######## d16_wb_uart ########
$ cat src/rtl/d16_pkg.sv
// Shared register offsets, STATUS/CTRL bit positions and FSM encodings for the d16 UART.
package d16_pkg;

  typedef enum logic [1:0] {
    REG_DATA   = 2'd0,
    REG_STATUS = 2'd1,
    REG_BAUD   = 2'd2,
    REG_CTRL   = 2'd3
  } reg_off_t;

  localparam int ST_RX_VALID     = 0;
  localparam int ST_TX_BUSY      = 1;
  localparam int ST_RX_OVERRUN   = 2;
  localparam int ST_RX_FRAME_ERR = 3;
  localparam int ST_TX_DROP      = 4;

  localparam int CTRL_RX_INT_EN = 0;
  localparam int CTRL_TX_INT_EN = 1;

  typedef enum logic [1:0] {TX_IDLE, TX_START, TX_DATA, TX_STOP} tx_state_t;
  typedef enum logic [1:0] {RX_IDLE, RX_START, RX_DATA, RX_STOP} rx_state_t;

endpackage

$ cat src/rtl/d16_uart_rx.sv
// 8N1 receiver: 2-FF synchronizer, start/data/stop FSM, mid-bit sampling.
// Emits one-cycle byte and frame-error strobes; the byte stays valid on o_byte.
module d16_uart_rx
  import d16_pkg::*;
(
  input  logic        i_clk,
  input  logic        i_reset,
  input  logic        i_rx,
  input  logic [15:0] i_div,
  output logic        o_byte_stb,
  output logic [7:0]  o_byte,
  output logic        o_frame_err
);

  logic [1:0]  sync;
  logic        rx_prev;
  logic        rx_s;
  logic        fall;
  logic [15:0] half;

  rx_state_t   state, state_d;
  logic [15:0] cnt, cnt_d;
  logic [2:0]  bit_idx, bit_d;
  logic [7:0]  shift, shift_d;

  assign rx_s = sync[1];
  assign fall = rx_prev & ~rx_s;
  // Offset of the start-bit sample from the detected edge; 0 only when DIV=0.
  assign half = 16'(({1'b0, i_div} + 17'd1) >> 1);

  // NOTE: sequential state uses <= so every flop samples pre-edge values; = here would chain the synchronizer into one stage.
  always_ff @(posedge i_clk) begin
    if (i_reset) begin
      sync    <= 2'b11;
      rx_prev <= 1'b1;
      state   <= RX_IDLE;
      cnt     <= '0;
      bit_idx <= '0;
      shift   <= '0;
    end else begin
      sync    <= {sync[0], i_rx};
      rx_prev <= rx_s;
      state   <= state_d;
      cnt     <= cnt_d;
      bit_idx <= bit_d;
      shift   <= shift_d;
    end
  end

  // NOTE: every output of this block gets a default first so no path leaves a latch behind.
  always_comb begin
    state_d     = state;
    cnt_d       = cnt;
    bit_d       = bit_idx;
    shift_d     = shift;
    o_byte_stb  = 1'b0;
    o_frame_err = 1'b0;
    case (state)
      RX_IDLE: begin
        if (fall) begin
          if (half == 16'd0) begin
            state_d = RX_DATA;
            cnt_d   = i_div;
            bit_d   = '0;
          end else begin
            state_d = RX_START;
            cnt_d   = half - 16'd1;
          end
        end
      end
      RX_START: begin
        if (cnt != 16'd0) cnt_d = cnt - 16'd1;
        else if (rx_s)    state_d = RX_IDLE;
        else begin
          state_d = RX_DATA;
          cnt_d   = i_div;
          bit_d   = '0;
        end
      end
      RX_DATA: begin
        if (cnt != 16'd0) cnt_d = cnt - 16'd1;
        else begin
          shift_d = {rx_s, shift[7:1]};
          cnt_d   = i_div;
          bit_d   = bit_idx + 3'd1;
          if (bit_idx == 3'd7) state_d = RX_STOP;
        end
      end
      RX_STOP: begin
        if (cnt != 16'd0) cnt_d = cnt - 16'd1;
        else begin
          state_d     = RX_IDLE;
          o_byte_stb  = rx_s;
          o_frame_err = ~rx_s;
        end
      end
      default: state_d = RX_IDLE;
    endcase
  end

  assign o_byte = shift;

endmodule

$ cat src/rtl/d16_wb_uart.sv
// Zero-wait-state Wishbone UART for the d16 core: DATA/STATUS/BAUD/CTRL, TX FSM, RX storage, IRQ.
// Define D16_UART_RXFIFO_EN for a 4-entry RX FIFO; otherwise a single holding register is used.
module d16_wb_uart
  import d16_pkg::*;
#(
  parameter logic [15:0] BASE_ADDR   = 16'hFF00,
  parameter logic [15:0] DEFAULT_DIV = 16'd103
) (
  input  logic        i_clk,
  input  logic        i_reset,
  input  logic [15:0] i_wb_addr,
  input  logic        i_wb_cyc,
  input  logic        i_wb_we,
  input  logic [15:0] i_wb_dat,
  output logic [15:0] o_wb_dat,
  output logic        o_sel,
  output logic        o_uart_tx,
  input  logic        i_uart_rx,
  output logic        o_int
);

  reg_off_t    off;
  logic        wr, wr_data, rd_data;
  logic [15:0] baud;
  logic [1:0]  ctrl;
  logic        rx_overrun, rx_frame_err, tx_drop;
  logic        tx_busy;

  logic        rx_byte_stb, rx_frame_stb;
  logic [7:0]  rx_byte;
  logic        rx_valid, push, pop, overrun_set;
  logic [7:0]  rx_byte_rd;

  assign off     = reg_off_t'(i_wb_addr[1:0]);
  assign o_sel   = i_wb_cyc && (i_wb_addr[15:2] == BASE_ADDR[15:2]);
  assign wr      = o_sel && i_wb_we;
  assign wr_data = wr && (off == REG_DATA);
  assign rd_data = o_sel && !i_wb_we && (off == REG_DATA);

  // ---------------- TX ----------------
  tx_state_t   tx_state, tx_state_d;
  logic [15:0] tx_cnt, tx_cnt_d;
  logic [2:0]  tx_bit, tx_bit_d;
  logic [7:0]  tx_shift, tx_shift_d;
  logic        tx_line, tx_line_d;

  assign tx_busy   = (tx_state != TX_IDLE);
  assign o_uart_tx = tx_line;

  always_ff @(posedge i_clk) begin
    if (i_reset) begin
      tx_state <= TX_IDLE;
      tx_cnt   <= '0;
      tx_bit   <= '0;
      tx_shift <= '0;
      tx_line  <= 1'b1;
    end else begin
      tx_state <= tx_state_d;
      tx_cnt   <= tx_cnt_d;
      tx_bit   <= tx_bit_d;
      tx_shift <= tx_shift_d;
      tx_line  <= tx_line_d;
    end
  end

  // BAUD is reloaded at every bit boundary, so a new divisor applies from the next bit.
  always_comb begin
    tx_state_d = tx_state;
    tx_cnt_d   = tx_cnt;
    tx_bit_d   = tx_bit;
    tx_shift_d = tx_shift;
    tx_line_d  = tx_line;
    case (tx_state)
      TX_IDLE: begin
        if (wr_data) begin
          tx_state_d = TX_START;
          tx_cnt_d   = baud;
          tx_shift_d = i_wb_dat[7:0];
          tx_line_d  = 1'b0;
        end
      end
      TX_START: begin
        if (tx_cnt != 16'd0) tx_cnt_d = tx_cnt - 16'd1;
        else begin
          tx_state_d = TX_DATA;
          tx_cnt_d   = baud;
          tx_bit_d   = '0;
          tx_line_d  = tx_shift[0];
        end
      end
      TX_DATA: begin
        if (tx_cnt != 16'd0) tx_cnt_d = tx_cnt - 16'd1;
        else begin
          tx_cnt_d = baud;
          if (tx_bit == 3'd7) begin
            tx_state_d = TX_STOP;
            tx_line_d  = 1'b1;
          end else begin
            tx_shift_d = {1'b0, tx_shift[7:1]};
            tx_bit_d   = tx_bit + 3'd1;
            tx_line_d  = tx_shift[1];
          end
        end
      end
      TX_STOP: begin
        if (tx_cnt != 16'd0) tx_cnt_d = tx_cnt - 16'd1;
        else                 tx_state_d = TX_IDLE;
      end
      default: begin
        tx_state_d = TX_IDLE;
        tx_line_d  = 1'b1;
      end
    endcase
  end

  // ---------------- RX ----------------
  d16_uart_rx u_rx (
    .i_clk       (i_clk),
    .i_reset     (i_reset),
    .i_rx        (i_uart_rx),
    .i_div       (baud),
    .o_byte_stb  (rx_byte_stb),
    .o_byte      (rx_byte),
    .o_frame_err (rx_frame_stb)
  );

`ifdef D16_UART_RXFIFO_EN
  logic [7:0] fifo_mem [4];
  logic [1:0] wr_ptr, rd_ptr;
  logic [2:0] count;
  logic [7:0] last_byte;

  assign rx_valid    = (count != 3'd0);
  assign pop         = rd_data && rx_valid;
  assign push        = rx_byte_stb && ((count != 3'd4) || pop);
  assign overrun_set = rx_byte_stb && (count == 3'd4) && !pop;
  assign rx_byte_rd  = rx_valid ? fifo_mem[rd_ptr] : last_byte;

  // NOTE: storage array has no reset; count gates every read, so its contents never matter while empty.
  always_ff @(posedge i_clk) begin
    if (push) fifo_mem[wr_ptr] <= rx_byte;
  end

  always_ff @(posedge i_clk) begin
    if (i_reset) begin
      wr_ptr    <= '0;
      rd_ptr    <= '0;
      count     <= '0;
      last_byte <= '0;
    end else begin
      if (push) wr_ptr <= wr_ptr + 2'd1;
      if (pop) begin
        rd_ptr    <= rd_ptr + 2'd1;
        last_byte <= fifo_mem[rd_ptr];
      end
      if (push && !pop)      count <= count + 3'd1;
      else if (pop && !push) count <= count - 3'd1;
    end
  end
`else
  logic [7:0] rx_hold;
  logic       rx_full;

  assign rx_valid    = rx_full;
  assign pop         = rd_data && rx_full;
  assign push        = rx_byte_stb && (!rx_full || pop);
  assign overrun_set = rx_byte_stb && rx_full && !pop;
  assign rx_byte_rd  = rx_hold;

  always_ff @(posedge i_clk) begin
    if (i_reset) begin
      rx_hold <= '0;
      rx_full <= 1'b0;
    end else if (push) begin
      rx_hold <= rx_byte;
      rx_full <= 1'b1;
    end else if (pop) begin
      rx_full <= 1'b0;
    end
  end
`endif

  // ---------------- registers / interrupt ----------------
  always_ff @(posedge i_clk) begin
    if (i_reset) begin
      baud         <= DEFAULT_DIV;
      ctrl         <= '0;
      rx_overrun   <= 1'b0;
      rx_frame_err <= 1'b0;
      tx_drop      <= 1'b0;
      o_int        <= 1'b0;
    end else begin
      if (wr && off == REG_BAUD) baud <= i_wb_dat;
      if (wr && off == REG_CTRL) ctrl <= i_wb_dat[1:0];
      if (wr && off == REG_STATUS) begin
        if (i_wb_dat[ST_RX_OVERRUN])   rx_overrun   <= 1'b0;
        if (i_wb_dat[ST_RX_FRAME_ERR]) rx_frame_err <= 1'b0;
        if (i_wb_dat[ST_TX_DROP])      tx_drop      <= 1'b0;
      end
      // Set events come last so they win over a same-cycle clear.
      if (overrun_set)         rx_overrun   <= 1'b1;
      if (rx_frame_stb)        rx_frame_err <= 1'b1;
      if (wr_data && tx_busy)  tx_drop      <= 1'b1;
      o_int <= (ctrl[CTRL_RX_INT_EN] & rx_valid) | (ctrl[CTRL_TX_INT_EN] & ~tx_busy);
    end
  end

  always_comb begin
    o_wb_dat = '0;
    if (o_sel) begin
      case (off)
        REG_DATA: o_wb_dat = {8'h00, rx_byte_rd};
        REG_STATUS: begin
          o_wb_dat[ST_RX_VALID]     = rx_valid;
          o_wb_dat[ST_TX_BUSY]      = tx_busy;
          o_wb_dat[ST_RX_OVERRUN]   = rx_overrun;
          o_wb_dat[ST_RX_FRAME_ERR] = rx_frame_err;
          o_wb_dat[ST_TX_DROP]      = tx_drop;
        end
        REG_BAUD: o_wb_dat = baud;
        REG_CTRL: o_wb_dat = {14'h0, ctrl};
        default:  o_wb_dat = '0;
      endcase
    end
  end

endmodule
$ cat config.mk
export PLATFORM = sky130hd
export DESIGN_NAME = d16_wb_uart
export DESIGN_NICKNAME = d
export VERILOG_FILES = /design/src/rtl/d16_pkg.sv /design/src/rtl/d16_uart_rx.sv /design/src/rtl/d16_wb_uart.sv
export SDC_FILE = /design/constraint.sdc
export NUM_CORES = 1
export LEC_CHECK = 0
export CAP_MARGIN = 5
export CORE_MARGIN = 4
export CORE_UTILIZATION = 63
export CTS_CLUSTER_DIAMETER = 120
export DETAILED_ROUTE_END_ITERATION = 16
export HOLD_SLACK_MARGIN = 0.02
export PLACE_DENSITY = 0.92
export RECOVER_POWER = 25
export SLEW_MARGIN = 20
export SYNTH_ARGS = -nofsm -noshare
export SYNTH_HDL_FRONTEND = slang
export SYNTH_SLANG_ARGS = --single-unit
$ cat constraint.sdc
create_clock -name i_clk -period 12.4 [get_ports i_clk]
set_input_delay 3.72 -clock i_clk [delete_from_list [all_inputs] [get_ports i_clk]]
set_output_delay 3.72 -clock i_clk [all_outputs]
set_load 0.005 [all_outputs]
######## boton_ar_multi_flat ########
[src/rtl/boton_ar_multi_if.sv]
// Button-conditioner bus: raw pins in, conditioned levels and strobes out.
// The board side drives boton_in; the conditioner drives everything else.
interface boton_ar_multi_if #(
    parameter int N_CANALES = 3
);
    logic [N_CANALES-1:0] boton_in;
    logic [N_CANALES-1:0] estado;
    logic [N_CANALES-1:0] pulso_on;
    logic [N_CANALES-1:0] pulso_off;
    logic [N_CANALES-1:0] pulso_largo;
    logic [N_CANALES-1:0] toggle;

    modport master (
        output boton_in,
        input  estado,
        input  pulso_on,
        input  pulso_off,
        input  pulso_largo,
        input  toggle
    );

    modport slave (
        input  boton_in,
        output estado,
        output pulso_on,
        output pulso_off,
        output pulso_largo,
        output toggle
    );
endinterface

[src/rtl/boton_ar_multi.sv]
// N-channel push-button conditioner: sync, debounce, edge/long-press strobes.
// Every output is a flop; channels share nothing but the clock and reset.
module boton_ar_multi #(
    parameter int N_CANALES       = 3,
    parameter int DEBOUNCE_CYCLES = 1500000,
    parameter int LONG_CYCLES     = 50000000,
    parameter int ACTIVE_LOW      = 0
) (
    input  logic              clk,
    input  logic              reset,
    boton_ar_multi_if.slave   bus
);
    localparam int CW = (DEBOUNCE_CYCLES > 1) ? $clog2(DEBOUNCE_CYCLES + 1) : 1;
    localparam int HW = (LONG_CYCLES > 0) ? $clog2(LONG_CYCLES + 1) : 1;
    localparam logic [CW-1:0] CNT_LAST = CW'(DEBOUNCE_CYCLES - 1);
    localparam logic [HW-1:0] HOLD_MAX = HW'(LONG_CYCLES);
    localparam bit LONG_EN = (LONG_CYCLES > 0);

    typedef enum logic [1:0] {
        SUELTO,
        FILTRO_ON,
        PRESIONADO,
        FILTRO_OFF
    } estado_t;

    logic [N_CANALES-1:0] x;
    logic [N_CANALES-1:0] s1;
    logic [N_CANALES-1:0] s2;

    logic [N_CANALES-1:0] est_v;
    logic [N_CANALES-1:0] on_v;
    logic [N_CANALES-1:0] off_v;
    logic [N_CANALES-1:0] lg_v;
    logic [N_CANALES-1:0] tog_v;

    // Polarity is normalised before the synchroniser so s2 always means "pressed".
    assign x = (ACTIVE_LOW != 0) ? ~bus.boton_in : bus.boton_in;

    // Two-flop synchroniser for the asynchronous pins.
    always_ff @(posedge clk or posedge reset) begin
        if (reset) begin
            s1 <= '0;
            s2 <= '0;
        end else begin
            s1 <= x;
            s2 <= s1;
        end
    end

    for (genvar i = 0; i < N_CANALES; i++) begin : g_canal
        estado_t       st;
        estado_t       st_n;
        logic [CW-1:0] cnt;
        logic [CW-1:0] cnt_n;
        logic [HW-1:0] hcnt;
        logic [HW-1:0] hcnt_n;
        logic          est_n;
        logic          on_n;
        logic          off_n;
        logic          lg_n;
        logic          tog_n;
        logic          est_q;
        logic          on_q;
        logic          off_q;
        logic          lg_q;
        logic          tog_q;

        // Next state, counters and strobes; the hold counter runs in both pressed states.
        always_comb begin
            st_n   = st;
            cnt_n  = cnt;
            hcnt_n = hcnt;
            on_n   = 1'b0;
            off_n  = 1'b0;
            lg_n   = 1'b0;
            tog_n  = tog_q;

            if (LONG_EN && (st == PRESIONADO || st == FILTRO_OFF)
                && (hcnt < HOLD_MAX)) begin
                hcnt_n = hcnt + 1'b1;
                lg_n   = (hcnt_n == HOLD_MAX);
            end

            unique case (st)
                SUELTO: begin
                    if (s2[i]) begin
                        st_n  = FILTRO_ON;
                        cnt_n = '0;
                    end
                end
                FILTRO_ON: begin
                    if (!s2[i]) begin
                        st_n = SUELTO;
                    end else if (cnt == CNT_LAST) begin
                        st_n   = PRESIONADO;
                        on_n   = 1'b1;
                        tog_n  = ~tog_q;
                        hcnt_n = '0;
                    end else begin
                        cnt_n = cnt + 1'b1;
                    end
                end
                PRESIONADO: begin
                    if (!s2[i]) begin
                        st_n  = FILTRO_OFF;
                        cnt_n = '0;
                    end
                end
                FILTRO_OFF: begin
                    if (s2[i]) begin
                        st_n = PRESIONADO;
                    end else if (cnt == CNT_LAST) begin
                        st_n  = SUELTO;
                        off_n = 1'b1;
                    end else begin
                        cnt_n = cnt + 1'b1;
                    end
                end
                default: st_n = SUELTO;
            endcase

            est_n = (st_n == PRESIONADO) || (st_n == FILTRO_OFF);
        end

        // State, counters and output flops for this channel.
        always_ff @(posedge clk or posedge reset) begin
            if (reset) begin
                st    <= SUELTO;
                cnt   <= '0;
                hcnt  <= '0;
                est_q <= 1'b0;
                on_q  <= 1'b0;
                off_q <= 1'b0;
                lg_q  <= 1'b0;
                tog_q <= 1'b0;
            end else begin
                st    <= st_n;
                cnt   <= cnt_n;
                hcnt  <= hcnt_n;
                est_q <= est_n;
                on_q  <= on_n;
                off_q <= off_n;
                lg_q  <= lg_n;
                tog_q <= tog_n;
            end
        end

        assign est_v[i] = est_q;
        assign on_v[i]  = on_q;
        assign off_v[i] = off_q;
        assign lg_v[i]  = lg_q;
        assign tog_v[i] = tog_q;
    end

    assign bus.estado      = est_v;
    assign bus.pulso_on    = on_v;
    assign bus.pulso_off   = off_v;
    assign bus.pulso_largo = lg_v;
    assign bus.toggle      = tog_v;
endmodule

[src/flat_wrapper.sv]
// flat-port wrapper written by rule: the top's interface ports become plain ports
module boton_ar_multi_flat 
#(
    parameter int N_CANALES       = 3,
    parameter int DEBOUNCE_CYCLES = 1500000,
    parameter int LONG_CYCLES     = 50000000,
    parameter int ACTIVE_LOW      = 0
)
  (clk, reset, bus_boton_in, bus_estado, bus_pulso_on, bus_pulso_off, bus_pulso_largo, bus_toggle);
  boton_ar_multi_if #(.N_CANALES(N_CANALES)) bus_i ();
  input  logic clk;
  input  logic reset;
  input wire logic [$bits(bus_i.boton_in)-1:0] bus_boton_in;
  output wire logic [$bits(bus_i.estado)-1:0] bus_estado;
  output wire logic [$bits(bus_i.pulso_on)-1:0] bus_pulso_on;
  output wire logic [$bits(bus_i.pulso_off)-1:0] bus_pulso_off;
  output wire logic [$bits(bus_i.pulso_largo)-1:0] bus_pulso_largo;
  output wire logic [$bits(bus_i.toggle)-1:0] bus_toggle;
  assign bus_i.boton_in = bus_boton_in;
  assign bus_estado = bus_i.estado;
  assign bus_pulso_on = bus_i.pulso_on;
  assign bus_pulso_off = bus_i.pulso_off;
  assign bus_pulso_largo = bus_i.pulso_largo;
  assign bus_toggle = bus_i.toggle;
  boton_ar_multi #(.N_CANALES(N_CANALES), .DEBOUNCE_CYCLES(DEBOUNCE_CYCLES), .LONG_CYCLES(LONG_CYCLES), .ACTIVE_LOW(ACTIVE_LOW)) u_core (.clk(clk), .reset(reset), .bus(bus_i));
endmodule
[config.mk]
export PLATFORM = sky130hd
export DESIGN_NAME = boton_ar_multi_flat
export DESIGN_NICKNAME = d
export VERILOG_FILES = /design/src/rtl/boton_ar_multi_if.sv /design/src/rtl/boton_ar_multi.sv /design/src/flat_wrapper.sv
export SDC_FILE = /design/constraint.sdc
export NUM_CORES = 1
export LEC_CHECK = 0
export ABC_AREA = 1
export CORE_AREA = 2 2 167 169
export DETAILED_ROUTE_END_ITERATION = 6
export DIE_AREA = 0 0 169 171
export SLEW_MARGIN = 0
export SYNTH_ARGS = -nofsm -noshare
export SYNTH_HDL_FRONTEND = slang
export SYNTH_SLANG_ARGS = --single-unit
[constraint.sdc]
create_clock -name clk -period 9.05 [get_ports clk]
set_input_delay 1.81 -clock clk [delete_from_list [all_inputs] [get_ports clk]]
set_output_delay 1.81 -clock clk [all_outputs]
set_load 0.02 [all_outputs]
######## multicore_run_controller ########
$ cat src/rtl/run_ctrl_pkg.sv
`default_nettype none
// =============================================================================
// Module   : run_ctrl_pkg
// Purpose  : Shared state encoding and defaults for the multicore run controller
// Revision : 1.0
// =============================================================================
package run_ctrl_pkg;

    typedef enum logic [2:0] {
        ST_IDLE    = 3'd0,
        ST_LAUNCH  = 3'd1,
        ST_RUN     = 3'd2,
        ST_DONE    = 3'd3,
        ST_TIMEOUT = 3'd4
    } state_e;

    localparam int unsigned DEFAULT_WATCHDOG_CYCLES = 2**20;

endpackage
`default_nettype wire

$ cat src/rtl/run_watchdog.sv
`default_nettype none
// =============================================================================
// Module   : run_watchdog
// Purpose  : RUN-phase cycle counter with terminal-count flag
// Revision : 1.0
// =============================================================================
module run_watchdog
    import run_ctrl_pkg::*;
#(
    parameter int unsigned WATCHDOG_CYCLES = DEFAULT_WATCHDOG_CYCLES,
    parameter int unsigned WD_WIDTH        = 21
) (
    input  logic clk,
    input  logic rstN,
    input  logic clear_i,
    input  logic enable_i,
    output logic tc_o
);

    logic [WD_WIDTH-1:0] count_q;
    logic [WD_WIDTH-1:0] count_d;

    always_comb begin
        count_d = count_q;
        if (clear_i) begin
            count_d = '0;
        end else if (enable_i) begin
            count_d = count_q + WD_WIDTH'(1);
        end
    end

    always_ff @(posedge clk or negedge rstN) begin
        if (!rstN) begin
            count_q <= '0;
        end else begin
            count_q <= count_d;
        end
    end

    // Flag reflects the pre-increment count so RUN is left before any wrap.
    assign tc_o = (count_q == WD_WIDTH'(WATCHDOG_CYCLES - 1));

endmodule
`default_nettype wire

$ cat src/rtl/multicore_run_controller.sv
`default_nettype none
// =============================================================================
// Module   : multicore_run_controller
// Purpose  : Launches enabled cores and the run timer, collects completion
// Revision : 1.0
// =============================================================================
module multicore_run_controller
    import run_ctrl_pkg::*;
#(
    parameter int unsigned CORE_COUNT      = 4,
    parameter int unsigned WATCHDOG_CYCLES = DEFAULT_WATCHDOG_CYCLES,
    parameter int unsigned WD_WIDTH        = 21
) (
    input  logic                  clk,
    input  logic                  rstN,
    input  logic                  startN,
    input  logic                  clear,
    input  logic [CORE_COUNT-1:0] coreEnable,
    input  logic [CORE_COUNT-1:0] coreDone,
    output logic [CORE_COUNT-1:0] coreStartN,
    output logic                  timerStartN,
    output logic                  timerStop,
    output logic                  busy,
    output logic                  done,
    output logic                  timeout,
    output logic [CORE_COUNT-1:0] doneMask
);

    state_e                state_q;
    logic                  start_prev_q;
    logic [CORE_COUNT-1:0] en_mask_q;
    logic [CORE_COUNT-1:0] done_mask_q;
    logic [CORE_COUNT-1:0] done_mask_d;
    logic                  start_edge;
    logic                  launch_req;
    logic                  all_done;
    logic                  wd_tc;

    assign start_edge  = start_prev_q & ~startN;
    assign launch_req  = (state_q == ST_IDLE) & start_edge & (|coreEnable);
    assign done_mask_d = done_mask_q | (coreDone & en_mask_q);
    // Completion looks at this cycle's coreDone so the last finisher is seen at once.
    assign all_done    = (done_mask_d == en_mask_q);

    run_watchdog #(
        .WATCHDOG_CYCLES (WATCHDOG_CYCLES),
        .WD_WIDTH        (WD_WIDTH)
    ) u_watchdog (
        .clk      (clk),
        .rstN     (rstN),
        .clear_i  (launch_req),
        .enable_i (state_q == ST_RUN),
        .tc_o     (wd_tc)
    );

    always_ff @(posedge clk or negedge rstN) begin
        if (!rstN) begin
            state_q      <= ST_IDLE;
            start_prev_q <= 1'b1;
            en_mask_q    <= '0;
            done_mask_q  <= '0;
        end else begin
            start_prev_q <= startN;
            case (state_q)
                ST_IDLE: begin
                    if (launch_req) begin
                        en_mask_q   <= coreEnable;
                        done_mask_q <= '0;
                        state_q     <= ST_LAUNCH;
                    end
                end
                ST_LAUNCH: begin
                    state_q <= ST_RUN;
                end
                ST_RUN: begin
                    done_mask_q <= done_mask_d;
                    if (all_done) begin
                        state_q <= ST_DONE;
                    end else if (wd_tc) begin
                        state_q <= ST_TIMEOUT;
                    end
                end
                ST_DONE, ST_TIMEOUT: begin
                    if (clear) begin
                        state_q <= ST_IDLE;
                    end
                end
                default: begin
                    state_q <= ST_IDLE;
                end
            endcase
        end
    end

    assign coreStartN  = (state_q == ST_LAUNCH) ? ~en_mask_q : '1;
    assign timerStartN = (state_q != ST_LAUNCH);
    assign timerStop   = (state_q == ST_DONE) | (state_q == ST_TIMEOUT);
    assign busy        = (state_q == ST_LAUNCH) | (state_q == ST_RUN);
    assign done        = (state_q == ST_DONE);
    assign timeout     = (state_q == ST_TIMEOUT);
    assign doneMask    = done_mask_q;

endmodule
`default_nettype wire

$ cat config.mk
export PLATFORM = sky130hd
export DESIGN_NAME = multicore_run_controller
export DESIGN_NICKNAME = d
export VERILOG_FILES = /design/src/rtl/run_ctrl_pkg.sv /design/src/rtl/run_watchdog.sv /design/src/rtl/multicore_run_controller.sv
export SDC_FILE = /design/constraint.sdc
export NUM_CORES = 1
export LEC_CHECK = 0
export CAP_MARGIN = 40
export CORE_MARGIN = 3
export CORE_UTILIZATION = 50
export CTS_CLUSTER_DIAMETER = 120
export CTS_CLUSTER_SIZE = 10
export DETAILED_ROUTE_END_ITERATION = 6
export GPL_TIMING_DRIVEN = 0
export PLACE_DENSITY_LB_ADDON = 0.25
export SLEW_MARGIN = 20
export SYNTH_ARGS = -nofsm -noshare
export SYNTH_HDL_FRONTEND = slang
export SYNTH_HIERARCHICAL = 1
export SYNTH_SLANG_ARGS = --single-unit
$ cat constraint.sdc
create_clock -name clk -period 3 [get_ports clk]
set_clock_uncertainty 0.05 [all_clocks]
set_input_delay 0.75 -clock clk [delete_from_list [all_inputs] [get_ports clk]]
set_output_delay 0.75 -clock clk [all_outputs]
set_load 0.01 [all_outputs]

==> layout pictures side by side <==
Cell density map.
(a)
Scale bar: 50 µm. 17 x 17 tiles, from black (low) to pale yellow (high), 0 to 100% covered.
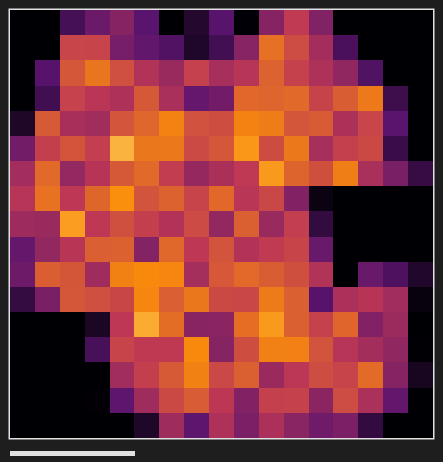
(b)
Scale bar: 20 µm. 11 x 11 tiles, from black (low) to pale yellow (high), 0 to 100% covered.
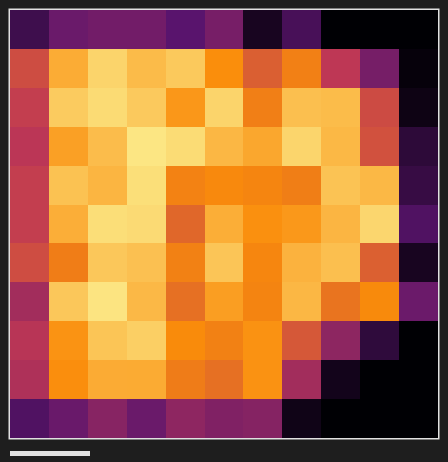
(c)
Scale bar: 20 µm. 7 x 7 tiles, from black (low) to pale yellow (high), 0 to 100% covered.
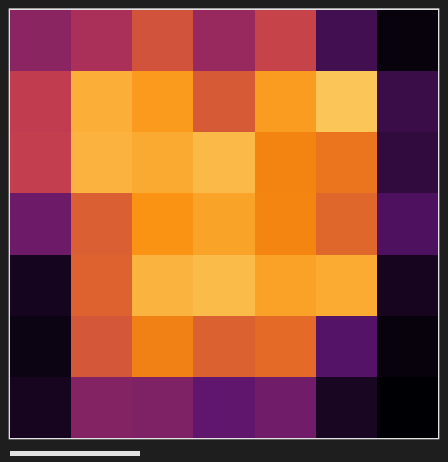
Of these, largest die: (a)
- (c) = multicore_run_controller
- (b) = d16_wb_uart
- (a) = boton_ar_multi_flat

Fig. 1: multicore_run_controller, signal metal coverage by tile
Scale bar: 20 µm. 13 x 13 tiles, from black (low) to pale yellow (high), scaled to the fullest tile. Values are wire area over tile area, all layers added.
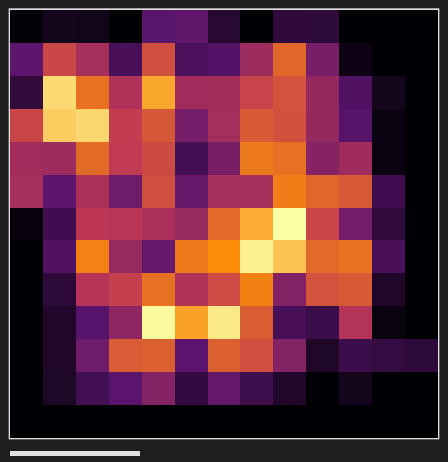
fullest tile: 0.44
densest ninth of the die: center
emptiest ninth of the die: south-east
nearly empty tiles: 23%
mean over tiles: 0.14
total wirelength of the detailed-routed design: 3.873 mm
total routing resource utilization after global routing: 20.17%
Routed wire per std cell: 14.73 µm
total number of vias: 1466

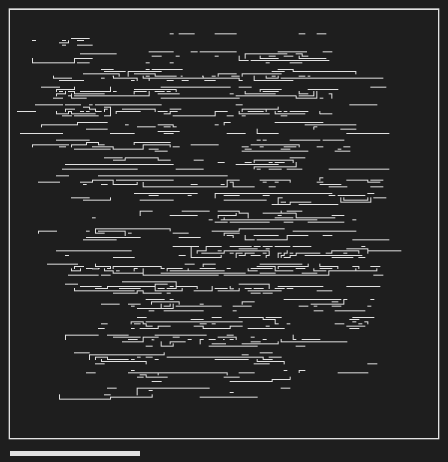
Fig. 2. The metal 1 layer (multicore_run_controller).
Scale bar: 20 µm.
main direction: horizontal
wire length on this layer: 1700 µm
nets with wire on the layer: 208
longest straight run: 19.8 µm
met1 global-route usage: 26.45%

==> Implementation_results.wiki, multicore_run_controller <==
=== Synthesis and place and route ===
{| class="wikitable"
! Metric !! Value
|-
| M1 wire length || 1.702 mm
|-
| Avg Cell Area, Syn || just under 10 µm²
|-
| Met3 track demand over resource in global routing || about 6.0%
|-
| Run status || completed
|-
| IO Pins || 25
|-
| Sum of negative setup slack || 0 ps
|-
| Post-detailed-route count of antenna-violating nets || 0
|-
| Count of hold-fix buffers inserted at cts || 0
|-
| Adders+Majority by Area || 0.7013%
|-
| Number of remaining DRC errors || 0
|-
| Routed length on met3 || 221 µm
|-
| XOR Share, Synth || 6.381%
|-
| Num Clock Sinks || 33
|-
| Remaining global-route overflow || 0
|-
| Most congested layer reported by global routing || met2
|-
| Post-route cell area || 2178 µm²
|-
| Synthesized Nets || 196
|-
| Die width || approximately 66 µm
|-
| Mapped Cells || 183
|-
| Final GP Congestion || 0.7825
|-
| Post-cts repair resize count || 2
|-
| Count of H-tree levels built during CTS || 2
|-
| Switching power || 602.5 µW
|-
| Met2 layer usage reported by global route || 32.29%
|-
| Total core area || 3390 µm²
|}
==> multicore_run_controller: path summary, 6_finish.rpt <==
check | start | end | slack, ps | cells past startpoint
worst max-delay path | coreEnable[1] | u_watchdog/count_q[15] | 130 | 10
worst min-delay path | rstN | u_watchdog/count_q[11] | 410 | 1
worst max register to register | start_prev_q | u_watchdog/count_q[15] | 690 | 8
worst min register to register | u_watchdog/count_q[20] | u_watchdog/count_q[20] | 510 | 2
max in group asynchronous | rstN | u_watchdog/count_q[1] | 2030 | 1
min in group clk | u_watchdog/count_q[20] | u_watchdog/count_q[20] | 510 | 2
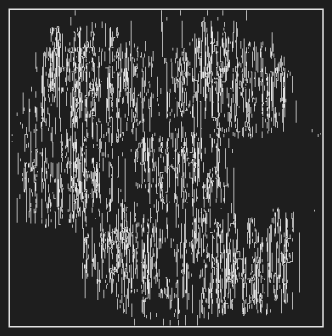
Fig. 3. M2 wires (boton_ar_multi_flat).
wire length on this layer: 11200 µm
nets with wire on the layer: 1155
met2 layer usage reported by global route: 29.38%
total wirelength of the detailed-routed design: 24.40 mm
total number of vias: 9409

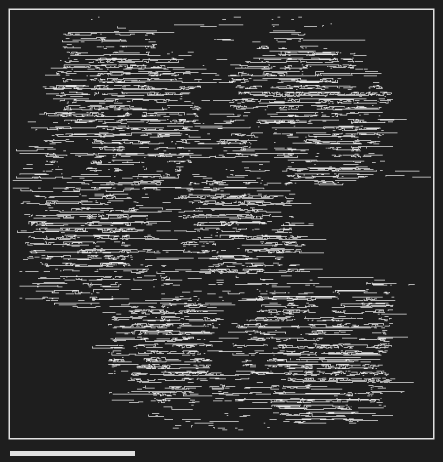
Fig. 4. The metal 1 layer (boton_ar_multi_flat).
Scale bar: 50 µm.
longest straight run: 53.4 µm
share of all routed wire: 50%
nets with wire on the layer: 1415
wire length on this layer: 12100 µm
met1 global-route usage: 24.62%

==> Implementation_results.wiki, boton_ar_multi_flat <==
=== Synthesis and place and route ===
{| class="wikitable"
! Metric !! Value
|-
| Run status || completed
|-
| XOR Share, Synth || 3.272%
|-
| Power density over cell area || 134.3 nW/µm²
|-
| Clk buf depth || 2
|-
| Sequential cell fraction of total power || 49.2%
|-
| Synth top area share || about two fifths
|-
| Number of enable flip-flop cells || 0
|-
| Yosys stat area || 10670 µm²
|-
| Largest net degree at the start of global routing || between 100 and 150
|-
| CP bufs+invs || 3
|-
| Pins over their slew limit || 0
|-
| Number of remaining DRC errors || 0
|-
| Die width || 169 µm
|-
| Top-count cell post-synth || nand2_1
|-
| Count of inverters other than clock inverters in the layout || 162
|-
| Total clock network power || 745 µW
|-
| Num Clock Sinks || 168
|-
| Count of H-tree levels built during CTS || 4
|-
| Placement-stage worst setup slack || 5115 ps
|-
| Final HPWL from detailed placement || 17.28 mm
|-
| Largest combinational cell category by area || simple AND/OR/NAND/NOR gates
|-
| Max Used Layer || met4
|-
| Switching power || 364.2 µW
|-
| Number of antenna violations at the first check in global routing || 0
|-
| Post-detailed-route count of antenna-violating nets || 0
|-
| Final GP Congestion || 0.8820
|-
| Most used DFF post-synth || dfrtp_1
|-
| Most area-hungry cell class in the final design || logic gates
|-
| Post-route cell area || 11590 µm²
|-
| Fraction of power spent switching nets || 23.40%
|-
| Remaining global-route overflow || 0
|-
| CTS tree || done
|-
| Combinational gate area || about 5500 µm²
|-
| Post-layout instance count excluding filler cells || 1843
|-
| AND-OR/OR-AND Cells, Area Fraction || 10.82%
|-
| Most instantiated logic cells after routing || 374 x nand2_1, 239 x nor2_1, 168 x dfrtp_1, 148 x inv_1, 93 x o21ai_0
|-
| Clock slew at reported path FFs || 70 ps
|-
| Critical Path Start Type || input pin
|-
| Mux cell area share after synthesis || 0%
|-
| Final tally of setup violations || 0
|-
| Count of hold-fix buffers inserted at cts || 0
|}
boton_ar_multi_flat: worst paths after layout:
path | to | slack (ps) | from | cells past startpoint
setup / recovery | u_core.g_canal[0].on_q | 5720 | reset | 3
hold / removal | u_core.s2[0] | 350 | u_core.s1[0] | 0
setup reg to reg | u_core.g_canal[2].cnt[7] | 6520 | u_core.g_canal[2].cnt[0] | 10
hold reg to reg | u_core.s2[0] | 350 | u_core.s1[0] | 0
max in group clk | bus_toggle[0] | 5790 | u_core.g_canal[0].tog_q | 1
min in group asynchronous | u_core.g_canal[2].off_q | 1920 | reset | 2
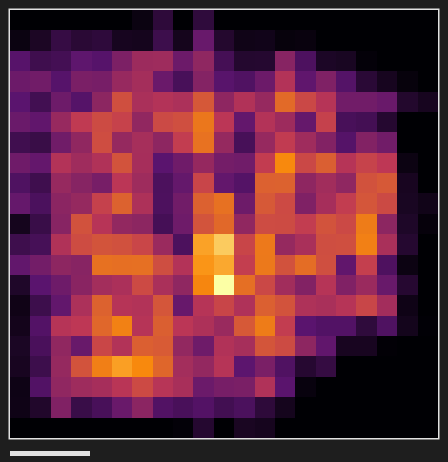
Fig. 5. Signal metal coverage by tile (d16_wb_uart).
Scale bar: 20 µm. 21 x 21 tiles, from black (low) to pale yellow (high), scaled to the fullest tile. Values are wire area over tile area, all layers added.
tiles over half the peak: 22%
densest ninth of the die: center
emptiest ninth of the die: south-east

==> Implementation_results.wiki, d16_wb_uart <==
=== Synthesis and place and route ===
{| class="wikitable"
! Metric !! Value
|-
| Most instantiated logic cells after routing || 109 x nor2_1, 93 x dfxtp_1, 83 x nand2_1, 75 x a21oi_1, 54 x clkdlybuf4s50_1
|-
| Destination of the worst register-to-register timing path || u_rx.bit_idx[2]
|-
| Avg Cell Area, Syn || 7.645 µm²
|-
| Worst path arrival time || roughly 6300 ps
|-
| Number of warnings printed during yosys synthesis || 0
|-
| Minimum clock period after layout || 10050 ps
|-
| Number of max-cap violations || 1
|-
| Placement-stage worst setup slack || 2357 ps
|-
| Number of remaining DRC errors || 0
|-
| Pins over their slew limit || 85
|-
| Sequential fraction of the synthesis area || 30.18%
|-
| Gate family responsible for the most delay along the worst path || simple AND/OR/NAND/NOR gates
|-
| Clock latency on the worst-skew pair || approximately 370 ps
|-
| Violations in the final reports || max-capacitance violations, max-slew violations
|-
| Count of hold-fix buffers inserted at cts || 0
|-
| Placed standard-cell area || 6645 µm²
|-
| Largest net degree at the start of global routing || 85
|-
| Sequential cell fraction of total power || 31.0%
|-
| Post-synthesis cell count from yosys || 807
|-
| Routed length on met2 || about 8.1 mm
|-
| Number of library cell types mapped by synthesis || 75
|-
| Crit path max fanout || 11
|-
| Pwr Total || approximately 1300 µW
|-
| Most frequent logic cell in the layout || nor2_1
|-
| Synthesized Nets || 862
|-
| Run status || finished with violations
|-
| CTS Root Buffer Type || clkbuf_8
|-
| Die width || 107.0 µm
|-
| Starting DRC count in detailed routing || 605
|-
| Chip Height || 107.0 µm
|-
| CTS tree || done
|-
| Worst path max stage delay || approximately 620 ps
|-
| Combinational share of power || 52.3%
|-
| Total clock network power || 210 µW
|-
| Static leakage || 0.002419 µW
|-
| Number of global-route vias before repair || 6010
|}
==> d16_wb_uart: cell type report <==
cell class              instances  area (µm²)  share of cell area, %
clock buffers                  10       127.6                  1.865
repair buffers                 57       556.8                  8.138
well taps                     129       161.4                  2.359
inverters                      23       86.33                  1.262
flip-flops and latches         93        1862                  27.21
clock inverters                 6       68.82                  1.006
multi-input cells             637        3979                  58.16
==> d16_wb_uart: stage by stage <==
stage	hold slack, ps	instances
after detailed placement	397.0	939
after global placement	400.3	939
after floorplan	389.5	807
after global routing	436.1	955
after CTS	424.6	955
final	420.7	955

######## prio_rr_arbiter ########
===== src/rtl/prio_rr_arbiter.sv =====
// Four-way arbiter with fixed or round-robin priority (3 highest at reset), registered one-hot grant, 1-cycle req->gnt.
// No backpressure: a grant is held while its owner requests, until MAX_HOLD forces re-arbitration.
module prio_rr_arbiter #(
    parameter int MODE     = 1,
    parameter int MAX_HOLD = 8
) (
    input  logic       clk,
    input  logic       rst_n,
    input  logic [3:0] req,
    output logic [3:0] gnt,
    output logic [1:0] gnt_id,
    output logic       gnt_valid,
    output logic       hold_expired
);

    typedef enum logic {IDLE, OWN} state_t;

    localparam logic [7:0] HOLD_LIM = 8'(MAX_HOLD);
    localparam bit         HOLD_EN  = (MAX_HOLD != 0);

    state_t     state_q;
    logic [3:0] gnt_q;
    logic [1:0] gnt_id_q;
    logic [1:0] last_id_q;
    logic       gnt_valid_q;
    logic       hold_expired_q;
    logic [7:0] cnt_q;

    logic       own_req;
    logic       at_limit;
    logic [3:0] masked;
    logic [3:0] cand;
    logic       win_vld;
    logic [1:0] win_id;
    logic [1:0] rr_idx;

    // On expiry the owner is masked out, but falls back in if nobody else wants the resource.
    always_comb begin
        own_req  = req[gnt_id_q];
        at_limit = HOLD_EN && (cnt_q >= HOLD_LIM);
        masked   = req & ~(4'b0001 << gnt_id_q);
        cand     = req;
        if (state_q == OWN && own_req && at_limit && masked != 4'b0000) begin
            cand = masked;
        end
    end

    always_comb begin
        win_vld = 1'b0;
        win_id  = 2'd0;
        rr_idx  = 2'd0;
        if (MODE == 0) begin
            for (int i = 0; i < 4; i++) begin
                if (cand[i]) begin
                    win_vld = 1'b1;
                    win_id  = 2'(i);
                end
            end
        end else begin
            // Walk from lowest to highest priority so the last hit is the winner.
            for (int i = 4; i >= 1; i--) begin
                rr_idx = last_id_q - 2'(i);
                if (cand[rr_idx]) begin
                    win_vld = 1'b1;
                    win_id  = rr_idx;
                end
            end
        end
    end

    always_ff @(posedge clk) begin
        if (!rst_n) begin
            state_q        <= IDLE;
            gnt_q          <= 4'b0000;
            gnt_id_q       <= 2'd0;
            gnt_valid_q    <= 1'b0;
            hold_expired_q <= 1'b0;
            cnt_q          <= 8'd0;
            last_id_q      <= 2'd0;
        end else begin
            hold_expired_q <= 1'b0;
            case (state_q)
                IDLE: begin
                    if (win_vld) begin
                        state_q     <= OWN;
                        gnt_q       <= 4'b0001 << win_id;
                        gnt_id_q    <= win_id;
                        gnt_valid_q <= 1'b1;
                        cnt_q       <= 8'd1;
                        last_id_q   <= win_id;
                    end
                end
                OWN: begin
                    if (own_req && !at_limit) begin
                        if (cnt_q != 8'hFF) begin
                            cnt_q <= cnt_q + 8'd1;
                        end
                    end else if (win_vld) begin
                        // Release with others pending, or forced expiry: hand over at this edge.
                        hold_expired_q <= own_req;
                        gnt_q          <= 4'b0001 << win_id;
                        gnt_id_q       <= win_id;
                        gnt_valid_q    <= 1'b1;
                        cnt_q          <= 8'd1;
                        last_id_q      <= win_id;
                    end else begin
                        state_q     <= IDLE;
                        gnt_q       <= 4'b0000;
                        gnt_id_q    <= 2'd0;
                        gnt_valid_q <= 1'b0;
                        cnt_q       <= 8'd0;
                    end
                end
                default: begin
                    state_q     <= IDLE;
                    gnt_q       <= 4'b0000;
                    gnt_id_q    <= 2'd0;
                    gnt_valid_q <= 1'b0;
                    cnt_q       <= 8'd0;
                end
            endcase
        end
    end

    assign gnt          = gnt_q;
    assign gnt_id       = gnt_id_q;
    assign gnt_valid    = gnt_valid_q;
    assign hold_expired = hold_expired_q;

endmodule

===== config.mk =====
export PLATFORM = sky130hd
export DESIGN_NAME = prio_rr_arbiter
export DESIGN_NICKNAME = d
export VERILOG_FILES = /design/src/rtl/prio_rr_arbiter.sv
export SDC_FILE = /design/constraint.sdc
export NUM_CORES = 1
export LEC_CHECK = 0
export ABC_AREA = 1
export CORE_MARGIN = 2
export CORE_UTILIZATION = 54
export CTS_CLUSTER_DIAMETER = 40
export DETAILED_ROUTE_END_ITERATION = 10
export PLACE_DENSITY = 0.87
export SLEW_MARGIN = 20
export SYNTH_ARGS = -nofsm -noshare
export SYNTH_HDL_FRONTEND = slang
export SYNTH_SLANG_ARGS = --single-unit

===== constraint.sdc =====
create_clock -name clk -period 2.4 [get_ports clk]
set_clock_uncertainty 0.2 [all_clocks]
set_input_delay 0.48 -clock clk [delete_from_list [all_inputs] [get_ports clk]]
set_output_delay 0.48 -clock clk [all_outputs]
set_load 0.01 [all_outputs]

######## alu_nibble_sequencer ########
[config.mk]
export PLATFORM = sky130hd
export DESIGN_NAME = alu_nibble_sequencer
export DESIGN_NICKNAME = d
export VERILOG_FILES = /design/src/rtl/alu_nibble_sequencer.sv
export SDC_FILE = /design/constraint.sdc
export NUM_CORES = 1
export LEC_CHECK = 0
export ABC_CLOCK_PERIOD_IN_PS = 2500
export CORE_UTILIZATION = 45
export CTS_CLUSTER_DIAMETER = 80
export CTS_CLUSTER_SIZE = 10
export DETAILED_ROUTE_END_ITERATION = 12
export PLACE_DENSITY = 0.75
export SYNTH_ARGS = -nofsm -noshare
export SYNTH_HDL_FRONTEND = slang
export SYNTH_SLANG_ARGS = --single-unit
[constraint.sdc]
create_clock -name clk -period 2.5 [get_ports clk]
set_clock_uncertainty 0.2 [all_clocks]
set_input_delay 0.5 -clock clk [delete_from_list [all_inputs] [get_ports clk]]
set_output_delay 0.5 -clock clk [all_outputs]
set_load 0.02 [all_outputs]
[src/rtl/alu_nibble_sequencer.sv]
// Runs a W-bit ALU operation as NIBBLES passes through an external 4-bit slice, LSB nibble first.
// Optional ALU_SEQ_PIPE_EN: accept the next request on the same edge that completes a response.
module alu_nibble_sequencer #(
    parameter int NIBBLES = 4
) (
    input  logic                   clk,
    input  logic                   reset,
    input  logic                   req_valid,
    output logic                   req_ready,
    input  logic [2:0]             req_op,
    input  logic [4*NIBBLES-1:0]   req_a,
    input  logic [4*NIBBLES-1:0]   req_b,
    output logic [3:0]             alu_a,
    output logic [3:0]             alu_b,
    output logic [2:0]             alu_op,
    output logic                   alu_cin,
    input  logic [3:0]             alu_result,
    input  logic                   alu_cout,
    input  logic                   alu_overflow,
    output logic                   rsp_valid,
    input  logic                   rsp_ready,
    output logic [4*NIBBLES-1:0]   rsp_result,
    output logic                   rsp_cout,
    output logic                   rsp_overflow,
    output logic                   rsp_zero,
    output logic                   rsp_err
);
    localparam int W  = 4 * NIBBLES;
    localparam int IW = (NIBBLES > 1) ? $clog2(NIBBLES) : 1;
    localparam logic [IW-1:0] LAST = IW'(NIBBLES - 1);

    localparam logic [2:0] OP_AND = 3'b000;
    localparam logic [2:0] OP_OR  = 3'b001;
    localparam logic [2:0] OP_ADD = 3'b010;
    localparam logic [2:0] OP_SUB = 3'b110;
    localparam logic [2:0] OP_SLT = 3'b111;

    typedef enum logic [1:0] {S_IDLE, S_RUN, S_DONE} state_t;

    state_t          state_q, state_d;
    logic [IW-1:0]   idx_q, idx_d;
    logic [2:0]      op_q, op_d;
    logic [W-1:0]    a_q, a_d, b_q, b_d, res_q, res_d;
    logic            carry_q, carry_d, cout_q, cout_d, ovf_q, ovf_d, err_q, err_d;
    logic            accept, legal, slt_set;

    always_ff @(posedge clk or posedge reset) begin
        if (reset) begin
            state_q <= S_IDLE;
            idx_q   <= '0;
            op_q    <= '0;
            a_q     <= '0;
            b_q     <= '0;
            res_q   <= '0;
            carry_q <= 1'b0;
            cout_q  <= 1'b0;
            ovf_q   <= 1'b0;
            err_q   <= 1'b0;
        end else begin
            state_q <= state_d;
            idx_q   <= idx_d;
            op_q    <= op_d;
            a_q     <= a_d;
            b_q     <= b_d;
            res_q   <= res_d;
            carry_q <= carry_d;
            cout_q  <= cout_d;
            ovf_q   <= ovf_d;
            err_q   <= err_d;
        end
    end

    always_comb begin
        state_d = state_q;
        idx_d   = idx_q;
        op_d    = op_q;
        a_d     = a_q;
        b_d     = b_q;
        res_d   = res_q;
        carry_d = carry_q;
        cout_d  = cout_q;
        ovf_d   = ovf_q;
        err_d   = err_q;
        accept  = req_valid & req_ready;
        legal   = (req_op == OP_AND) || (req_op == OP_OR) || (req_op == OP_ADD) ||
                  (req_op == OP_SUB) || (req_op == OP_SLT);
        slt_set = alu_result[3] ^ alu_overflow;
        case (state_q)
            S_RUN: begin
                for (int i = 0; i < NIBBLES; i++) begin
                    if (idx_q == IW'(i)) res_d[i*4 +: 4] = alu_result;
                end
                carry_d = alu_cout;
                idx_d   = idx_q + 1'b1;
                if (idx_q == LAST) begin
                    state_d = S_DONE;
                    idx_d   = '0;
                    cout_d  = 1'b0;
                    ovf_d   = 1'b0;
                    if (op_q == OP_ADD || op_q == OP_SUB) begin
                        cout_d = alu_cout;
                        ovf_d  = alu_overflow;
                    end else if (op_q == OP_SLT) begin
                        res_d = {{(W-1){1'b0}}, slt_set};
                    end
                end
            end
            S_DONE: begin
                if (rsp_ready) state_d = S_IDLE;
            end
            default: ;
        endcase
        // Acceptance only happens from IDLE, or from a completing DONE when pipelined.
        if (accept) begin
            state_d = legal ? S_RUN : S_DONE;
            idx_d   = '0;
            op_d    = req_op;
            a_d     = req_a;
            b_d     = req_b;
            res_d   = '0;
            carry_d = 1'b0;
            cout_d  = 1'b0;
            ovf_d   = 1'b0;
            err_d   = ~legal;
        end
    end

    always_comb begin
        req_ready = (state_q == S_IDLE);
`ifdef ALU_SEQ_PIPE_EN
        req_ready = req_ready | ((state_q == S_DONE) & rsp_ready);
`endif
        alu_a   = 4'h0;
        alu_b   = 4'h0;
        alu_op  = 3'b000;
        alu_cin = 1'b0;
        if (state_q == S_RUN) begin
            for (int i = 0; i < NIBBLES; i++) begin
                if (idx_q == IW'(i)) begin
                    alu_a = a_q[i*4 +: 4];
                    alu_b = b_q[i*4 +: 4];
                end
            end
            alu_op  = (op_q == OP_SLT) ? OP_SUB : op_q;
            alu_cin = (idx_q == '0) ? op_q[2] : carry_q;
        end
        rsp_valid    = (state_q == S_DONE);
        rsp_result   = rsp_valid ? res_q : '0;
        rsp_cout     = rsp_valid & cout_q;
        rsp_overflow = rsp_valid & ovf_q;
        rsp_err      = rsp_valid & err_q;
        // An error response reports only rsp_err; its all-zero result is not a "zero" outcome.
        rsp_zero     = rsp_valid & ~err_q & (res_q == '0);
    end
endmodule

######## chain_reader ########
==> src/rtl/chain_reader.sv <==
// chain_reader: walks one packet's linked list in ctrl memory starting at its head
// block. Each data block address is presented downstream in chain order, and each
// block is returned to the allocator after it has been accepted. One packet at a time.
//
// Ports:
//   clk, rst_n                          clock, asynchronous active-low reset
//   i_start, i_head_addr, i_pkt_len     packet request from the egress scheduler
//   o_busy                              high whenever the FSM is not idle
//   o_ctrl_addr, i_ctrl_rdata           ctrl memory read port (1-cycle synchronous read)
//   o_blk_valid, i_blk_ready            downstream block handshake
//   o_blk_addr, o_blk_idx, o_blk_last   block payload
//   o_free_en, o_free_addr              block release pulse to the allocator
//   o_done, o_err, o_err_code           completion / error pulses
//                                       (err_code 01 unallocated, 10 length mismatch, 11 bad start)
module chain_reader #(
  parameter int unsigned ADDR_W   = 10,
  parameter int unsigned LEN_W    = 6,
  parameter int unsigned CTRL_W   = 11,
  parameter int unsigned FREE_GAP = 2
) (
  input  logic              clk,
  input  logic              rst_n,
  input  logic              i_start,
  input  logic [ADDR_W-1:0] i_head_addr,
  input  logic [LEN_W-1:0]  i_pkt_len,
  output logic              o_busy,
  output logic [ADDR_W-1:0] o_ctrl_addr,
  input  logic [CTRL_W-1:0] i_ctrl_rdata,
  output logic              o_blk_valid,
  input  logic              i_blk_ready,
  output logic [ADDR_W-1:0] o_blk_addr,
  output logic [LEN_W-1:0]  o_blk_idx,
  output logic              o_blk_last,
  output logic              o_free_en,
  output logic [ADDR_W-1:0] o_free_addr,
  output logic              o_done,
  output logic              o_err,
  output logic [1:0]        o_err_code
);

  localparam int unsigned GAP_W = (FREE_GAP > 2) ? $clog2(FREE_GAP - 1) : 1;

  localparam logic [1:0] ERR_UNALLOC  = 2'b01;
  localparam logic [1:0] ERR_MISMATCH = 2'b10;
  localparam logic [1:0] ERR_BADSTART = 2'b11;

  typedef enum logic [2:0] {
    S_IDLE, S_RD, S_WAIT, S_EMIT, S_FREE, S_GAP
  } state_t;

  state_t             r_state, w_state_nxt;
  logic [ADDR_W-1:0]  r_cur, w_cur_nxt;
  logic [ADDR_W-1:0]  r_next, w_next_nxt;
  logic [LEN_W-1:0]   r_rem, w_rem_nxt;
  logic [LEN_W-1:0]   r_idx, w_idx_nxt;
  logic [GAP_W-1:0]   r_gap, w_gap_nxt;

  logic               w_busy_nxt, w_blk_valid_nxt, w_blk_last_nxt;
  logic [ADDR_W-1:0]  w_ctrl_addr_nxt, w_blk_addr_nxt, w_free_addr_nxt;
  logic [LEN_W-1:0]   w_blk_idx_nxt;
  logic               w_free_en_nxt, w_done_nxt, w_err_nxt;
  logic [1:0]         w_err_code_nxt;

  // State, datapath and registered outputs
  always_ff @(posedge clk or negedge rst_n) begin
    if (!rst_n) begin
      r_state     <= S_IDLE;
      r_cur       <= '0;
      r_next      <= '0;
      r_rem       <= '0;
      r_idx       <= '0;
      r_gap       <= '0;
      o_busy      <= 1'b0;
      o_ctrl_addr <= '0;
      o_blk_valid <= 1'b0;
      o_blk_addr  <= '0;
      o_blk_idx   <= '0;
      o_blk_last  <= 1'b0;
      o_free_en   <= 1'b0;
      o_free_addr <= '0;
      o_done      <= 1'b0;
      o_err       <= 1'b0;
      o_err_code  <= '0;
    end else begin
      r_state     <= w_state_nxt;
      r_cur       <= w_cur_nxt;
      r_next      <= w_next_nxt;
      r_rem       <= w_rem_nxt;
      r_idx       <= w_idx_nxt;
      r_gap       <= w_gap_nxt;
      o_busy      <= w_busy_nxt;
      o_ctrl_addr <= w_ctrl_addr_nxt;
      o_blk_valid <= w_blk_valid_nxt;
      o_blk_addr  <= w_blk_addr_nxt;
      o_blk_idx   <= w_blk_idx_nxt;
      o_blk_last  <= w_blk_last_nxt;
      o_free_en   <= w_free_en_nxt;
      o_free_addr <= w_free_addr_nxt;
      o_done      <= w_done_nxt;
      o_err       <= w_err_nxt;
      o_err_code  <= w_err_code_nxt;
    end
  end

  // Next-state and next-output logic
  always_comb begin
    w_state_nxt     = r_state;
    w_cur_nxt       = r_cur;
    w_next_nxt      = r_next;
    w_rem_nxt       = r_rem;
    w_idx_nxt       = r_idx;
    w_gap_nxt       = r_gap;
    w_blk_valid_nxt = 1'b0;
    w_blk_addr_nxt  = o_blk_addr;
    w_blk_idx_nxt   = o_blk_idx;
    w_blk_last_nxt  = o_blk_last;
    w_free_en_nxt   = 1'b0;
    w_free_addr_nxt = o_free_addr;
    w_done_nxt      = 1'b0;
    w_err_nxt       = 1'b0;
    w_err_code_nxt  = 2'b00;

    case (r_state)
      S_IDLE: begin
        if (i_start) begin
          if ((i_pkt_len == '0) || (i_head_addr == '0)) begin
            w_err_nxt      = 1'b1;
            w_err_code_nxt = ERR_BADSTART;
          end else begin
            w_cur_nxt   = i_head_addr;
            w_rem_nxt   = i_pkt_len;
            w_idx_nxt   = '0;
            w_state_nxt = S_RD;
          end
        end
      end
      S_RD: w_state_nxt = S_WAIT;
      S_WAIT: begin
        w_next_nxt = i_ctrl_rdata[ADDR_W-1:0];
        if (!i_ctrl_rdata[CTRL_W-1]) begin
          w_done_nxt     = 1'b1;
          w_err_nxt      = 1'b1;
          w_err_code_nxt = ERR_UNALLOC;
          w_state_nxt    = S_IDLE;
        end else begin
          w_blk_valid_nxt = 1'b1;
          w_blk_addr_nxt  = r_cur;
          w_blk_idx_nxt   = r_idx;
          w_blk_last_nxt  = (r_rem == LEN_W'(1));
          w_state_nxt     = S_EMIT;
        end
      end
      S_EMIT: begin
        // Payload is held in its registers until the handshake completes
        if (o_blk_valid && i_blk_ready) begin
          w_free_en_nxt   = 1'b1;
          w_free_addr_nxt = r_cur;
          w_state_nxt     = S_FREE;
        end else begin
          w_blk_valid_nxt = 1'b1;
        end
      end
      S_FREE: begin
        w_gap_nxt   = GAP_W'(FREE_GAP - 2);
        w_state_nxt = S_GAP;
      end
      S_GAP: begin
        if (r_gap != '0) begin
          w_gap_nxt = r_gap - GAP_W'(1);
        end else if (r_rem == LEN_W'(1)) begin
          w_done_nxt  = 1'b1;
          w_state_nxt = S_IDLE;
          if (r_next != '0) begin
            w_err_nxt      = 1'b1;
            w_err_code_nxt = ERR_MISMATCH;
          end
        end else if (r_next == '0) begin
          // Chain ended before the advertised length
          w_done_nxt     = 1'b1;
          w_err_nxt      = 1'b1;
          w_err_code_nxt = ERR_MISMATCH;
          w_state_nxt    = S_IDLE;
        end else begin
          w_cur_nxt   = r_next;
          w_rem_nxt   = r_rem - LEN_W'(1);
          w_idx_nxt   = r_idx + LEN_W'(1);
          w_state_nxt = S_RD;
        end
      end
      default: w_state_nxt = S_IDLE;
    endcase

    w_busy_nxt      = (w_state_nxt != S_IDLE);
    // ctrl_addr tracks the current block whenever a packet is in flight
    w_ctrl_addr_nxt = w_busy_nxt ? w_cur_nxt : o_ctrl_addr;
  end

endmodule

==> config.mk <==
export PLATFORM = sky130hd
export DESIGN_NAME = chain_reader
export DESIGN_NICKNAME = d
export VERILOG_FILES = /design/src/rtl/chain_reader.sv
export SDC_FILE = /design/constraint.sdc
export NUM_CORES = 1
export LEC_CHECK = 0
export CORE_UTILIZATION = 50
export DETAILED_ROUTE_END_ITERATION = 10
export PLACE_DENSITY = 0.82
export SLEW_MARGIN = 0
export SYNTH_ARGS = -nofsm -noshare
export SYNTH_HDL_FRONTEND = slang
export SYNTH_SLANG_ARGS = --single-unit
export TNS_END_PERCENT = 5
==> constraint.sdc <==
create_clock -name clk -period 2.9 [get_ports clk]
set_input_delay 0.29 -clock clk [delete_from_list [all_inputs] [get_ports clk]]
set_output_delay 0.29 -clock clk [all_outputs]
set_load 0.005 [all_outputs]
######## multicycle_control ########
## config.mk

```make
export PLATFORM = sky130hd
export DESIGN_NAME = multicycle_control
export DESIGN_NICKNAME = d
export VERILOG_FILES = /design/src/rtl/multicycle_control.sv
export SDC_FILE = /design/constraint.sdc
export NUM_CORES = 1
export LEC_CHECK = 0
export CORE_AREA = 3 3 43 83
export DETAILED_ROUTE_END_ITERATION = 12
export DIE_AREA = 0 0 46 86
export PLACE_DENSITY_LB_ADDON = 0.3
export SLEW_MARGIN = 20
export SYNTH_ARGS = -nofsm -noshare
export SYNTH_HDL_FRONTEND = slang
export SYNTH_SLANG_ARGS = --single-unit
```

## constraint.sdc

```tcl
create_clock -name clk -period 3.4 [get_ports clk]
set_input_delay 0.68 -clock clk [delete_from_list [all_inputs] [get_ports clk]]
set_output_delay 0.68 -clock clk [all_outputs]
set_load 0.01 [all_outputs]
```

## src/rtl/multicycle_control.sv

```systemverilog
// Multi-cycle control sequencer for the 8-bit accumulator ISA: walks each instruction
// through DECODE/EXEC/MEM/WB with instruction and data-memory handshakes, traps and a retire counter.
module multicycle_control #(
  parameter int OPW         = 3,
  parameter int MEM_TIMEOUT = 15,
  parameter int CNTW        = 16
) (
  input  logic            clk,
  input  logic            rst_n,
  input  logic            instr_valid,
  output logic            instr_ready,
  input  logic [OPW-1:0]  opcode,
  input  logic            zero_flag,
  input  logic            mem_ack,
  input  logic            err_clr,
  output logic            mem_req,
  output logic            mem_we,
  output logic            reg_we,
  output logic            two_reg_en,
  output logic [2:0]      alu_op,
  output logic            pc_inc,
  output logic            pc_load,
  output logic            err,
  output logic [1:0]      err_cause,
  output logic [CNTW-1:0] retired,
  output logic [2:0]      dbgState
);

  // Handshakes: an instruction transfers on a rising edge where instr_valid && instr_ready;
  // a memory request completes on an edge where mem_req && mem_ack (mem_ack is ignored otherwise).

  localparam int CW = $clog2(MEM_TIMEOUT + 1);

  typedef enum logic [2:0] {
    IDLE   = 3'd0,
    DECODE = 3'd1,
    EXEC   = 3'd2,
    MEM    = 3'd3,
    WB     = 3'd4,
    ERR    = 3'd5
  } stateT;

  stateT            state, nextState;
  logic [OPW-1:0]   opLat;
  logic             zfLat;
  logic [CW-1:0]    memCnt;
  logic [1:0]       errCause;
  logic             swDone;
  logic [31:0]      opExt;
  logic             isSw, isBnez, isMemOp, isTwoReg, illegalOp, memTimeout, retire;

  // Zero-extended view so opcodes above 7 never alias onto legal ones.
  assign opExt      = 32'(opLat);
  assign isSw       = (opExt == 32'd1);
  assign isBnez     = (opExt == 32'd2);
  assign isMemOp    = (opExt <= 32'd1);
  assign isTwoReg   = (opExt == 32'd3) || (opExt == 32'd7);
  assign illegalOp  = (opExt > 32'd7);
  assign memTimeout = (memCnt == CW'(MEM_TIMEOUT - 1));

  always_comb begin
    nextState = state;
    case (state)
      IDLE:    if (instr_valid) nextState = DECODE;
      DECODE:  nextState = illegalOp ? ERR : EXEC;
      EXEC: begin
        if (isMemOp)     nextState = MEM;
        else if (isBnez) nextState = IDLE;
        else             nextState = WB;
      end
      MEM: begin
        if (mem_ack)         nextState = isSw ? IDLE : WB;
        else if (memTimeout) nextState = ERR;
      end
      WB:      nextState = IDLE;
      ERR:     if (err_clr) nextState = IDLE;
      default: nextState = IDLE;
    endcase
  end

  // A store retires in the IDLE cycle after its ack, flagged by swDone.
  assign retire = (state == WB) || ((state == EXEC) && isBnez) || ((state == IDLE) && swDone);

  always_ff @(posedge clk or negedge rst_n) begin
    if (!rst_n) begin
      state    <= IDLE;
      opLat    <= '0;
      zfLat    <= 1'b0;
      memCnt   <= '0;
      errCause <= 2'd0;
      swDone   <= 1'b0;
      retired  <= '0;
    end else begin
      state  <= nextState;
      swDone <= (state == MEM) && mem_ack && isSw;
      if ((state == IDLE) && instr_valid) begin
        opLat <= opcode;
        zfLat <= zero_flag;
      end
      if (state == EXEC)     memCnt <= '0;
      else if (state == MEM) memCnt <= memCnt + 1'b1;
      if ((state == DECODE) && illegalOp)                  errCause <= 2'd1;
      else if ((state == MEM) && !mem_ack && memTimeout)   errCause <= 2'd2;
      else if ((state == ERR) && err_clr)                  errCause <= 2'd0;
      if (retire) retired <= retired + 1'b1;
    end
  end

  always_comb begin
    instr_ready = (state == IDLE);
    mem_req     = (state == MEM);
    mem_we      = (state == MEM) && isSw;
    reg_we      = (state == WB);
    two_reg_en  = ((state == DECODE) || (state == EXEC)) && isTwoReg;
    alu_op      = (state == EXEC) ? opLat[2:0] : 3'd0;
    pc_inc      = (state == WB) || ((state == EXEC) && isBnez && zfLat) || ((state == IDLE) && swDone);
    pc_load     = (state == EXEC) && isBnez && !zfLat;
    err         = (state == ERR);
    err_cause   = errCause;
    dbgState    = state;
  end

endmodule
```

######## gf2m_alu_param_flat ########
## src/rtl/gf2m_alu_param_if.sv

```systemverilog
// Start/busy/done request bundle for the GF(2^M) arithmetic unit.
// The controller drives the master side; the ALU implements the slave side.
interface gf2m_alu_param_if #(
  parameter int M  = 163,
  parameter int KW = 8
);
  logic          start;
  logic [1:0]    op;
  logic [M-1:0]  a;
  logic [M-1:0]  b;
  logic [KW-1:0] k;
  logic          busy;
  logic          done;
  logic [M-1:0]  result;

  modport master (
    output start, op, a, b, k,
    input  busy, done, result
  );

  modport slave (
    input  start, op, a, b, k,
    output busy, done, result
  );
endinterface

```

## src/rtl/gf2m_alu_param.sv

```systemverilog
// GF(2^M) add / digit-serial multiply / square-chain unit.
// Multiplier is D-bit MSB-first with interleaved reduction by x^M + POLY.
module gf2m_alu_param #(
  parameter int          M    = 163,
  parameter int          D    = 4,
  parameter logic [M-1:0] POLY = 'hC9,
  parameter int          KW   = 8
) (
  input logic             clk,
  input logic             rst,
  gf2m_alu_param_if.slave bus
);

  localparam int N  = (M + D - 1) / D;
  localparam int W  = N * D;
  localparam int CW = $clog2(N + 1);

  typedef enum logic [2:0] {
    S_IDLE,
    S_ADD,
    S_MUL,
    S_FIN,
    S_DONE
  } state_t;

  state_t        state_q, state_d;
  logic [M-1:0]  a_q, a_d;
  logic [W-1:0]  sh_q, sh_d;
  logic [M-1:0]  acc_q, acc_d;
  logic [M-1:0]  res_q, res_d;
  logic [1:0]    op_q, op_d;
  logic [KW-1:0] k_q, k_d;
  logic [CW-1:0] cnt_q, cnt_d;
  logic [M-1:0]  step;

  // Horner over one digit: acc*x^D + a*digit, reduced every bit.
  always_comb begin
    step = acc_q;
    for (int i = D - 1; i >= 0; i--) begin
      step = {step[M-2:0], 1'b0}
           ^ ({M{step[M-1]}} & POLY)
           ^ ({M{sh_q[W-D+i]}} & a_q);
    end
  end

  always_comb begin
    state_d = state_q;
    a_d     = a_q;
    sh_d    = sh_q;
    acc_d   = acc_q;
    res_d   = res_q;
    op_d    = op_q;
    k_d     = k_q;
    cnt_d   = cnt_q;
    unique case (state_q)
      S_IDLE: begin
        if (bus.start) begin
          a_d   = bus.a;
          op_d  = bus.op;
          k_d   = bus.k;
          acc_d = '0;
          cnt_d = '0;
          sh_d  = W'(bus.op[1] ? bus.a : bus.b);
          if (bus.op == 2'b00 ||
              (bus.op == 2'b11 && bus.k == '0))
            state_d = S_ADD;
          else
            state_d = S_MUL;
        end
      end
      S_ADD: begin
        res_d   = (op_q == 2'b00) ? (a_q ^ sh_q[M-1:0]) : a_q;
        state_d = S_DONE;
      end
      S_MUL: begin
        acc_d = step;
        sh_d  = sh_q << D;
        cnt_d = cnt_q + 1'b1;
        if (cnt_q == CW'(N - 1))
          state_d = S_FIN;
      end
      S_FIN: begin
        // Chain: feed the square back in as both operands.
        if (op_q == 2'b11 && k_q > KW'(1)) begin
          a_d     = acc_q;
          sh_d    = W'(acc_q);
          k_d     = k_q - 1'b1;
          acc_d   = '0;
          cnt_d   = '0;
          state_d = S_MUL;
        end else begin
          res_d   = acc_q;
          state_d = S_DONE;
        end
      end
      S_DONE: state_d = S_IDLE;
      default: state_d = S_IDLE;
    endcase
  end

  always_ff @(posedge clk or negedge rst) begin
    if (!rst) begin
      state_q <= S_IDLE;
      a_q     <= '0;
      sh_q    <= '0;
      acc_q   <= '0;
      res_q   <= '0;
      op_q    <= '0;
      k_q     <= '0;
      cnt_q   <= '0;
    end else begin
      state_q <= state_d;
      a_q     <= a_d;
      sh_q    <= sh_d;
      acc_q   <= acc_d;
      res_q   <= res_d;
      op_q    <= op_d;
      k_q     <= k_d;
      cnt_q   <= cnt_d;
    end
  end

  assign bus.busy   = (state_q != S_IDLE);
  assign bus.done   = (state_q == S_DONE);
  assign bus.result = res_q;

endmodule
```

## src/flat_wrapper.sv

```systemverilog
// flat-port wrapper written by rule: the top's interface ports become plain ports
module gf2m_alu_param_flat 
#(
  parameter int          M    = 163,
  parameter int          D    = 4,
  parameter logic [M-1:0] POLY = 'hC9,
  parameter int          KW   = 8
)
  (clk, rst, bus_start, bus_op, bus_a, bus_b, bus_k, bus_busy, bus_done, bus_result);
  gf2m_alu_param_if #(.M(M), .KW(KW)) bus_i ();
  input logic clk;
  input logic rst;
  input wire logic [$bits(bus_i.start)-1:0] bus_start;
  input wire logic [$bits(bus_i.op)-1:0] bus_op;
  input wire logic [$bits(bus_i.a)-1:0] bus_a;
  input wire logic [$bits(bus_i.b)-1:0] bus_b;
  input wire logic [$bits(bus_i.k)-1:0] bus_k;
  output wire logic [$bits(bus_i.busy)-1:0] bus_busy;
  output wire logic [$bits(bus_i.done)-1:0] bus_done;
  output wire logic [$bits(bus_i.result)-1:0] bus_result;
  assign bus_i.start = bus_start;
  assign bus_i.op = bus_op;
  assign bus_i.a = bus_a;
  assign bus_i.b = bus_b;
  assign bus_i.k = bus_k;
  assign bus_busy = bus_i.busy;
  assign bus_done = bus_i.done;
  assign bus_result = bus_i.result;
  gf2m_alu_param #(.M(M), .D(D), .POLY(POLY), .KW(KW)) u_core (.clk(clk), .rst(rst), .bus(bus_i));
endmodule
```

## config.mk

```make
export PLATFORM = sky130hd
export DESIGN_NAME = gf2m_alu_param_flat
export DESIGN_NICKNAME = d
export VERILOG_FILES = /design/src/rtl/gf2m_alu_param_if.sv /design/src/rtl/gf2m_alu_param.sv /design/src/flat_wrapper.sv
export SDC_FILE = /design/constraint.sdc
export NUM_CORES = 2
export LEC_CHECK = 0
export CAP_MARGIN = 10
export CORE_ASPECT_RATIO = 1.4
export CORE_MARGIN = 2
export CORE_UTILIZATION = 45
export DETAILED_ROUTE_END_ITERATION = 10
export PLACE_DENSITY = 0.69
export SETUP_SLACK_MARGIN = 0.4
export SYNTH_ARGS = -nofsm -noshare
export SYNTH_HDL_FRONTEND = slang
export SYNTH_SLANG_ARGS = --single-unit
```

## constraint.sdc

```tcl
create_clock -name clk -period 2.5 [get_ports clk]
set_clock_uncertainty 0.15 [all_clocks]
set_input_delay 0.75 -clock clk [delete_from_list [all_inputs] [get_ports clk]]
set_output_delay 0.75 -clock clk [all_outputs]
set_load 0.005 [all_outputs]
```


==> layout pictures side by side <==
Cell density map.
shot_01.png
Scale bar: 10 µm. 5 x 9 tiles, from black (low) to pale yellow (high), 0 to 100% covered.
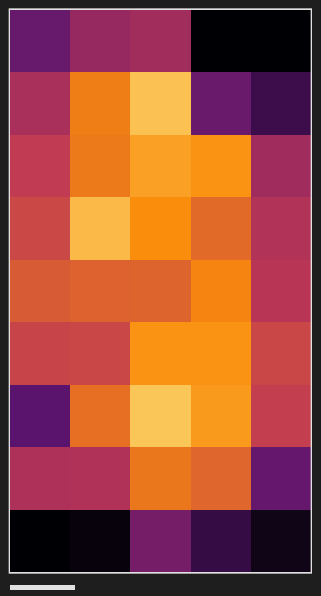
shot_02.png
Scale bar: 100 µm. 26 x 37 tiles, from black (low) to pale yellow (high), 0 to 100% covered.
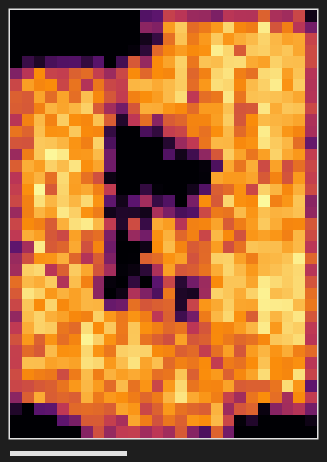
shot_03.png
Scale bar: 10 µm. 10 x 10 tiles, from black (low) to pale yellow (high), 0 to 100% covered.
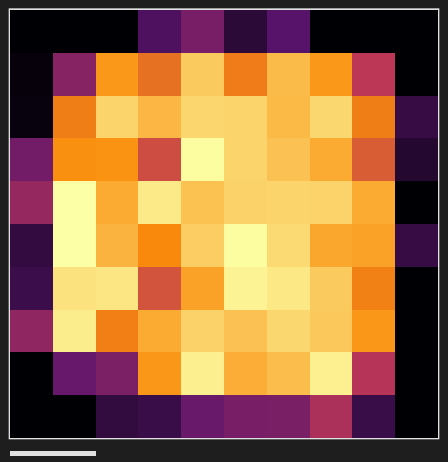
shot_04.png
Scale bar: 20 µm. 8 x 8 tiles, from black (low) to pale yellow (high), 0 to 100% covered.
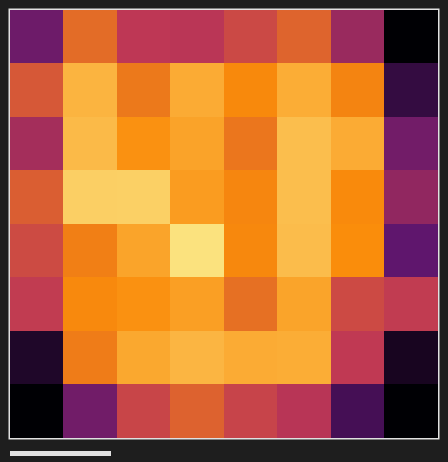
shot_05.png
Scale bar: 20 µm. 8 x 8 tiles, from black (low) to pale yellow (high), 0 to 100% covered.
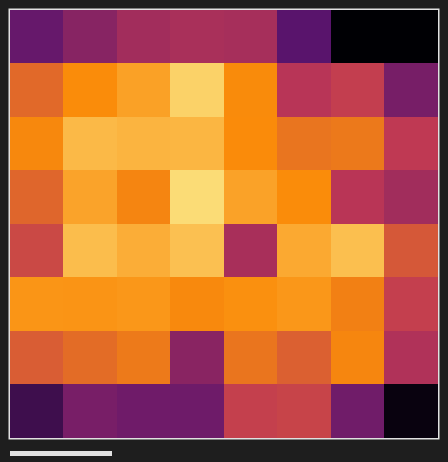
- shot_01.png = multicycle_control
- shot_03.png = prio_rr_arbiter
- shot_02.png = gf2m_alu_param_flat
- shot_05.png = alu_nibble_sequencer
- shot_04.png = chain_reader
The one with the largest die is shot_02.png.
The one with the smallest die is shot_03.png.

Key to shot_03.png:
nearly empty tiles: 16%
tiles over 75% full: 49%
densest ninth of the die: center
fullest tile: 100%
mean over tiles: 56%

Fig. 6: gf2m_alu_param_flat, M2 wires
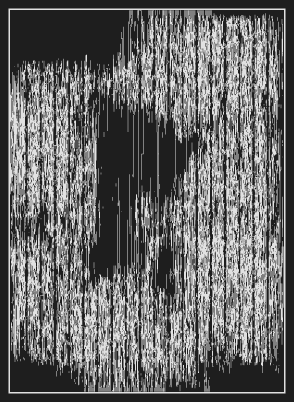
nets with wire on the layer: 5179
share of all routed wire: 48%
longest straight run: 106 µm
main direction: vertical

==> Implementation_results.wiki, gf2m_alu_param_flat <==
=== Synthesis and place and route ===
{| class="wikitable"
! Metric !! Value
|-
| Met1 global-route usage || about 38%
|-
| Filler cells || 7425
|-
| Number of buffers inserted by post-CTS setup repair || approximately 82
|-
| CTS tree || done
|-
| Crit share post-route || 103.6%
|-
| DR pass1 iterations || 6
|-
| Final WS setup || -89.36 ps
|-
| Post-cts repair resize count || 831
|-
| Final tally of setup violations || 20
|-
| Min-delay src || u_core.bus.result[36]
|-
| Combinational share of power || 58.9%
|-
| Number of stages on the worst hold path || 2
|-
| Routed length on met2 || slightly above 80 mm
|-
| Count of hold-fix buffers inserted at cts || 1
|-
| Violations in the final reports || negative setup slack
|-
| Number of enable flip-flop cells || 0
|-
| Destination of the worst register-to-register timing path || u_core.a_q[23]
|-
| Run status || finished with violations
|-
| Wire length of the first global-routing pass || 230.4 mm
|-
| Number of antenna violations at the first check in global routing || 8
|-
| Sequential-cell power consumption || 23700 µW
|-
| Worst-case headroom to the max-slew limit || 48.89%
|-
| Post-synthesis cell count from yosys || 5220
|-
| Worst path max stage delay || 480 ps
|-
| Num rows || 132
|-
| Startpoint of the worst register-to-register path || u_core.k_q[7]
|-
| CP bufs+invs || 1
|-
| Worst hold slack across all endpoints || 322.5 ps
|-
| Fraction of layout cells with a size suffix above 1 || 20.37%
|}
-- gf2m_alu_param_flat: cell type report --
| class | count | area (µm²) | share of cell area, % |
|---|---|---|---|
| Clock inverter | 24 | 259.0 | 0.4442 |
| Timing Repair Buffer | 925 | 11660 | 19.99 |
| Sequential cell | 672 | 16840 | 28.88 |
| Multi-Input combinational cell | 4010 | 25370 | 43.52 |
| Antenna cell | 4 | 10.01 | 0.01717 |
| Tap cell | 1206 | 1509 | 2.588 |
| Clock buffer | 102 | 2056 | 3.526 |
| Inverter | 157 | 601.8 | 1.032 |
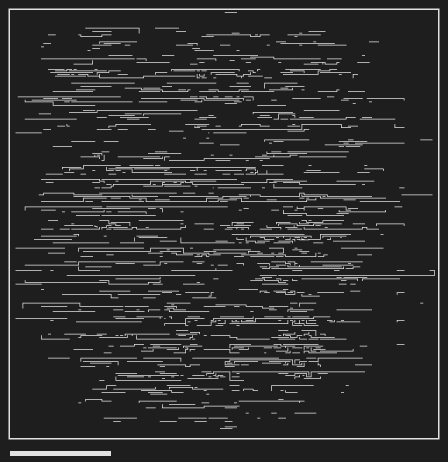
Fig. 7. The metal 1 layer (chain_reader).
Scale bar: 20 µm.
wire length on this layer: 3270 µm
nets with wire on the layer: 330
longest straight run: 30.8 µm
total wirelength of the detailed-routed design: 7.422 mm
total number of vias: 2414
met1 global-route usage: 31.40%

==> Implementation_results.wiki, chain_reader <==
=== Synthesis and place and route ===
{| class="wikitable"
! Metric !! Value
|-
| Run status || finished with violations
|-
| Mapped Cells || 259
|-
| Routed length on met2 || between 3 and 4 mm
|-
| Clock slew at reported path FFs || approximately 80 ps
|-
| Fraction of area in multi-input gates || 30.65%
|-
| Number of remaining DRC errors || 2
|-
| Violations in the final reports || design-rule violations
|-
| Routed length on met3 || about 400 µm
|-
| Register-to-Register Path Depth || 7
|-
| Non-clock buffering overhead in the final layout || 17.70%
|-
| CTS Root Buffer Type || clkbuf_8
|-
| Number of enable flip-flop cells || 0
|-
| Count of inverters other than clock inverters in the layout || 4
|-
| Synthesized Nets || about 300
|-
| Most frequent logic cell in the layout || dfrtp_1
|-
| Fp util || about 53%
|-
| Worst path max stage delay || 460 ps
|-
| Final WS setup || 393.1 ps
|-
| Largest net degree at the start of global routing || 80
|-
| Number of logic stages on the critical path including buffering || 7
|-
| Clock power share || a little under a fifth
|-
| Clock latency on the worst-skew pair || 350 ps
|}
## chain_reader: through the flow
| step | util (%) | power [µW] | instances | hold WS (ps) |
|---|---|---|---|---|
| after floorplan | - | 2874 | 259 | -5.591 |
| after global placement | 65.46 | 3578 | 405 | 469.3 |
| after detailed placement | 65.46 | 3649 | 405 | 485.7 |
| after CTS | 68.52 | 4461 | 421 | 131.8 |
| after global routing | 68.52 | 4708 | 421 | 179.5 |
| final | 68.52 | 4435 | 421 | 75.83 |
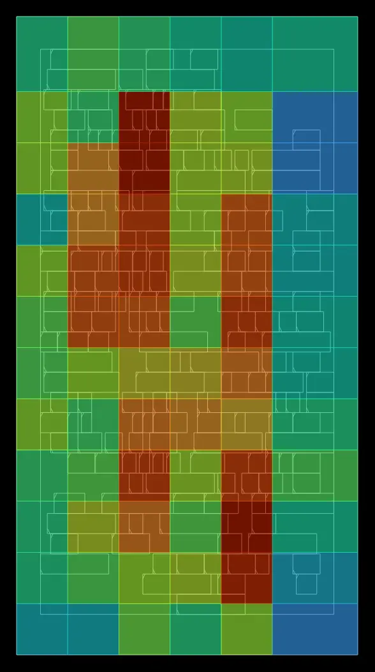
Fig. 8. Routing congestion map (multicycle_control).
met3 track demand over resource in global routing: 6.513%
met2 layer usage reported by global route: 35.05%
Routed wire per std cell: 16.16 µm
met1 global-route usage: 18.38%

==> Implementation_results.wiki, multicycle_control <==
=== Synthesis and place and route ===
{| class="wikitable"
! Metric !! Value
|-
| Main power group || registers
|-
| Run status || completed
|-
| Inserted Clock Buffers || 5
|-
| Most frequent logic cell in the layout || clkdlybuf4s50_1
|-
| Area Growth Syn to Fin || 34.14%
|-
| Clock latency on the worst-skew pair || approximately 280 ps
|-
| R2R setup slack || 1420 ps
|-
| Worst-case headroom to the max-slew limit || 63.69%
|-
| Total clock network power || 296 µW
|-
| Register with the most flip-flops || retired
|-
| Worst Setup End Kind || primary output
|-
| CTS tree || done
|-
| Routed length on met3 || 196 µm
|-
| Placement-stage worst setup slack || 868.3 ps
|-
| M1 wire length || 1.243 mm
|-
| Post-detailed-route count of antenna-violating nets || 0
|-
| Startpoint of the worst register-to-register path || dbgState[0]
|-
| Largest net degree at the start of global routing || 31
|-
| Total routing resource utilization after global routing || between 20% and 30%
|}
## multicycle_control: critical path, stage by stage (launching register included)
cell and delay [ps]:
dfrtp_1 510, or4b_4 570, nor2_1 110, a22o_1 130, clkdlybuf4s50_1 540
## multicycle_control: area by class of cell
class / count / area, µm² / area share [%]
Clock buffer: 7 / 86.33 / 4.294
Clock inverter: 1 / 5.005 / 0.2489
Inverter: 4 / 15.01 / 0.7467
Multi-Input combinational cell: 102 / 700.7 / 34.85
Sequential cell: 30 / 750.7 / 37.34
Tap cell: 30 / 37.54 / 1.867
Timing Repair Buffer: 42 / 415.4 / 20.66
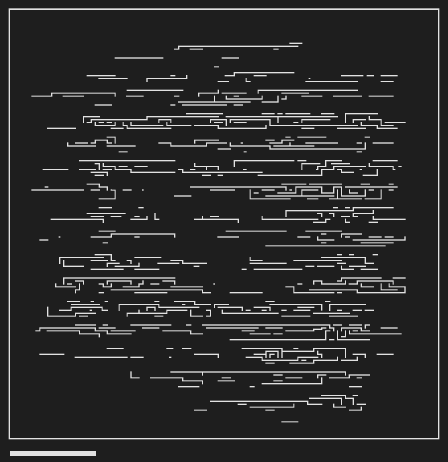
Fig. 9. The metal 1 layer (prio_rr_arbiter).
Scale bar: 10 µm.
longest straight run: 20.2 µm
main direction: horizontal
share of all routed wire: 43%

==> Implementation_results.wiki, prio_rr_arbiter <==
=== Synthesis and place and route ===
{| class="wikitable"
! Metric !! Value
|-
| Combinational gate area || 683.2 µm²
|-
| Worst Path Class, Setup || reg2reg
|-
| Starting DRC count in detailed routing || 31
|-
| Number of library cell types mapped by synthesis || 27
|-
| Minimum clock period after layout || 2220 ps
|-
| Port Buf Inserts || 13
|-
| R2R setup slack || 180 ps
|-
| Number of logic stages on the critical path including buffering || 16
|-
| Synthesized Nets || 172
|-
| Total wirelength of the detailed-routed design || 2.669 mm
|-
| Fraction of layout cells with a size suffix above 1 || 21.05%
|-
| Synth top area share || 33.89%
|-
| Pins over their slew limit || 0
|-
| Routed length on met3 || 80 µm
|-
| Clk buf depth || 2
|-
| Run status || completed
|-
| Combinational share of power || 58.3%
|}
==> prio_rr_arbiter: metrics by stage <==
step	TNS [ps]	hold WS [ps]	utilization [%]	setup slack, ps
floorplan	0	217.2	-	359.0
global placement	-2631	230.4	69.20	-213.9
detailed placement	-3662	231.8	69.20	-281.4
CTS	0	247.6	70.54	45.83
global route	-194.7	275.4	72.39	-46.05
finish	0	244.4	72.39	179.7
==> prio_rr_arbiter: final cells by class <==
class                   instances  area share (%)
multi-input cells             124           48.11
flip-flops and latches         19           26.96
inverters                      19           5.022
clock buffers                   4           1.850
well taps                      27           2.379
repair buffers                 24           15.68
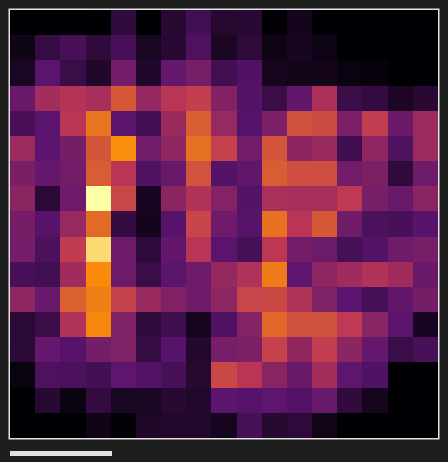
Fig. 10. Signal metal coverage by tile (alu_nibble_sequencer).
Scale bar: 20 µm. 17 x 17 tiles, from black (low) to pale yellow (high), scaled to the fullest tile. Values are wire area over tile area, all layers added.
fullest tile: 0.56
mean over tiles: 0.16
emptiest ninth of the die: north-east
tiles over half the peak: 14%

==> Implementation_results.wiki, alu_nibble_sequencer <==
=== Synthesis and place and route ===
{| class="wikitable"
! Metric !! Value
|-
| Run status || finished with violations
|-
| Violations in the final reports || design-rule violations, negative setup slack
|-
| Final tally of setup violations || 8
|-
| Synthesized Nets || ~310
|-
| Antenna diode count || 0
|-
| Register bit count reported by yosys || 59
|-
| Yosys stat area || a little over 3000 µm²
|-
| Post-detailed-route count of antenna-violating nets || 0
|-
| Total routing resource utilization after global routing || 21.23%
|-
| Adders+Majority by Area || 2.070%
|-
| Starting DRC count in detailed routing || around 130
|-
| Flop area || about 1500 µm²
|-
| Most instantiated logic cells after routing || 59 x dfrtp_1, 45 x clkdlybuf4s50_1, 23 x dlygate4sd2_1, 21 x and2_1, 21 x buf_4
|-
| Leading post-synthesis cells by instance count || 59 x dfrtp_1, 21 x and2_1, 19 x a21oi_1, 18 x nand2_1, 16 x mux2_2
|-
| Mapped Cells || 264
|-
| Total number of vias || 2393
|-
| Flip-flops || 59
|-
| Multi-input gate count || 175
|-
| Worst hold path class || reg2reg
|-
| XOR Share, Synth || less than 1%
|-
| Critical Path Start Type || flop
|-
| Internal power summed over all cells || 3176 µW
|-
| Number of remaining DRC errors || 12
|-
| Mux cell area share after synthesis || 12.62%
|-
| Total core area || between 6000 and 7000 µm²
|-
| DR pass1 iterations || 8
|-
| Remaining global-route overflow || 0
|-
| End point of the most critical hold path || b_q[0]
|-
| Avg Cell Area, Syn || ~11 µm²
|-
| Register-to-Register Path Depth || 5
|-
| Number of well taps || 77
|-
| Final WS setup || -46.24 ps
|-
| Count of inverters other than clock inverters in the layout || 11
|-
| Number of warnings in the stage logs || 32
|-
| Number of library cell types mapped by synthesis || 40
|-
| Area of the die || a little over 7000 µm²
|-
| Pwr Total || 5030 µW
|-
| Simple share || ~14%
|-
| Power density over cell area || 1181 nW/µm²
|-
| Cell type with the largest total area || dfrtp_1
|-
| Per-cell via count in the routed design || 5.439
|-
| Num rows || 29
|-
| Leading registers by flop count || a_q (16), b_q (16), res_q (16)
|-
| Destination of the worst register-to-register timing path || res_q[3]
|-
| Inserted Clock Buffers || 9
|-
| Total wirelength of the detailed-routed design || 6.865 mm
|-
| Maximum clock rate || 0.3927 GHz
|}
-- alu_nibble_sequencer: what timing repair did --
action | in CTS | in global routing
gates resized | 83 | 11
endpoints found under the setup margin | 33 | 9
setup buffers | 4 | 1
pin swaps | 6 | 3
endpoints found under the hold margin | 0 | 0
-- alu_nibble_sequencer: metal layers --
metal	up-vias	wire length [µm]	share of wire [%]
li1	1143	-	-
met1	1157	2954	43
met2	83	3408	50
met3	10	388	5.7
met4	0	114	1.7
met5	-	0	0

######## instr_encoder ########
Fig. 11: instr_encoder, M2 wires
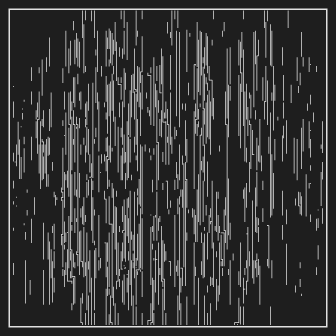

--- src/rtl/legv8_pkg.sv ---
// Shared LEGv8 encoding definitions: operation select, opcode fields and
// immediate limits, used by the encoder and by decoder-side tests.
package legv8_pkg;

    typedef enum logic [3:0] {
        OP_ADD   = 4'd0,
        OP_SUB   = 4'd1,
        OP_AND   = 4'd2,
        OP_ORR   = 4'd3,
        OP_LDUR  = 4'd4,
        OP_STUR  = 4'd5,
        OP_ADDI  = 4'd6,
        OP_SUBI  = 4'd7,
        OP_CBZ   = 4'd8,
        OP_BCOND = 4'd9
    } enc_op_t;

    localparam logic [10:0] OPC_ADD   = 11'b10001011000;
    localparam logic [10:0] OPC_SUB   = 11'b11001011000;
    localparam logic [10:0] OPC_AND   = 11'b10001010000;
    localparam logic [10:0] OPC_ORR   = 11'b10101010000;
    localparam logic [10:0] OPC_LDUR  = 11'b11111000010;
    localparam logic [10:0] OPC_STUR  = 11'b11111000000;
    localparam logic [9:0]  OPC_ADDI  = 10'b1001000100;
    localparam logic [9:0]  OPC_SUBI  = 10'b1101000100;
    localparam logic [7:0]  OPC_CBZ   = 8'b10110100;
    localparam logic [7:0]  OPC_BCOND = 8'b01010100;

    localparam int D_IMM_MIN  = -256;
    localparam int D_IMM_MAX  = 255;
    localparam int I_IMM_MIN  = 0;
    localparam int I_IMM_MAX  = 4095;
    localparam int CB_IMM_MIN = -262144;
    localparam int CB_IMM_MAX = 262143;

    localparam logic [1:0] ERR_NONE      = 2'b00;
    localparam logic [1:0] ERR_BAD_OP    = 2'b01;
    localparam logic [1:0] ERR_IMM_RANGE = 2'b10;

    function automatic logic imm_in_range(input logic signed [31:0] imm,
                                          input int lo, input int hi);
        return (imm >= lo) && (imm <= hi);
    endfunction

endpackage

--- src/rtl/instr_format.sv ---
// Combinational LEGv8 field packer: builds the instruction word for one
// request and reports whether the op is known and the immediate fits.
module instr_format
    import legv8_pkg::*;
(
    input  logic [3:0]         op,
    input  logic [4:0]         rd,
    input  logic [4:0]         rn,
    input  logic [4:0]         rm,
    input  logic signed [31:0] imm,
    output logic [31:0]        word,
    output logic               legal,
    output logic               range_ok
);

    enc_op_t op_e;
    assign op_e = enc_op_t'(op);

    always_comb begin
        word     = '0;
        legal    = 1'b1;
        range_ok = 1'b1;
        case (op_e)
            OP_ADD:  word = {OPC_ADD, rm, 6'b000000, rn, rd};
            OP_SUB:  word = {OPC_SUB, rm, 6'b000000, rn, rd};
            OP_AND:  word = {OPC_AND, rm, 6'b000000, rn, rd};
            OP_ORR:  word = {OPC_ORR, rm, 6'b000000, rn, rd};
            OP_LDUR: begin
                word     = {OPC_LDUR, imm[8:0], 2'b00, rn, rd};
                range_ok = imm_in_range(imm, D_IMM_MIN, D_IMM_MAX);
            end
            OP_STUR: begin
                word     = {OPC_STUR, imm[8:0], 2'b00, rn, rd};
                range_ok = imm_in_range(imm, D_IMM_MIN, D_IMM_MAX);
            end
            OP_ADDI: begin
                word     = {OPC_ADDI, imm[11:0], rn, rd};
                range_ok = imm_in_range(imm, I_IMM_MIN, I_IMM_MAX);
            end
            OP_SUBI: begin
                word     = {OPC_SUBI, imm[11:0], rn, rd};
                range_ok = imm_in_range(imm, I_IMM_MIN, I_IMM_MAX);
            end
            // For BCOND the rd field carries the condition code
            OP_CBZ: begin
                word     = {OPC_CBZ, imm[18:0], rd};
                range_ok = imm_in_range(imm, CB_IMM_MIN, CB_IMM_MAX);
            end
            OP_BCOND: begin
                word     = {OPC_BCOND, imm[18:0], rd};
                range_ok = imm_in_range(imm, CB_IMM_MIN, CB_IMM_MAX);
            end
            default: legal = 1'b0;
        endcase
    end

endmodule

--- src/rtl/instr_encoder.sv ---
// LEGv8 instruction encoder: one registered output stage with valid/ready
// handshake, an 8-bit word address counter and a sticky error flag.
module instr_encoder
    import legv8_pkg::*;
(
    input  logic        clk,
    input  logic        reset,
    input  logic        in_valid,
    output logic        in_ready,
    input  logic [3:0]  op,
    input  logic [4:0]  rd,
    input  logic [4:0]  rn,
    input  logic [4:0]  rm,
    input  logic [31:0] imm,
    output logic        out_valid,
    input  logic        out_ready,
    output logic [31:0] instr,
    output logic [7:0]  addr,
    output logic        err,
    output logic [1:0]  err_code
);

    logic signed [31:0] imm_s;
    logic [31:0]        word;
    logic               legal;
    logic               range_ok;
    logic               accept;
    logic               ok;

    logic               vld_p1;
    logic [31:0]        instr_p1;
    logic [7:0]         addr_p1;
    logic [7:0]         cnt;
    logic               err_q;
    logic [1:0]         err_code_q;

    assign imm_s = $signed(imm);

    instr_format u_format (
        .op       (op),
        .rd       (rd),
        .rn       (rn),
        .rm       (rm),
        .imm      (imm_s),
        .word     (word),
        .legal    (legal),
        .range_ok (range_ok)
    );

    assign in_ready = !vld_p1 || out_ready;
    assign accept   = in_valid && in_ready;
    assign ok       = legal && range_ok;

    // ---- stage p1: output register (illegal requests are consumed but drop the word)
    always_ff @(posedge clk or posedge reset) begin
        if (reset) begin
            vld_p1     <= 1'b0;
            instr_p1   <= '0;
            addr_p1    <= '0;
            cnt        <= '0;
            err_q      <= 1'b0;
            err_code_q <= ERR_NONE;
        end else begin
            if (accept && ok) begin
                vld_p1   <= 1'b1;
                instr_p1 <= word;
                addr_p1  <= cnt;
                cnt      <= cnt + 8'd1;
            end else if (out_ready) begin
                vld_p1   <= 1'b0;
            end
            if (accept && !ok && !err_q) begin
                err_q      <= 1'b1;
                err_code_q <= legal ? ERR_IMM_RANGE : ERR_BAD_OP;
            end
        end
    end

    assign out_valid = vld_p1;
    assign instr     = instr_p1;
    assign addr      = addr_p1;
    assign err       = err_q;
    assign err_code  = err_code_q;

endmodule

--- config.mk ---
export PLATFORM = sky130hd
export DESIGN_NAME = instr_encoder
export DESIGN_NICKNAME = d
export VERILOG_FILES = /design/src/rtl/legv8_pkg.sv /design/src/rtl/instr_format.sv /design/src/rtl/instr_encoder.sv
export SDC_FILE = /design/constraint.sdc
export NUM_CORES = 1
export LEC_CHECK = 0
export CAP_MARGIN = 10
export CELL_PAD_IN_SITES_DETAIL_PLACEMENT = 1
export CELL_PAD_IN_SITES_GLOBAL_PLACEMENT = 1
export CORE_UTILIZATION = 30
export DETAILED_ROUTE_END_ITERATION = 12
export PLACE_DENSITY_LB_ADDON = 0.1
export SYNTH_ARGS = -nofsm -noshare
export SYNTH_HDL_FRONTEND = slang
export SYNTH_SLANG_ARGS = --single-unit
export TNS_END_PERCENT = 30
--- constraint.sdc ---
create_clock -name clk -period 1.5 [get_ports clk]
set_input_delay 0.225 -clock clk [delete_from_list [all_inputs] [get_ports clk]]
set_output_delay 0.225 -clock clk [all_outputs]
set_load 0.03 [all_outputs]
######## k2_fetch_decode ########
===== config.mk =====
export PLATFORM = sky130hd
export DESIGN_NAME = k2_fetch_decode
export DESIGN_NICKNAME = d
export VERILOG_FILES = /design/src/rtl/k2_pkg.sv /design/src/rtl/k2_pc.sv /design/src/rtl/k2_fetch_decode.sv
export SDC_FILE = /design/constraint.sdc
export NUM_CORES = 1
export LEC_CHECK = 0
export ABC_AREA = 1
export ABC_CLOCK_PERIOD_IN_PS = 3800
export CAP_MARGIN = 20
export CORE_MARGIN = 3
export CORE_UTILIZATION = 50
export DETAILED_ROUTE_END_ITERATION = 6
export PLACE_DENSITY = 0.93
export RECOVER_POWER = 100
export SLEW_MARGIN = 10
export SYNTH_ARGS = -nofsm -noshare
export SYNTH_HDL_FRONTEND = slang
export SYNTH_SLANG_ARGS = --single-unit
export TNS_END_PERCENT = 50

===== constraint.sdc =====
create_clock -name clk -period 3.8 [get_ports clk]
set_input_delay 0.76 -clock clk [delete_from_list [all_inputs] [get_ports clk]]
set_output_delay 0.76 -clock clk [all_outputs]
set_load 0.05 [all_outputs]

===== src/rtl/k2_pkg.sv =====
// k2_pkg: shared types and field positions for the K2 fetch/decode block.
// The optional retired-instruction counter in k2_fetch_decode is enabled by
// defining K2_PERF_CNT_EN; nothing in this package depends on it.
package k2_pkg;

    // Opcode field positions inside an instruction byte
    localparam int OPC_MSB  = 7;
    localparam int OPC_LSB  = 6;
    localparam int DEST_MSB = 5;
    localparam int DEST_LSB = 4;
    localparam int COND_MSB = 5;
    localparam int COND_LSB = 4;
    localparam int SUB_BIT  = 3;

    // Instruction class carried in instr[7:6]
    typedef enum logic [1:0] {
        CLS_ALU  = 2'b00,
        CLS_LDI  = 2'b01,
        CLS_JMP  = 2'b10,
        CLS_HALT = 2'b11
    } opclass_e;

    // Jump condition carried in instr[5:4]
    typedef enum logic [1:0] {
        COND_ALWAYS = 2'b00,
        COND_C      = 2'b01,
        COND_Z      = 2'b10,
        COND_NZ     = 2'b11
    } cond_e;

    // Sequencer states
    typedef enum logic [2:0] {
        FETCH    = 3'd0,
        DECODE   = 3'd1,
        FETCH_OP = 3'd2,
        EXEC     = 3'd3,
        HALT     = 3'd4
    } state_e;

    // Evaluates a jump condition against the flags presented this cycle
    function automatic logic branch_taken(input cond_e cond, input logic c, input logic z);
        logic taken;
        case (cond)
            COND_ALWAYS: taken = 1'b1;
            COND_C:      taken = c;
            COND_Z:      taken = z;
            COND_NZ:     taken = ~z;
            default:     taken = 1'b0;
        endcase
        return taken;
    endfunction

endpackage


===== src/rtl/k2_pc.sv =====
// k2_pc: program counter with load, increment and asynchronous reset.
// Load wins over increment; the increment wraps naturally at 2^bits-1.
module k2_pc
    import k2_pkg::*;
#(
    parameter int bits = 8
) (
    input  logic            clk,
    input  logic            rst,
    input  logic            load_i,
    input  logic [bits-1:0] load_val_i,
    input  logic            inc_i,
    output logic [bits-1:0] pc_o
);

    localparam logic [bits-1:0] PC_ONE = {{(bits-1){1'b0}}, 1'b1};

    logic [bits-1:0] pc_q;
    logic [bits-1:0] pc_d;

    // Next PC: jump target, sequential increment, or hold
    always_comb begin
        pc_d = pc_q;
        if (load_i) begin
            pc_d = load_val_i;
        end else if (inc_i) begin
            pc_d = pc_q + PC_ONE;
        end
    end

    // PC register, cleared to address 0 on reset
    always_ff @(posedge clk or posedge rst) begin
        if (rst) begin
            pc_q <= '0;
        end else begin
            pc_q <= pc_d;
        end
    end

    assign pc_o = pc_q;

endmodule


===== src/rtl/k2_fetch_decode.sv =====
// k2_fetch_decode: multi-cycle fetch/decode sequencer for the K2 core.
// Fetches one instruction byte, optionally a second operand byte, then
// spends one EXEC cycle driving register-file / ALU controls or a jump.
// Define K2_PERF_CNT_EN to add retired_o, a saturating count of EXEC cycles.
module k2_fetch_decode
    import k2_pkg::*;
#(
    parameter int bits = 8
) (
    input  logic            clk,
    input  logic            rst,
    output logic            imem_req,
    output logic [bits-1:0] imem_addr,
    input  logic            imem_valid,
    input  logic [bits-1:0] imem_data,
    input  logic            c_i,
    input  logic            z_i,
    output logic            alu_s_o,
    output logic            rf_we_o,
    output logic [1:0]      rf_sel_o,
    output logic            imm_sel_o,
    output logic [bits-1:0] imm_o,
    output logic [bits-1:0] pc_o,
    output logic            halted_o
`ifdef K2_PERF_CNT_EN
    ,
    output logic [15:0]     retired_o
`endif
);

    state_e          state_q;
    state_e          state_d;
    logic [bits-1:0] instr_q;
    logic [bits-1:0] instr_d;
    logic [bits-1:0] operand_q;
    logic [bits-1:0] operand_d;

    logic            pc_load;
    logic            pc_inc;
    logic [bits-1:0] pc;

    opclass_e        op_class;
    cond_e           jmp_cond;
    logic [1:0]      dest;
    logic            sub_sel;
    logic            instr_unused;

    // Instruction fields, decoded from the latched instruction byte
    assign op_class = opclass_e'(instr_q[OPC_MSB:OPC_LSB]);
    assign jmp_cond = cond_e'(instr_q[COND_MSB:COND_LSB]);
    assign dest     = instr_q[DEST_MSB:DEST_LSB];
    assign sub_sel  = instr_q[SUB_BIT];

    // The low instruction bits carry no meaning; fold them so they are consumed
    assign instr_unused = ^instr_q;

    k2_pc #(
        .bits (bits)
    ) u_pc (
        .clk        (clk),
        .rst        (rst),
        .load_i     (pc_load),
        .load_val_i (operand_q),
        .inc_i      (pc_inc),
        .pc_o       (pc)
    );

    assign imem_addr = pc;
    assign pc_o      = pc;

    // Sequencer next-state, instruction/operand capture and control outputs
    always_comb begin
        state_d   = state_q;
        instr_d   = instr_q;
        operand_d = operand_q;
        pc_inc    = 1'b0;
        pc_load   = 1'b0;
        imem_req  = 1'b0;
        rf_we_o   = 1'b0;
        alu_s_o   = 1'b0;
        rf_sel_o  = 2'b00;
        imm_sel_o = 1'b0;
        imm_o     = '0;
        halted_o  = 1'b0;

        case (state_q)
            FETCH: begin
                imem_req = 1'b1;
                if (imem_valid) begin
                    instr_d = imem_data;
                    pc_inc  = 1'b1;
                    state_d = DECODE;
                end
            end

            DECODE: begin
                case (op_class)
                    CLS_ALU:  state_d = EXEC;
                    CLS_LDI:  state_d = FETCH_OP;
                    CLS_JMP:  state_d = FETCH_OP;
                    CLS_HALT: state_d = HALT;
                    default:  state_d = HALT;
                endcase
            end

            FETCH_OP: begin
                imem_req = 1'b1;
                if (imem_valid) begin
                    operand_d = imem_data;
                    pc_inc    = 1'b1;
                    state_d   = EXEC;
                end
            end

            EXEC: begin
                state_d = FETCH;
                case (op_class)
                    CLS_ALU: begin
                        rf_we_o  = 1'b1;
                        alu_s_o  = sub_sel;
                        rf_sel_o = dest;
                    end
                    CLS_LDI: begin
                        rf_we_o   = 1'b1;
                        imm_sel_o = 1'b1;
                        imm_o     = operand_q;
                        rf_sel_o  = dest;
                    end
                    CLS_JMP: begin
                        pc_load = branch_taken(jmp_cond, c_i, z_i);
                    end
                    default: begin
                    end
                endcase
            end

            HALT: begin
                halted_o = 1'b1;
            end

            default: begin
                state_d = FETCH;
            end
        endcase
    end

    // Sequencer state and instruction/operand registers
    always_ff @(posedge clk or posedge rst) begin
        if (rst) begin
            state_q   <= FETCH;
            instr_q   <= '0;
            operand_q <= '0;
        end else begin
            state_q   <= state_d;
            instr_q   <= instr_d;
            operand_q <= operand_d;
        end
    end

`ifdef K2_PERF_CNT_EN
    logic [15:0] retired_q;
    logic [15:0] retired_d;

    // Count every completed EXEC cycle, holding at the all-ones ceiling
    always_comb begin
        retired_d = retired_q;
        if ((state_q == EXEC) && (retired_q != 16'hFFFF)) begin
            retired_d = retired_q + 16'd1;
        end
    end

    // Retired-instruction counter register
    always_ff @(posedge clk or posedge rst) begin
        if (rst) begin
            retired_q <= 16'd0;
        end else begin
            retired_q <= retired_d;
        end
    end

    assign retired_o = retired_q;
`endif

endmodule


######## cmd_issuer ########
===== config.mk =====
export PLATFORM = sky130hd
export DESIGN_NAME = cmd_issuer
export DESIGN_NICKNAME = d
export VERILOG_FILES = /design/src/rtl/cmd_issuer.sv
export SDC_FILE = /design/constraint.sdc
export NUM_CORES = 1
export LEC_CHECK = 0
export CORE_ASPECT_RATIO = 1.25
export CORE_UTILIZATION = 25
export DETAILED_ROUTE_END_ITERATION = 6
export PLACE_DENSITY = 0.46
export SYNTH_ARGS = -nofsm -noshare
export SYNTH_HDL_FRONTEND = slang
export SYNTH_SLANG_ARGS = --single-unit

===== constraint.sdc =====
create_clock -name i_clk -period 1.95 [get_ports i_clk]
set_input_delay 0.39 -clock i_clk [delete_from_list [all_inputs] [get_ports i_clk]]
set_output_delay 0.39 -clock i_clk [all_outputs]
set_load 0.005 [all_outputs]

===== src/rtl/cmd_issuer.sv =====
// Command issuer: accepts one upstream command, streams LD/LD/INFO words to the
// processor under an ack handshake, then times the run phase and reports completion.
module cmd_issuer #(
  parameter int              CNT_W       = 16,
  parameter int              RUN_TIMEOUT = 1024,
  parameter int              ADDR_W      = 16,
  parameter int              INFO_W      = 16,
  parameter int              ID_W        = 4,
  parameter int              OP_W        = 4,
  parameter logic [OP_W-1:0] INSTR_LD    = OP_W'(1),
  parameter logic [OP_W-1:0] INSTR_INFO  = OP_W'(2),
  localparam int             PAY_W       = (ADDR_W > INFO_W) ? ADDR_W : INFO_W,
  localparam int             INSTR_W     = OP_W + PAY_W
) (
  input  logic               i_clk,
  input  logic               i_rstn,
  input  logic               i_cmd_valid,
  output logic               o_cmd_ready,
  input  logic [ADDR_W-1:0]  i_cmd_addr0,
  input  logic [ADDR_W-1:0]  i_cmd_addr1,
  input  logic [INFO_W-1:0]  i_cmd_info,
  input  logic [ID_W-1:0]    i_cmd_id,
  output logic               o_en,
  output logic               o_valid,
  output logic [INSTR_W-1:0] o_instr,
  input  logic               i_ack,
  input  logic               i_finish,
  input  logic               i_busy,
  output logic               o_done,
  output logic [ID_W-1:0]    o_done_id,
  output logic [CNT_W-1:0]   o_run_cycles,
  output logic               o_timeout,
  output logic               o_busy
);

  typedef enum logic [2:0] {
    IDLE, START, SEND, WAIT_ACK, WAIT_LOW, RUN, RELEASE
  } state_t;

  localparam logic [CNT_W:0] TIMEOUT_VAL = (CNT_W+1)'(RUN_TIMEOUT);

  state_t             state;
  logic [1:0]         k;
  logic [ADDR_W-1:0]  addr0_q;
  logic [ADDR_W-1:0]  addr1_q;
  logic [INFO_W-1:0]  info_q;
  logic [ID_W-1:0]    id_q;
  logic [CNT_W-1:0]   run_cnt;
  logic [CNT_W-1:0]   run_cnt_nxt;
  logic               timeout_hit;

  function automatic logic [CNT_W-1:0] sat_inc(input logic [CNT_W-1:0] v);
    return (&v) ? v : v + CNT_W'(1);
  endfunction

  function automatic logic [INSTR_W-1:0] word_for(input logic [1:0]        idx,
                                                  input logic [ADDR_W-1:0] a0,
                                                  input logic [ADDR_W-1:0] a1,
                                                  input logic [INFO_W-1:0] inf);
    logic [INSTR_W-1:0] w;
    case (idx)
      2'd0:    w = {INSTR_LD, PAY_W'(a0)};
      2'd1:    w = {INSTR_LD, PAY_W'(a1)};
      default: w = {INSTR_INFO, PAY_W'(inf)};
    endcase
    return w;
  endfunction

  assign run_cnt_nxt = sat_inc(run_cnt);
  // Zero-extend so a RUN_TIMEOUT beyond the counter range can never match.
  assign timeout_hit = ({1'b0, run_cnt_nxt} == TIMEOUT_VAL);
  assign o_cmd_ready = (state == IDLE) && !i_busy;
  assign o_busy      = (state != IDLE);

  always_ff @(posedge i_clk or negedge i_rstn) begin
    if (!i_rstn) begin
      state        <= IDLE;
      k            <= 2'd0;
      addr0_q      <= '0;
      addr1_q      <= '0;
      info_q       <= '0;
      id_q         <= '0;
      run_cnt      <= '0;
      o_en         <= 1'b0;
      o_valid      <= 1'b0;
      o_instr      <= '0;
      o_done       <= 1'b0;
      o_done_id    <= '0;
      o_run_cycles <= '0;
      o_timeout    <= 1'b0;
    end else begin
      // Strobes default low so each fires for exactly the cycle of its state.
      o_en      <= 1'b0;
      o_valid   <= 1'b0;
      o_instr   <= '0;
      o_done    <= 1'b0;
      o_timeout <= 1'b0;
      case (state)
        IDLE: begin
          if (i_cmd_valid && !i_busy) begin
            addr0_q <= i_cmd_addr0;
            addr1_q <= i_cmd_addr1;
            info_q  <= i_cmd_info;
            id_q    <= i_cmd_id;
            run_cnt <= '0;
            o_en    <= 1'b1;
            state   <= START;
          end
        end
        START: begin
          k       <= 2'd0;
          o_valid <= 1'b1;
          o_instr <= word_for(2'd0, addr0_q, addr1_q, info_q);
          state   <= SEND;
        end
        SEND: begin
          state <= WAIT_ACK;
        end
        WAIT_ACK: begin
          if (i_ack) state <= (k == 2'd2) ? RUN : WAIT_LOW;
        end
        WAIT_LOW: begin
          // Wait for ack to drop so one ack pulse never covers two words.
          if (!i_ack) begin
            k       <= k + 2'd1;
            o_valid <= 1'b1;
            o_instr <= word_for(k + 2'd1, addr0_q, addr1_q, info_q);
            state   <= SEND;
          end
        end
        RUN: begin
          run_cnt   <= run_cnt_nxt;
          o_timeout <= timeout_hit;
          if (i_finish) begin
            o_valid      <= 1'b1;
            o_done       <= 1'b1;
            o_done_id    <= id_q;
            o_run_cycles <= run_cnt_nxt;
            state        <= RELEASE;
          end
        end
        RELEASE: begin
          state <= IDLE;
        end
        default: begin
          state <= IDLE;
        end
      endcase
    end
  end

endmodule


Fig. 12: cmd_issuer, cell density map
Scale bar: 50 µm. 13 x 16 tiles, from black (low) to pale yellow (high), 0 to 100% covered.
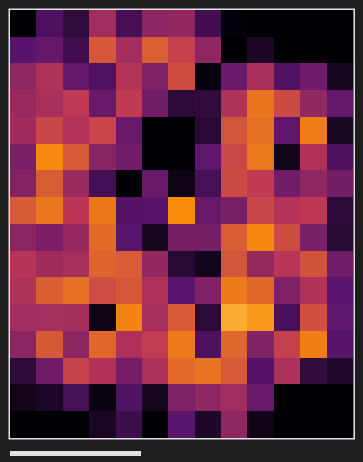
emptiest ninth of the die: north-east
densest ninth of the die: west
fullest tile: 82%

==> Implementation_results.wiki, cmd_issuer <==
=== Synthesis and place and route ===
{| class="wikitable"
! Metric !! Value
|-
| Routed wire per std cell || 14.49 µm
|-
| Number of global-route vias before repair || about 4.5k
|-
| Worst-case headroom to the max-slew limit || 64.16%
|-
| Fraction of the core area covered by cells at the end of the flow || 37.66%
|-
| Maximum clock rate || roughly 0.53 GHz
|-
| Top-count cell post-synth || nand2_1
|-
| Net count of the finished layout || 754
|-
| Destination of the worst register-to-register timing path || o_run_cycles[9]
|-
| Clk buf depth || 2
|-
| Leading post-synthesis cells by instance count || 190 x nand2_1, 115 x dfrtp_1, 39 x o21ai_0, 19 x a21o_1
|-
| Post-cts repair resize count || 4
|-
| Clock latency on the worst-skew pair || just over 400 ps
|-
| Count of hold-fix buffers inserted at cts || 1
|-
| Seq/total area || 37.91%
|-
| Total wirelength of the detailed-routed design || roughly 14 mm
|-
| Required arrival time at the worst endpoint || 1560 ps
|-
| Flip-flops || 115
|-
| Starting DRC count in detailed routing || 210
|-
| Post-detailed-route count of antenna-violating nets || 0
|-
| Number of stages on the worst hold path || 2
|-
| Most congested layer reported by global routing || met2
|-
| Internal power summed over all cells || ~7400 µW
|-
| R2R setup slack || 80 ps
|-
| Max Used Layer || met4
|-
| Met2 layer usage reported by global route || 23.62%
|-
| Post-layout instance count excluding filler cells || about 980
|-
| Met1 global-route usage || 18.41%
|-
| Fraction of layout cells with a size suffix above 1 || 17.02%
|-
| Avg Cell Area, Syn || 9.439 µm²
|-
| Gate family responsible for the most delay along the worst path || simple AND/OR/NAND/NOR gates
|-
| Min-delay src || id_q[1]
|-
| Post-route cell area || 7599 µm²
|-
| Register with the most flip-flops || o_instr
|-
| Per-cell via count in the routed design || 4.441
|-
| Placement-stage worst setup slack || -64.96 ps
|-
| Number of warnings in the stage logs || 30
|-
| Placed cell count || 940
|-
| Num rows || between 50 and 60
|-
| Pins over their slew limit || 0
|-
| CTS Root Buffer Type || clkbuf_16
|-
| Final GP Congestion || about 0.84
|-
| Run status || completed
|-
| Port Buf Inserts || approximately 100
|-
| Minimum clock period after layout || between 1500 and 2000 ps
|-
| Main power group || registers
|-
| Num Clock Sinks || 115
|-
| Critical Path End || o_busy
|-
| Routed length on met3 || roughly 780 µm
|-
| Static leakage || 0.003632 µW
|-
| Number of warnings printed during yosys synthesis || 0
|}
## cmd_issuer: cells by family (layout without fill, tap and decap cells)
family / Yosys count / in the layout / share of synthesized area [%]
other: 1 / 2 / 0.07250
AND-OR/OR-AND: 106 / 106 / 13.74
multiplexers: 10 / 10 / 2.056
buffers and inverters: 43 / 199 / 4.112
adder cells (fa/ha/maj): 4 / 4 / 0.9676
XOR/XNOR: 6 / 6 / 1.016
flip-flops: 115 / 115 / 55.64
AND/OR/NAND/NOR: 263 / 263 / 22.40
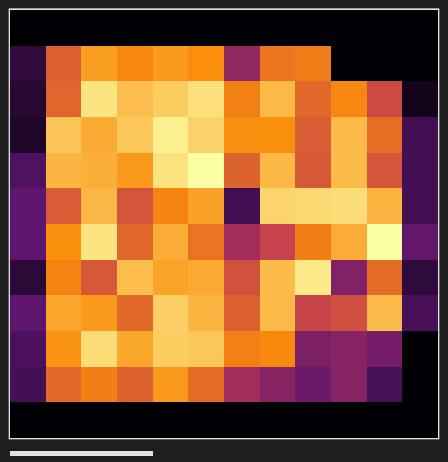
Fig. 13. Cell density map (k2_fetch_decode).
Scale bar: 20 µm. 12 x 12 tiles, from black (low) to pale yellow (high), 0 to 100% covered.
nearly empty tiles: 20%
fullest tile: 100%
emptiest ninth of the die: south-east
tiles over 75% full: 35%
mean over tiles: 51%
fp util: 55.22%
total core area: 2613 µm²
fraction of the core area covered by cells at the end of the flow: 70.93%

==> Implementation_results.wiki, k2_fetch_decode <==
=== Synthesis and place and route ===
{| class="wikitable"
! Metric !! Value
|-
| Post-layout instance count excluding filler cells || 258
|-
| Register bit count reported by yosys || 24
|-
| Required arrival time at the worst endpoint || roughly 3000 ps
|-
| Wire length of the first global-routing pass || 5.589 mm
|-
| Top cells by area || dfrtp_1 42%, nand2_1 12%, nand3_1 8.3%
|-
| Number of warnings in the stage logs || 26
|-
| Combinational share of power || 59.6%
|-
| Internal power summed over all cells || between 700 and 800 µW
|-
| Most instantiated logic cells after routing || 46 x nand2_1, 34 x dlygate4sd3_1, 27 x inv_1, 25 x nand3_1, 24 x dfrtp_1
|-
| Minimum clock period after layout || 3143 ps
|-
| Clk buf depth || 2
|-
| Crit path max fanout || 9
|-
| Critical-path top delay cell || dlygate4sd3_1
|-
| Sequential fraction of the synthesis area || 41.63%
|-
| DR pass1 iterations || 4
|-
| Avg Cell Area, Syn || 7.436 µm²
|-
| Setup skew after layout || 15.57 ps
|-
| Register-to-Register Path Depth || 7
|-
| Num rows || 18
|-
| Total wirelength of the detailed-routed design || 3.035 mm
|-
| Worst path arrival time || approximately 2400 ps
|-
| Most prevalent standard cell on the critical path || nor2_1
|-
| Post-detailed-route count of antenna-violating nets || 0
|-
| XOR Share, Synth || 1.821%
|-
| Placed cell count || 254
|-
| Total number of vias || 1281
|-
| Run status || completed
|-
| Largest combinational cell category by area || simple AND/OR/NAND/NOR gates
|-
| Main power group || combinational logic
|-
| Seq/total area || 32.41%
|-
| Sequential-cell power consumption || just under 500 µW
|-
| Met2 layer usage reported by global route || 34.72%
|-
| Number of stages on the worst hold path || 2
|-
| Number of buffers inserted by post-CTS setup repair || 0
|-
| Placed standard-cell area || 1813 µm²
|-
| Flip-flops || 24
|-
| Cell type with the largest total area || dfrtp_1
|-
| Filler cells || 234
|-
| Crit share post-route || between 80% and 90%
|-
| Post-cts repair resize count || 0
|-
| Layout clock buffer count || 3
|-
| Fraction of power spent switching nets || 53.76%
|-
| Routed wire per std cell || 11.76 µm
|-
| CTS Root Buffer Type || clkbuf_4
|}
[k2_fetch_decode: registers in the layout, indices dropped and copies added, names as in the netlist]
name       count
instr_q        5
operand_q      8
state_q        3
u_pc.pc_o      8
[k2_fetch_decode: through the flow]
stage	util [%]	total power, µW	hold WS [ps]
after global placement	69.40	1508	468.8
after global routing	70.93	1794	544.4
after CTS	71.41	1722	514.1
after detailed placement	69.40	1536	478.5
after floorplan	-	1296	453.0
final	70.93	1662	508.1
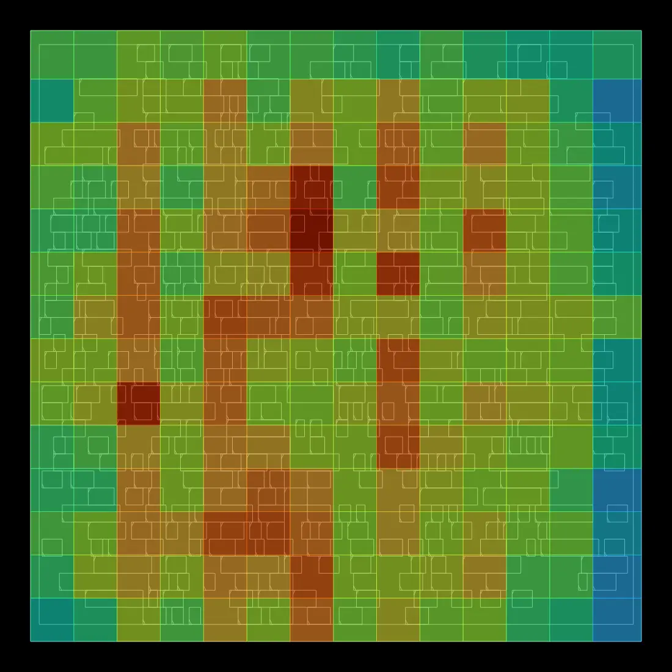
Fig. 14. Routing congestion map (instr_encoder).
fraction of the core area covered by cells at the end of the flow: 53.97%
Routed wire per std cell: 17.74 µm
met1 global-route usage: 25.38%
total routing resource utilization after global routing: 20.10%
met2 layer usage reported by global route: 35.56%

Notes on Fig. 11 above:
main direction: vertical
share of all routed wire: 51%

==> Implementation_results.wiki, instr_encoder <==
=== Synthesis and place and route ===
{| class="wikitable"
! Metric !! Value
|-
| Seq/total area || 27.51%
|-
| Startpoint of the worst register-to-register path || out_valid
|-
| Worst Setup End Kind || flop
|-
| Flip-flops || 52
|-
| Count of H-tree levels built during CTS || 2
|-
| Top cells by area || dfrtp_1 48%, mux2_4 7.7%, nand2_1 4.0%
|-
| Number of warnings printed during yosys synthesis || 0
|-
| Filler cells || 989
|-
| DR pass1 iterations || 4
|-
| Most frequent logic cell in the layout || dfrtp_1
|-
| Most instantiated logic cells after routing || 52 x dfrtp_1, 51 x buf_4, 46 x dlygate4sd2_1, 27 x clkdlybuf4s50_1, 22 x nor2_1
|-
| Violations in the final reports || negative setup slack
|-
| Total core area || approximately 9000 µm²
|-
| Top-count cell post-synth || dfrtp_1
|-
| Most area-hungry cell class in the final design || non-clock buffers
|-
| Asr flop ratio synth || 100.0%
|-
| Adders+Majority by Area || 0.4579%
|-
| Post-detailed-route count of antenna-violating nets || 0
|-
| CTS Root Buffer Type || clkbuf_8
|-
| Number of flip-flops under the largest register name || 32
|-
| Number of antenna violations at the first check in global routing || 0
|-
| Run status || finished with violations
|-
| Leading post-synthesis cells by instance count || 52 x dfrtp_1, 29 x nand2_1, 25 x nor2_1, 19 x o21ai_1, 15 x a21oi_1
|-
| Crit share post-route || 125.8%
|-
| Cell-by-cell trace of the critical path || buf_2 > or3b_4 > or4_4 > o22ai_4 > o211ai_4 > buf_12 > buf_16 > buf_12 > nand2_2 > o31ai_1
|-
| Fp util || 31.18%
|-
| Port Buf Inserts || approximately 100
|-
| Sum of negative setup slack || -17470 ps
|-
| Layout clock buffer count || 5
|-
| Total number of vias || 2728
|-
| Critical-path top delay cell || or4_4
|-
| Chip Height || 97.44 µm
|-
| Register bit count reported by yosys || between 50 and 60
|-
| Simple share || 18.64%
|-
| Minimum clock period after layout || 1887 ps
|-
| Pins over their slew limit || 0
|-
| Final tally of setup violations || 52
|-
| Critical Path End || instr[22]
|-
| Final WS setup || -386.6 ps
|}
[instr_encoder: power breakdown]
| part | switching (µW) | internal (µW) |
|---|---|---|
| Clock | 504 | 336 |
| Combinational | 1070 | 901 |
| Sequential | 258 | 1700 |
| Total | 1830 | 2940 |
[instr_encoder: critical path: cells and delay by family]
kind            cells  cell delay, ps
compound gates      3             400
buf+inv             4             560
simple gates        3             890
[instr_encoder: routing by layer]
metal | up-vias | track usage [%]
met5 | - | 0
met1 | 1349 | 25.38
met2 | 79 | 35.56
met4 | 0 | 4.525
met3 | 10 | 3.669
li1 | 1290 | -


==> notes/layouts.md <==
Pictures saved along the way, in no particular order.

The metal 1 layer.
image #1
Scale bar: 10 µm.
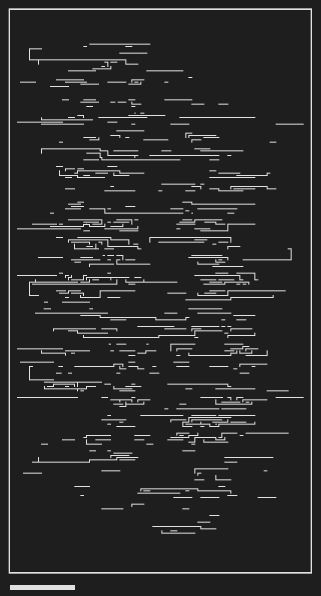
image #2
Scale bar: 20 µm.
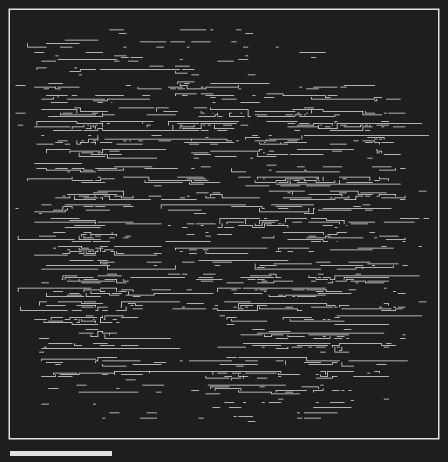
image #3
Scale bar: 50 µm.
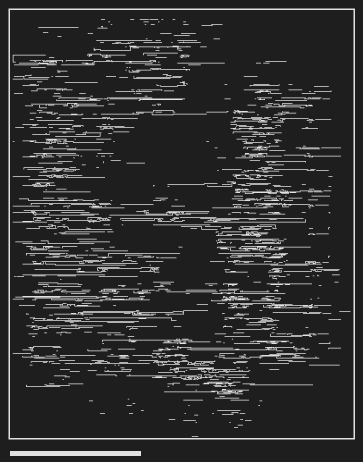
image #4
Scale bar: 20 µm.
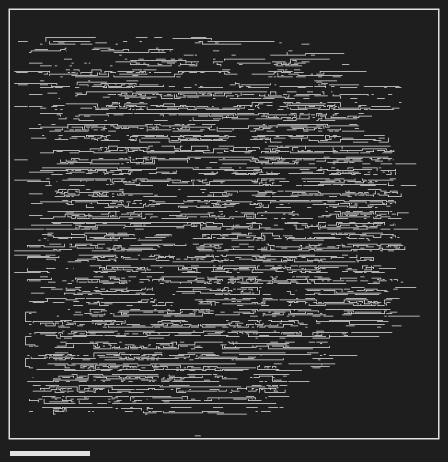
image #5
Scale bar: 100 µm.
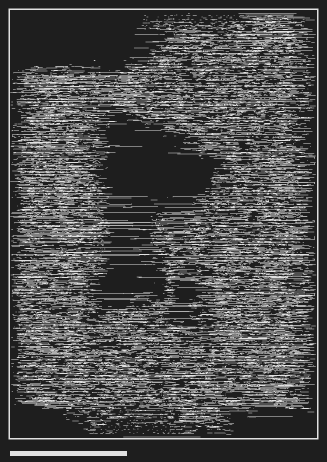
image #6
Scale bar: 20 µm.
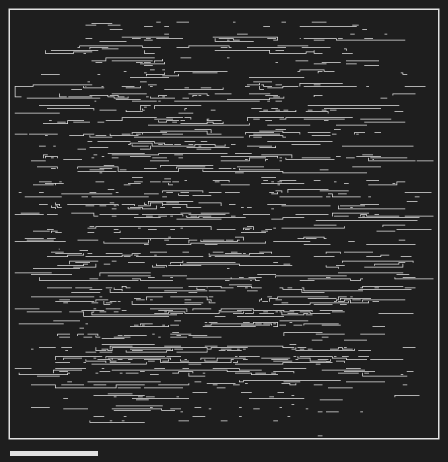
The one with the smallest die is image #1.
The one with the largest die is image #5.
alu_nibble_sequencer: image #2
d16_wb_uart: image #4
gf2m_alu_param_flat: image #5
cmd_issuer: image #3
instr_encoder: image #6
multicycle_control: image #1

Key to image #4:
nets with wire on the layer: 821
longest straight run: 40.9 µm
wire length on this layer: 7100 µm
main direction: horizontal
share of all routed wire: 41%


## Gallery

M2 wires.
panel A
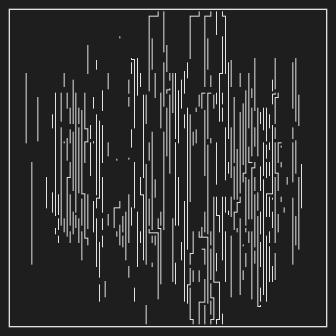
panel B
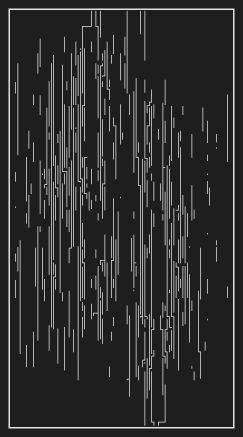
panel C
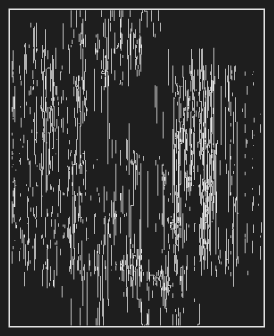
panel D
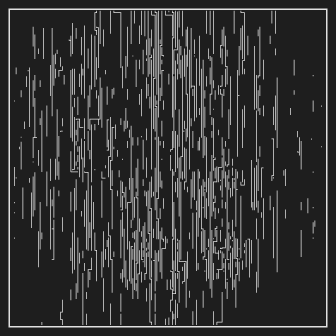
panel E
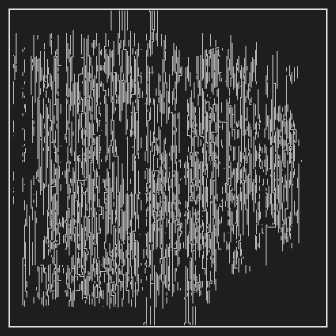
panel F
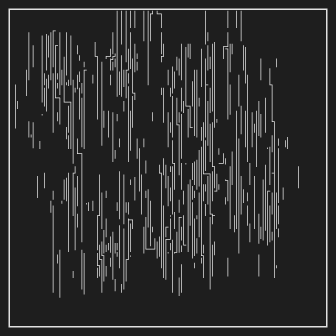
| from | picture |
|---|---|
| d16_wb_uart | panel E |
| prio_rr_arbiter | panel A |
| multicycle_control | panel B |
| chain_reader | panel D |
| multicore_run_controller | panel F |
| cmd_issuer | panel C |

Key to panel B:
nets with wire on the layer: 180
main direction: vertical
longest straight run: 54.4 µm

No activity file was given, so power comes from the tool's default toggle rates.
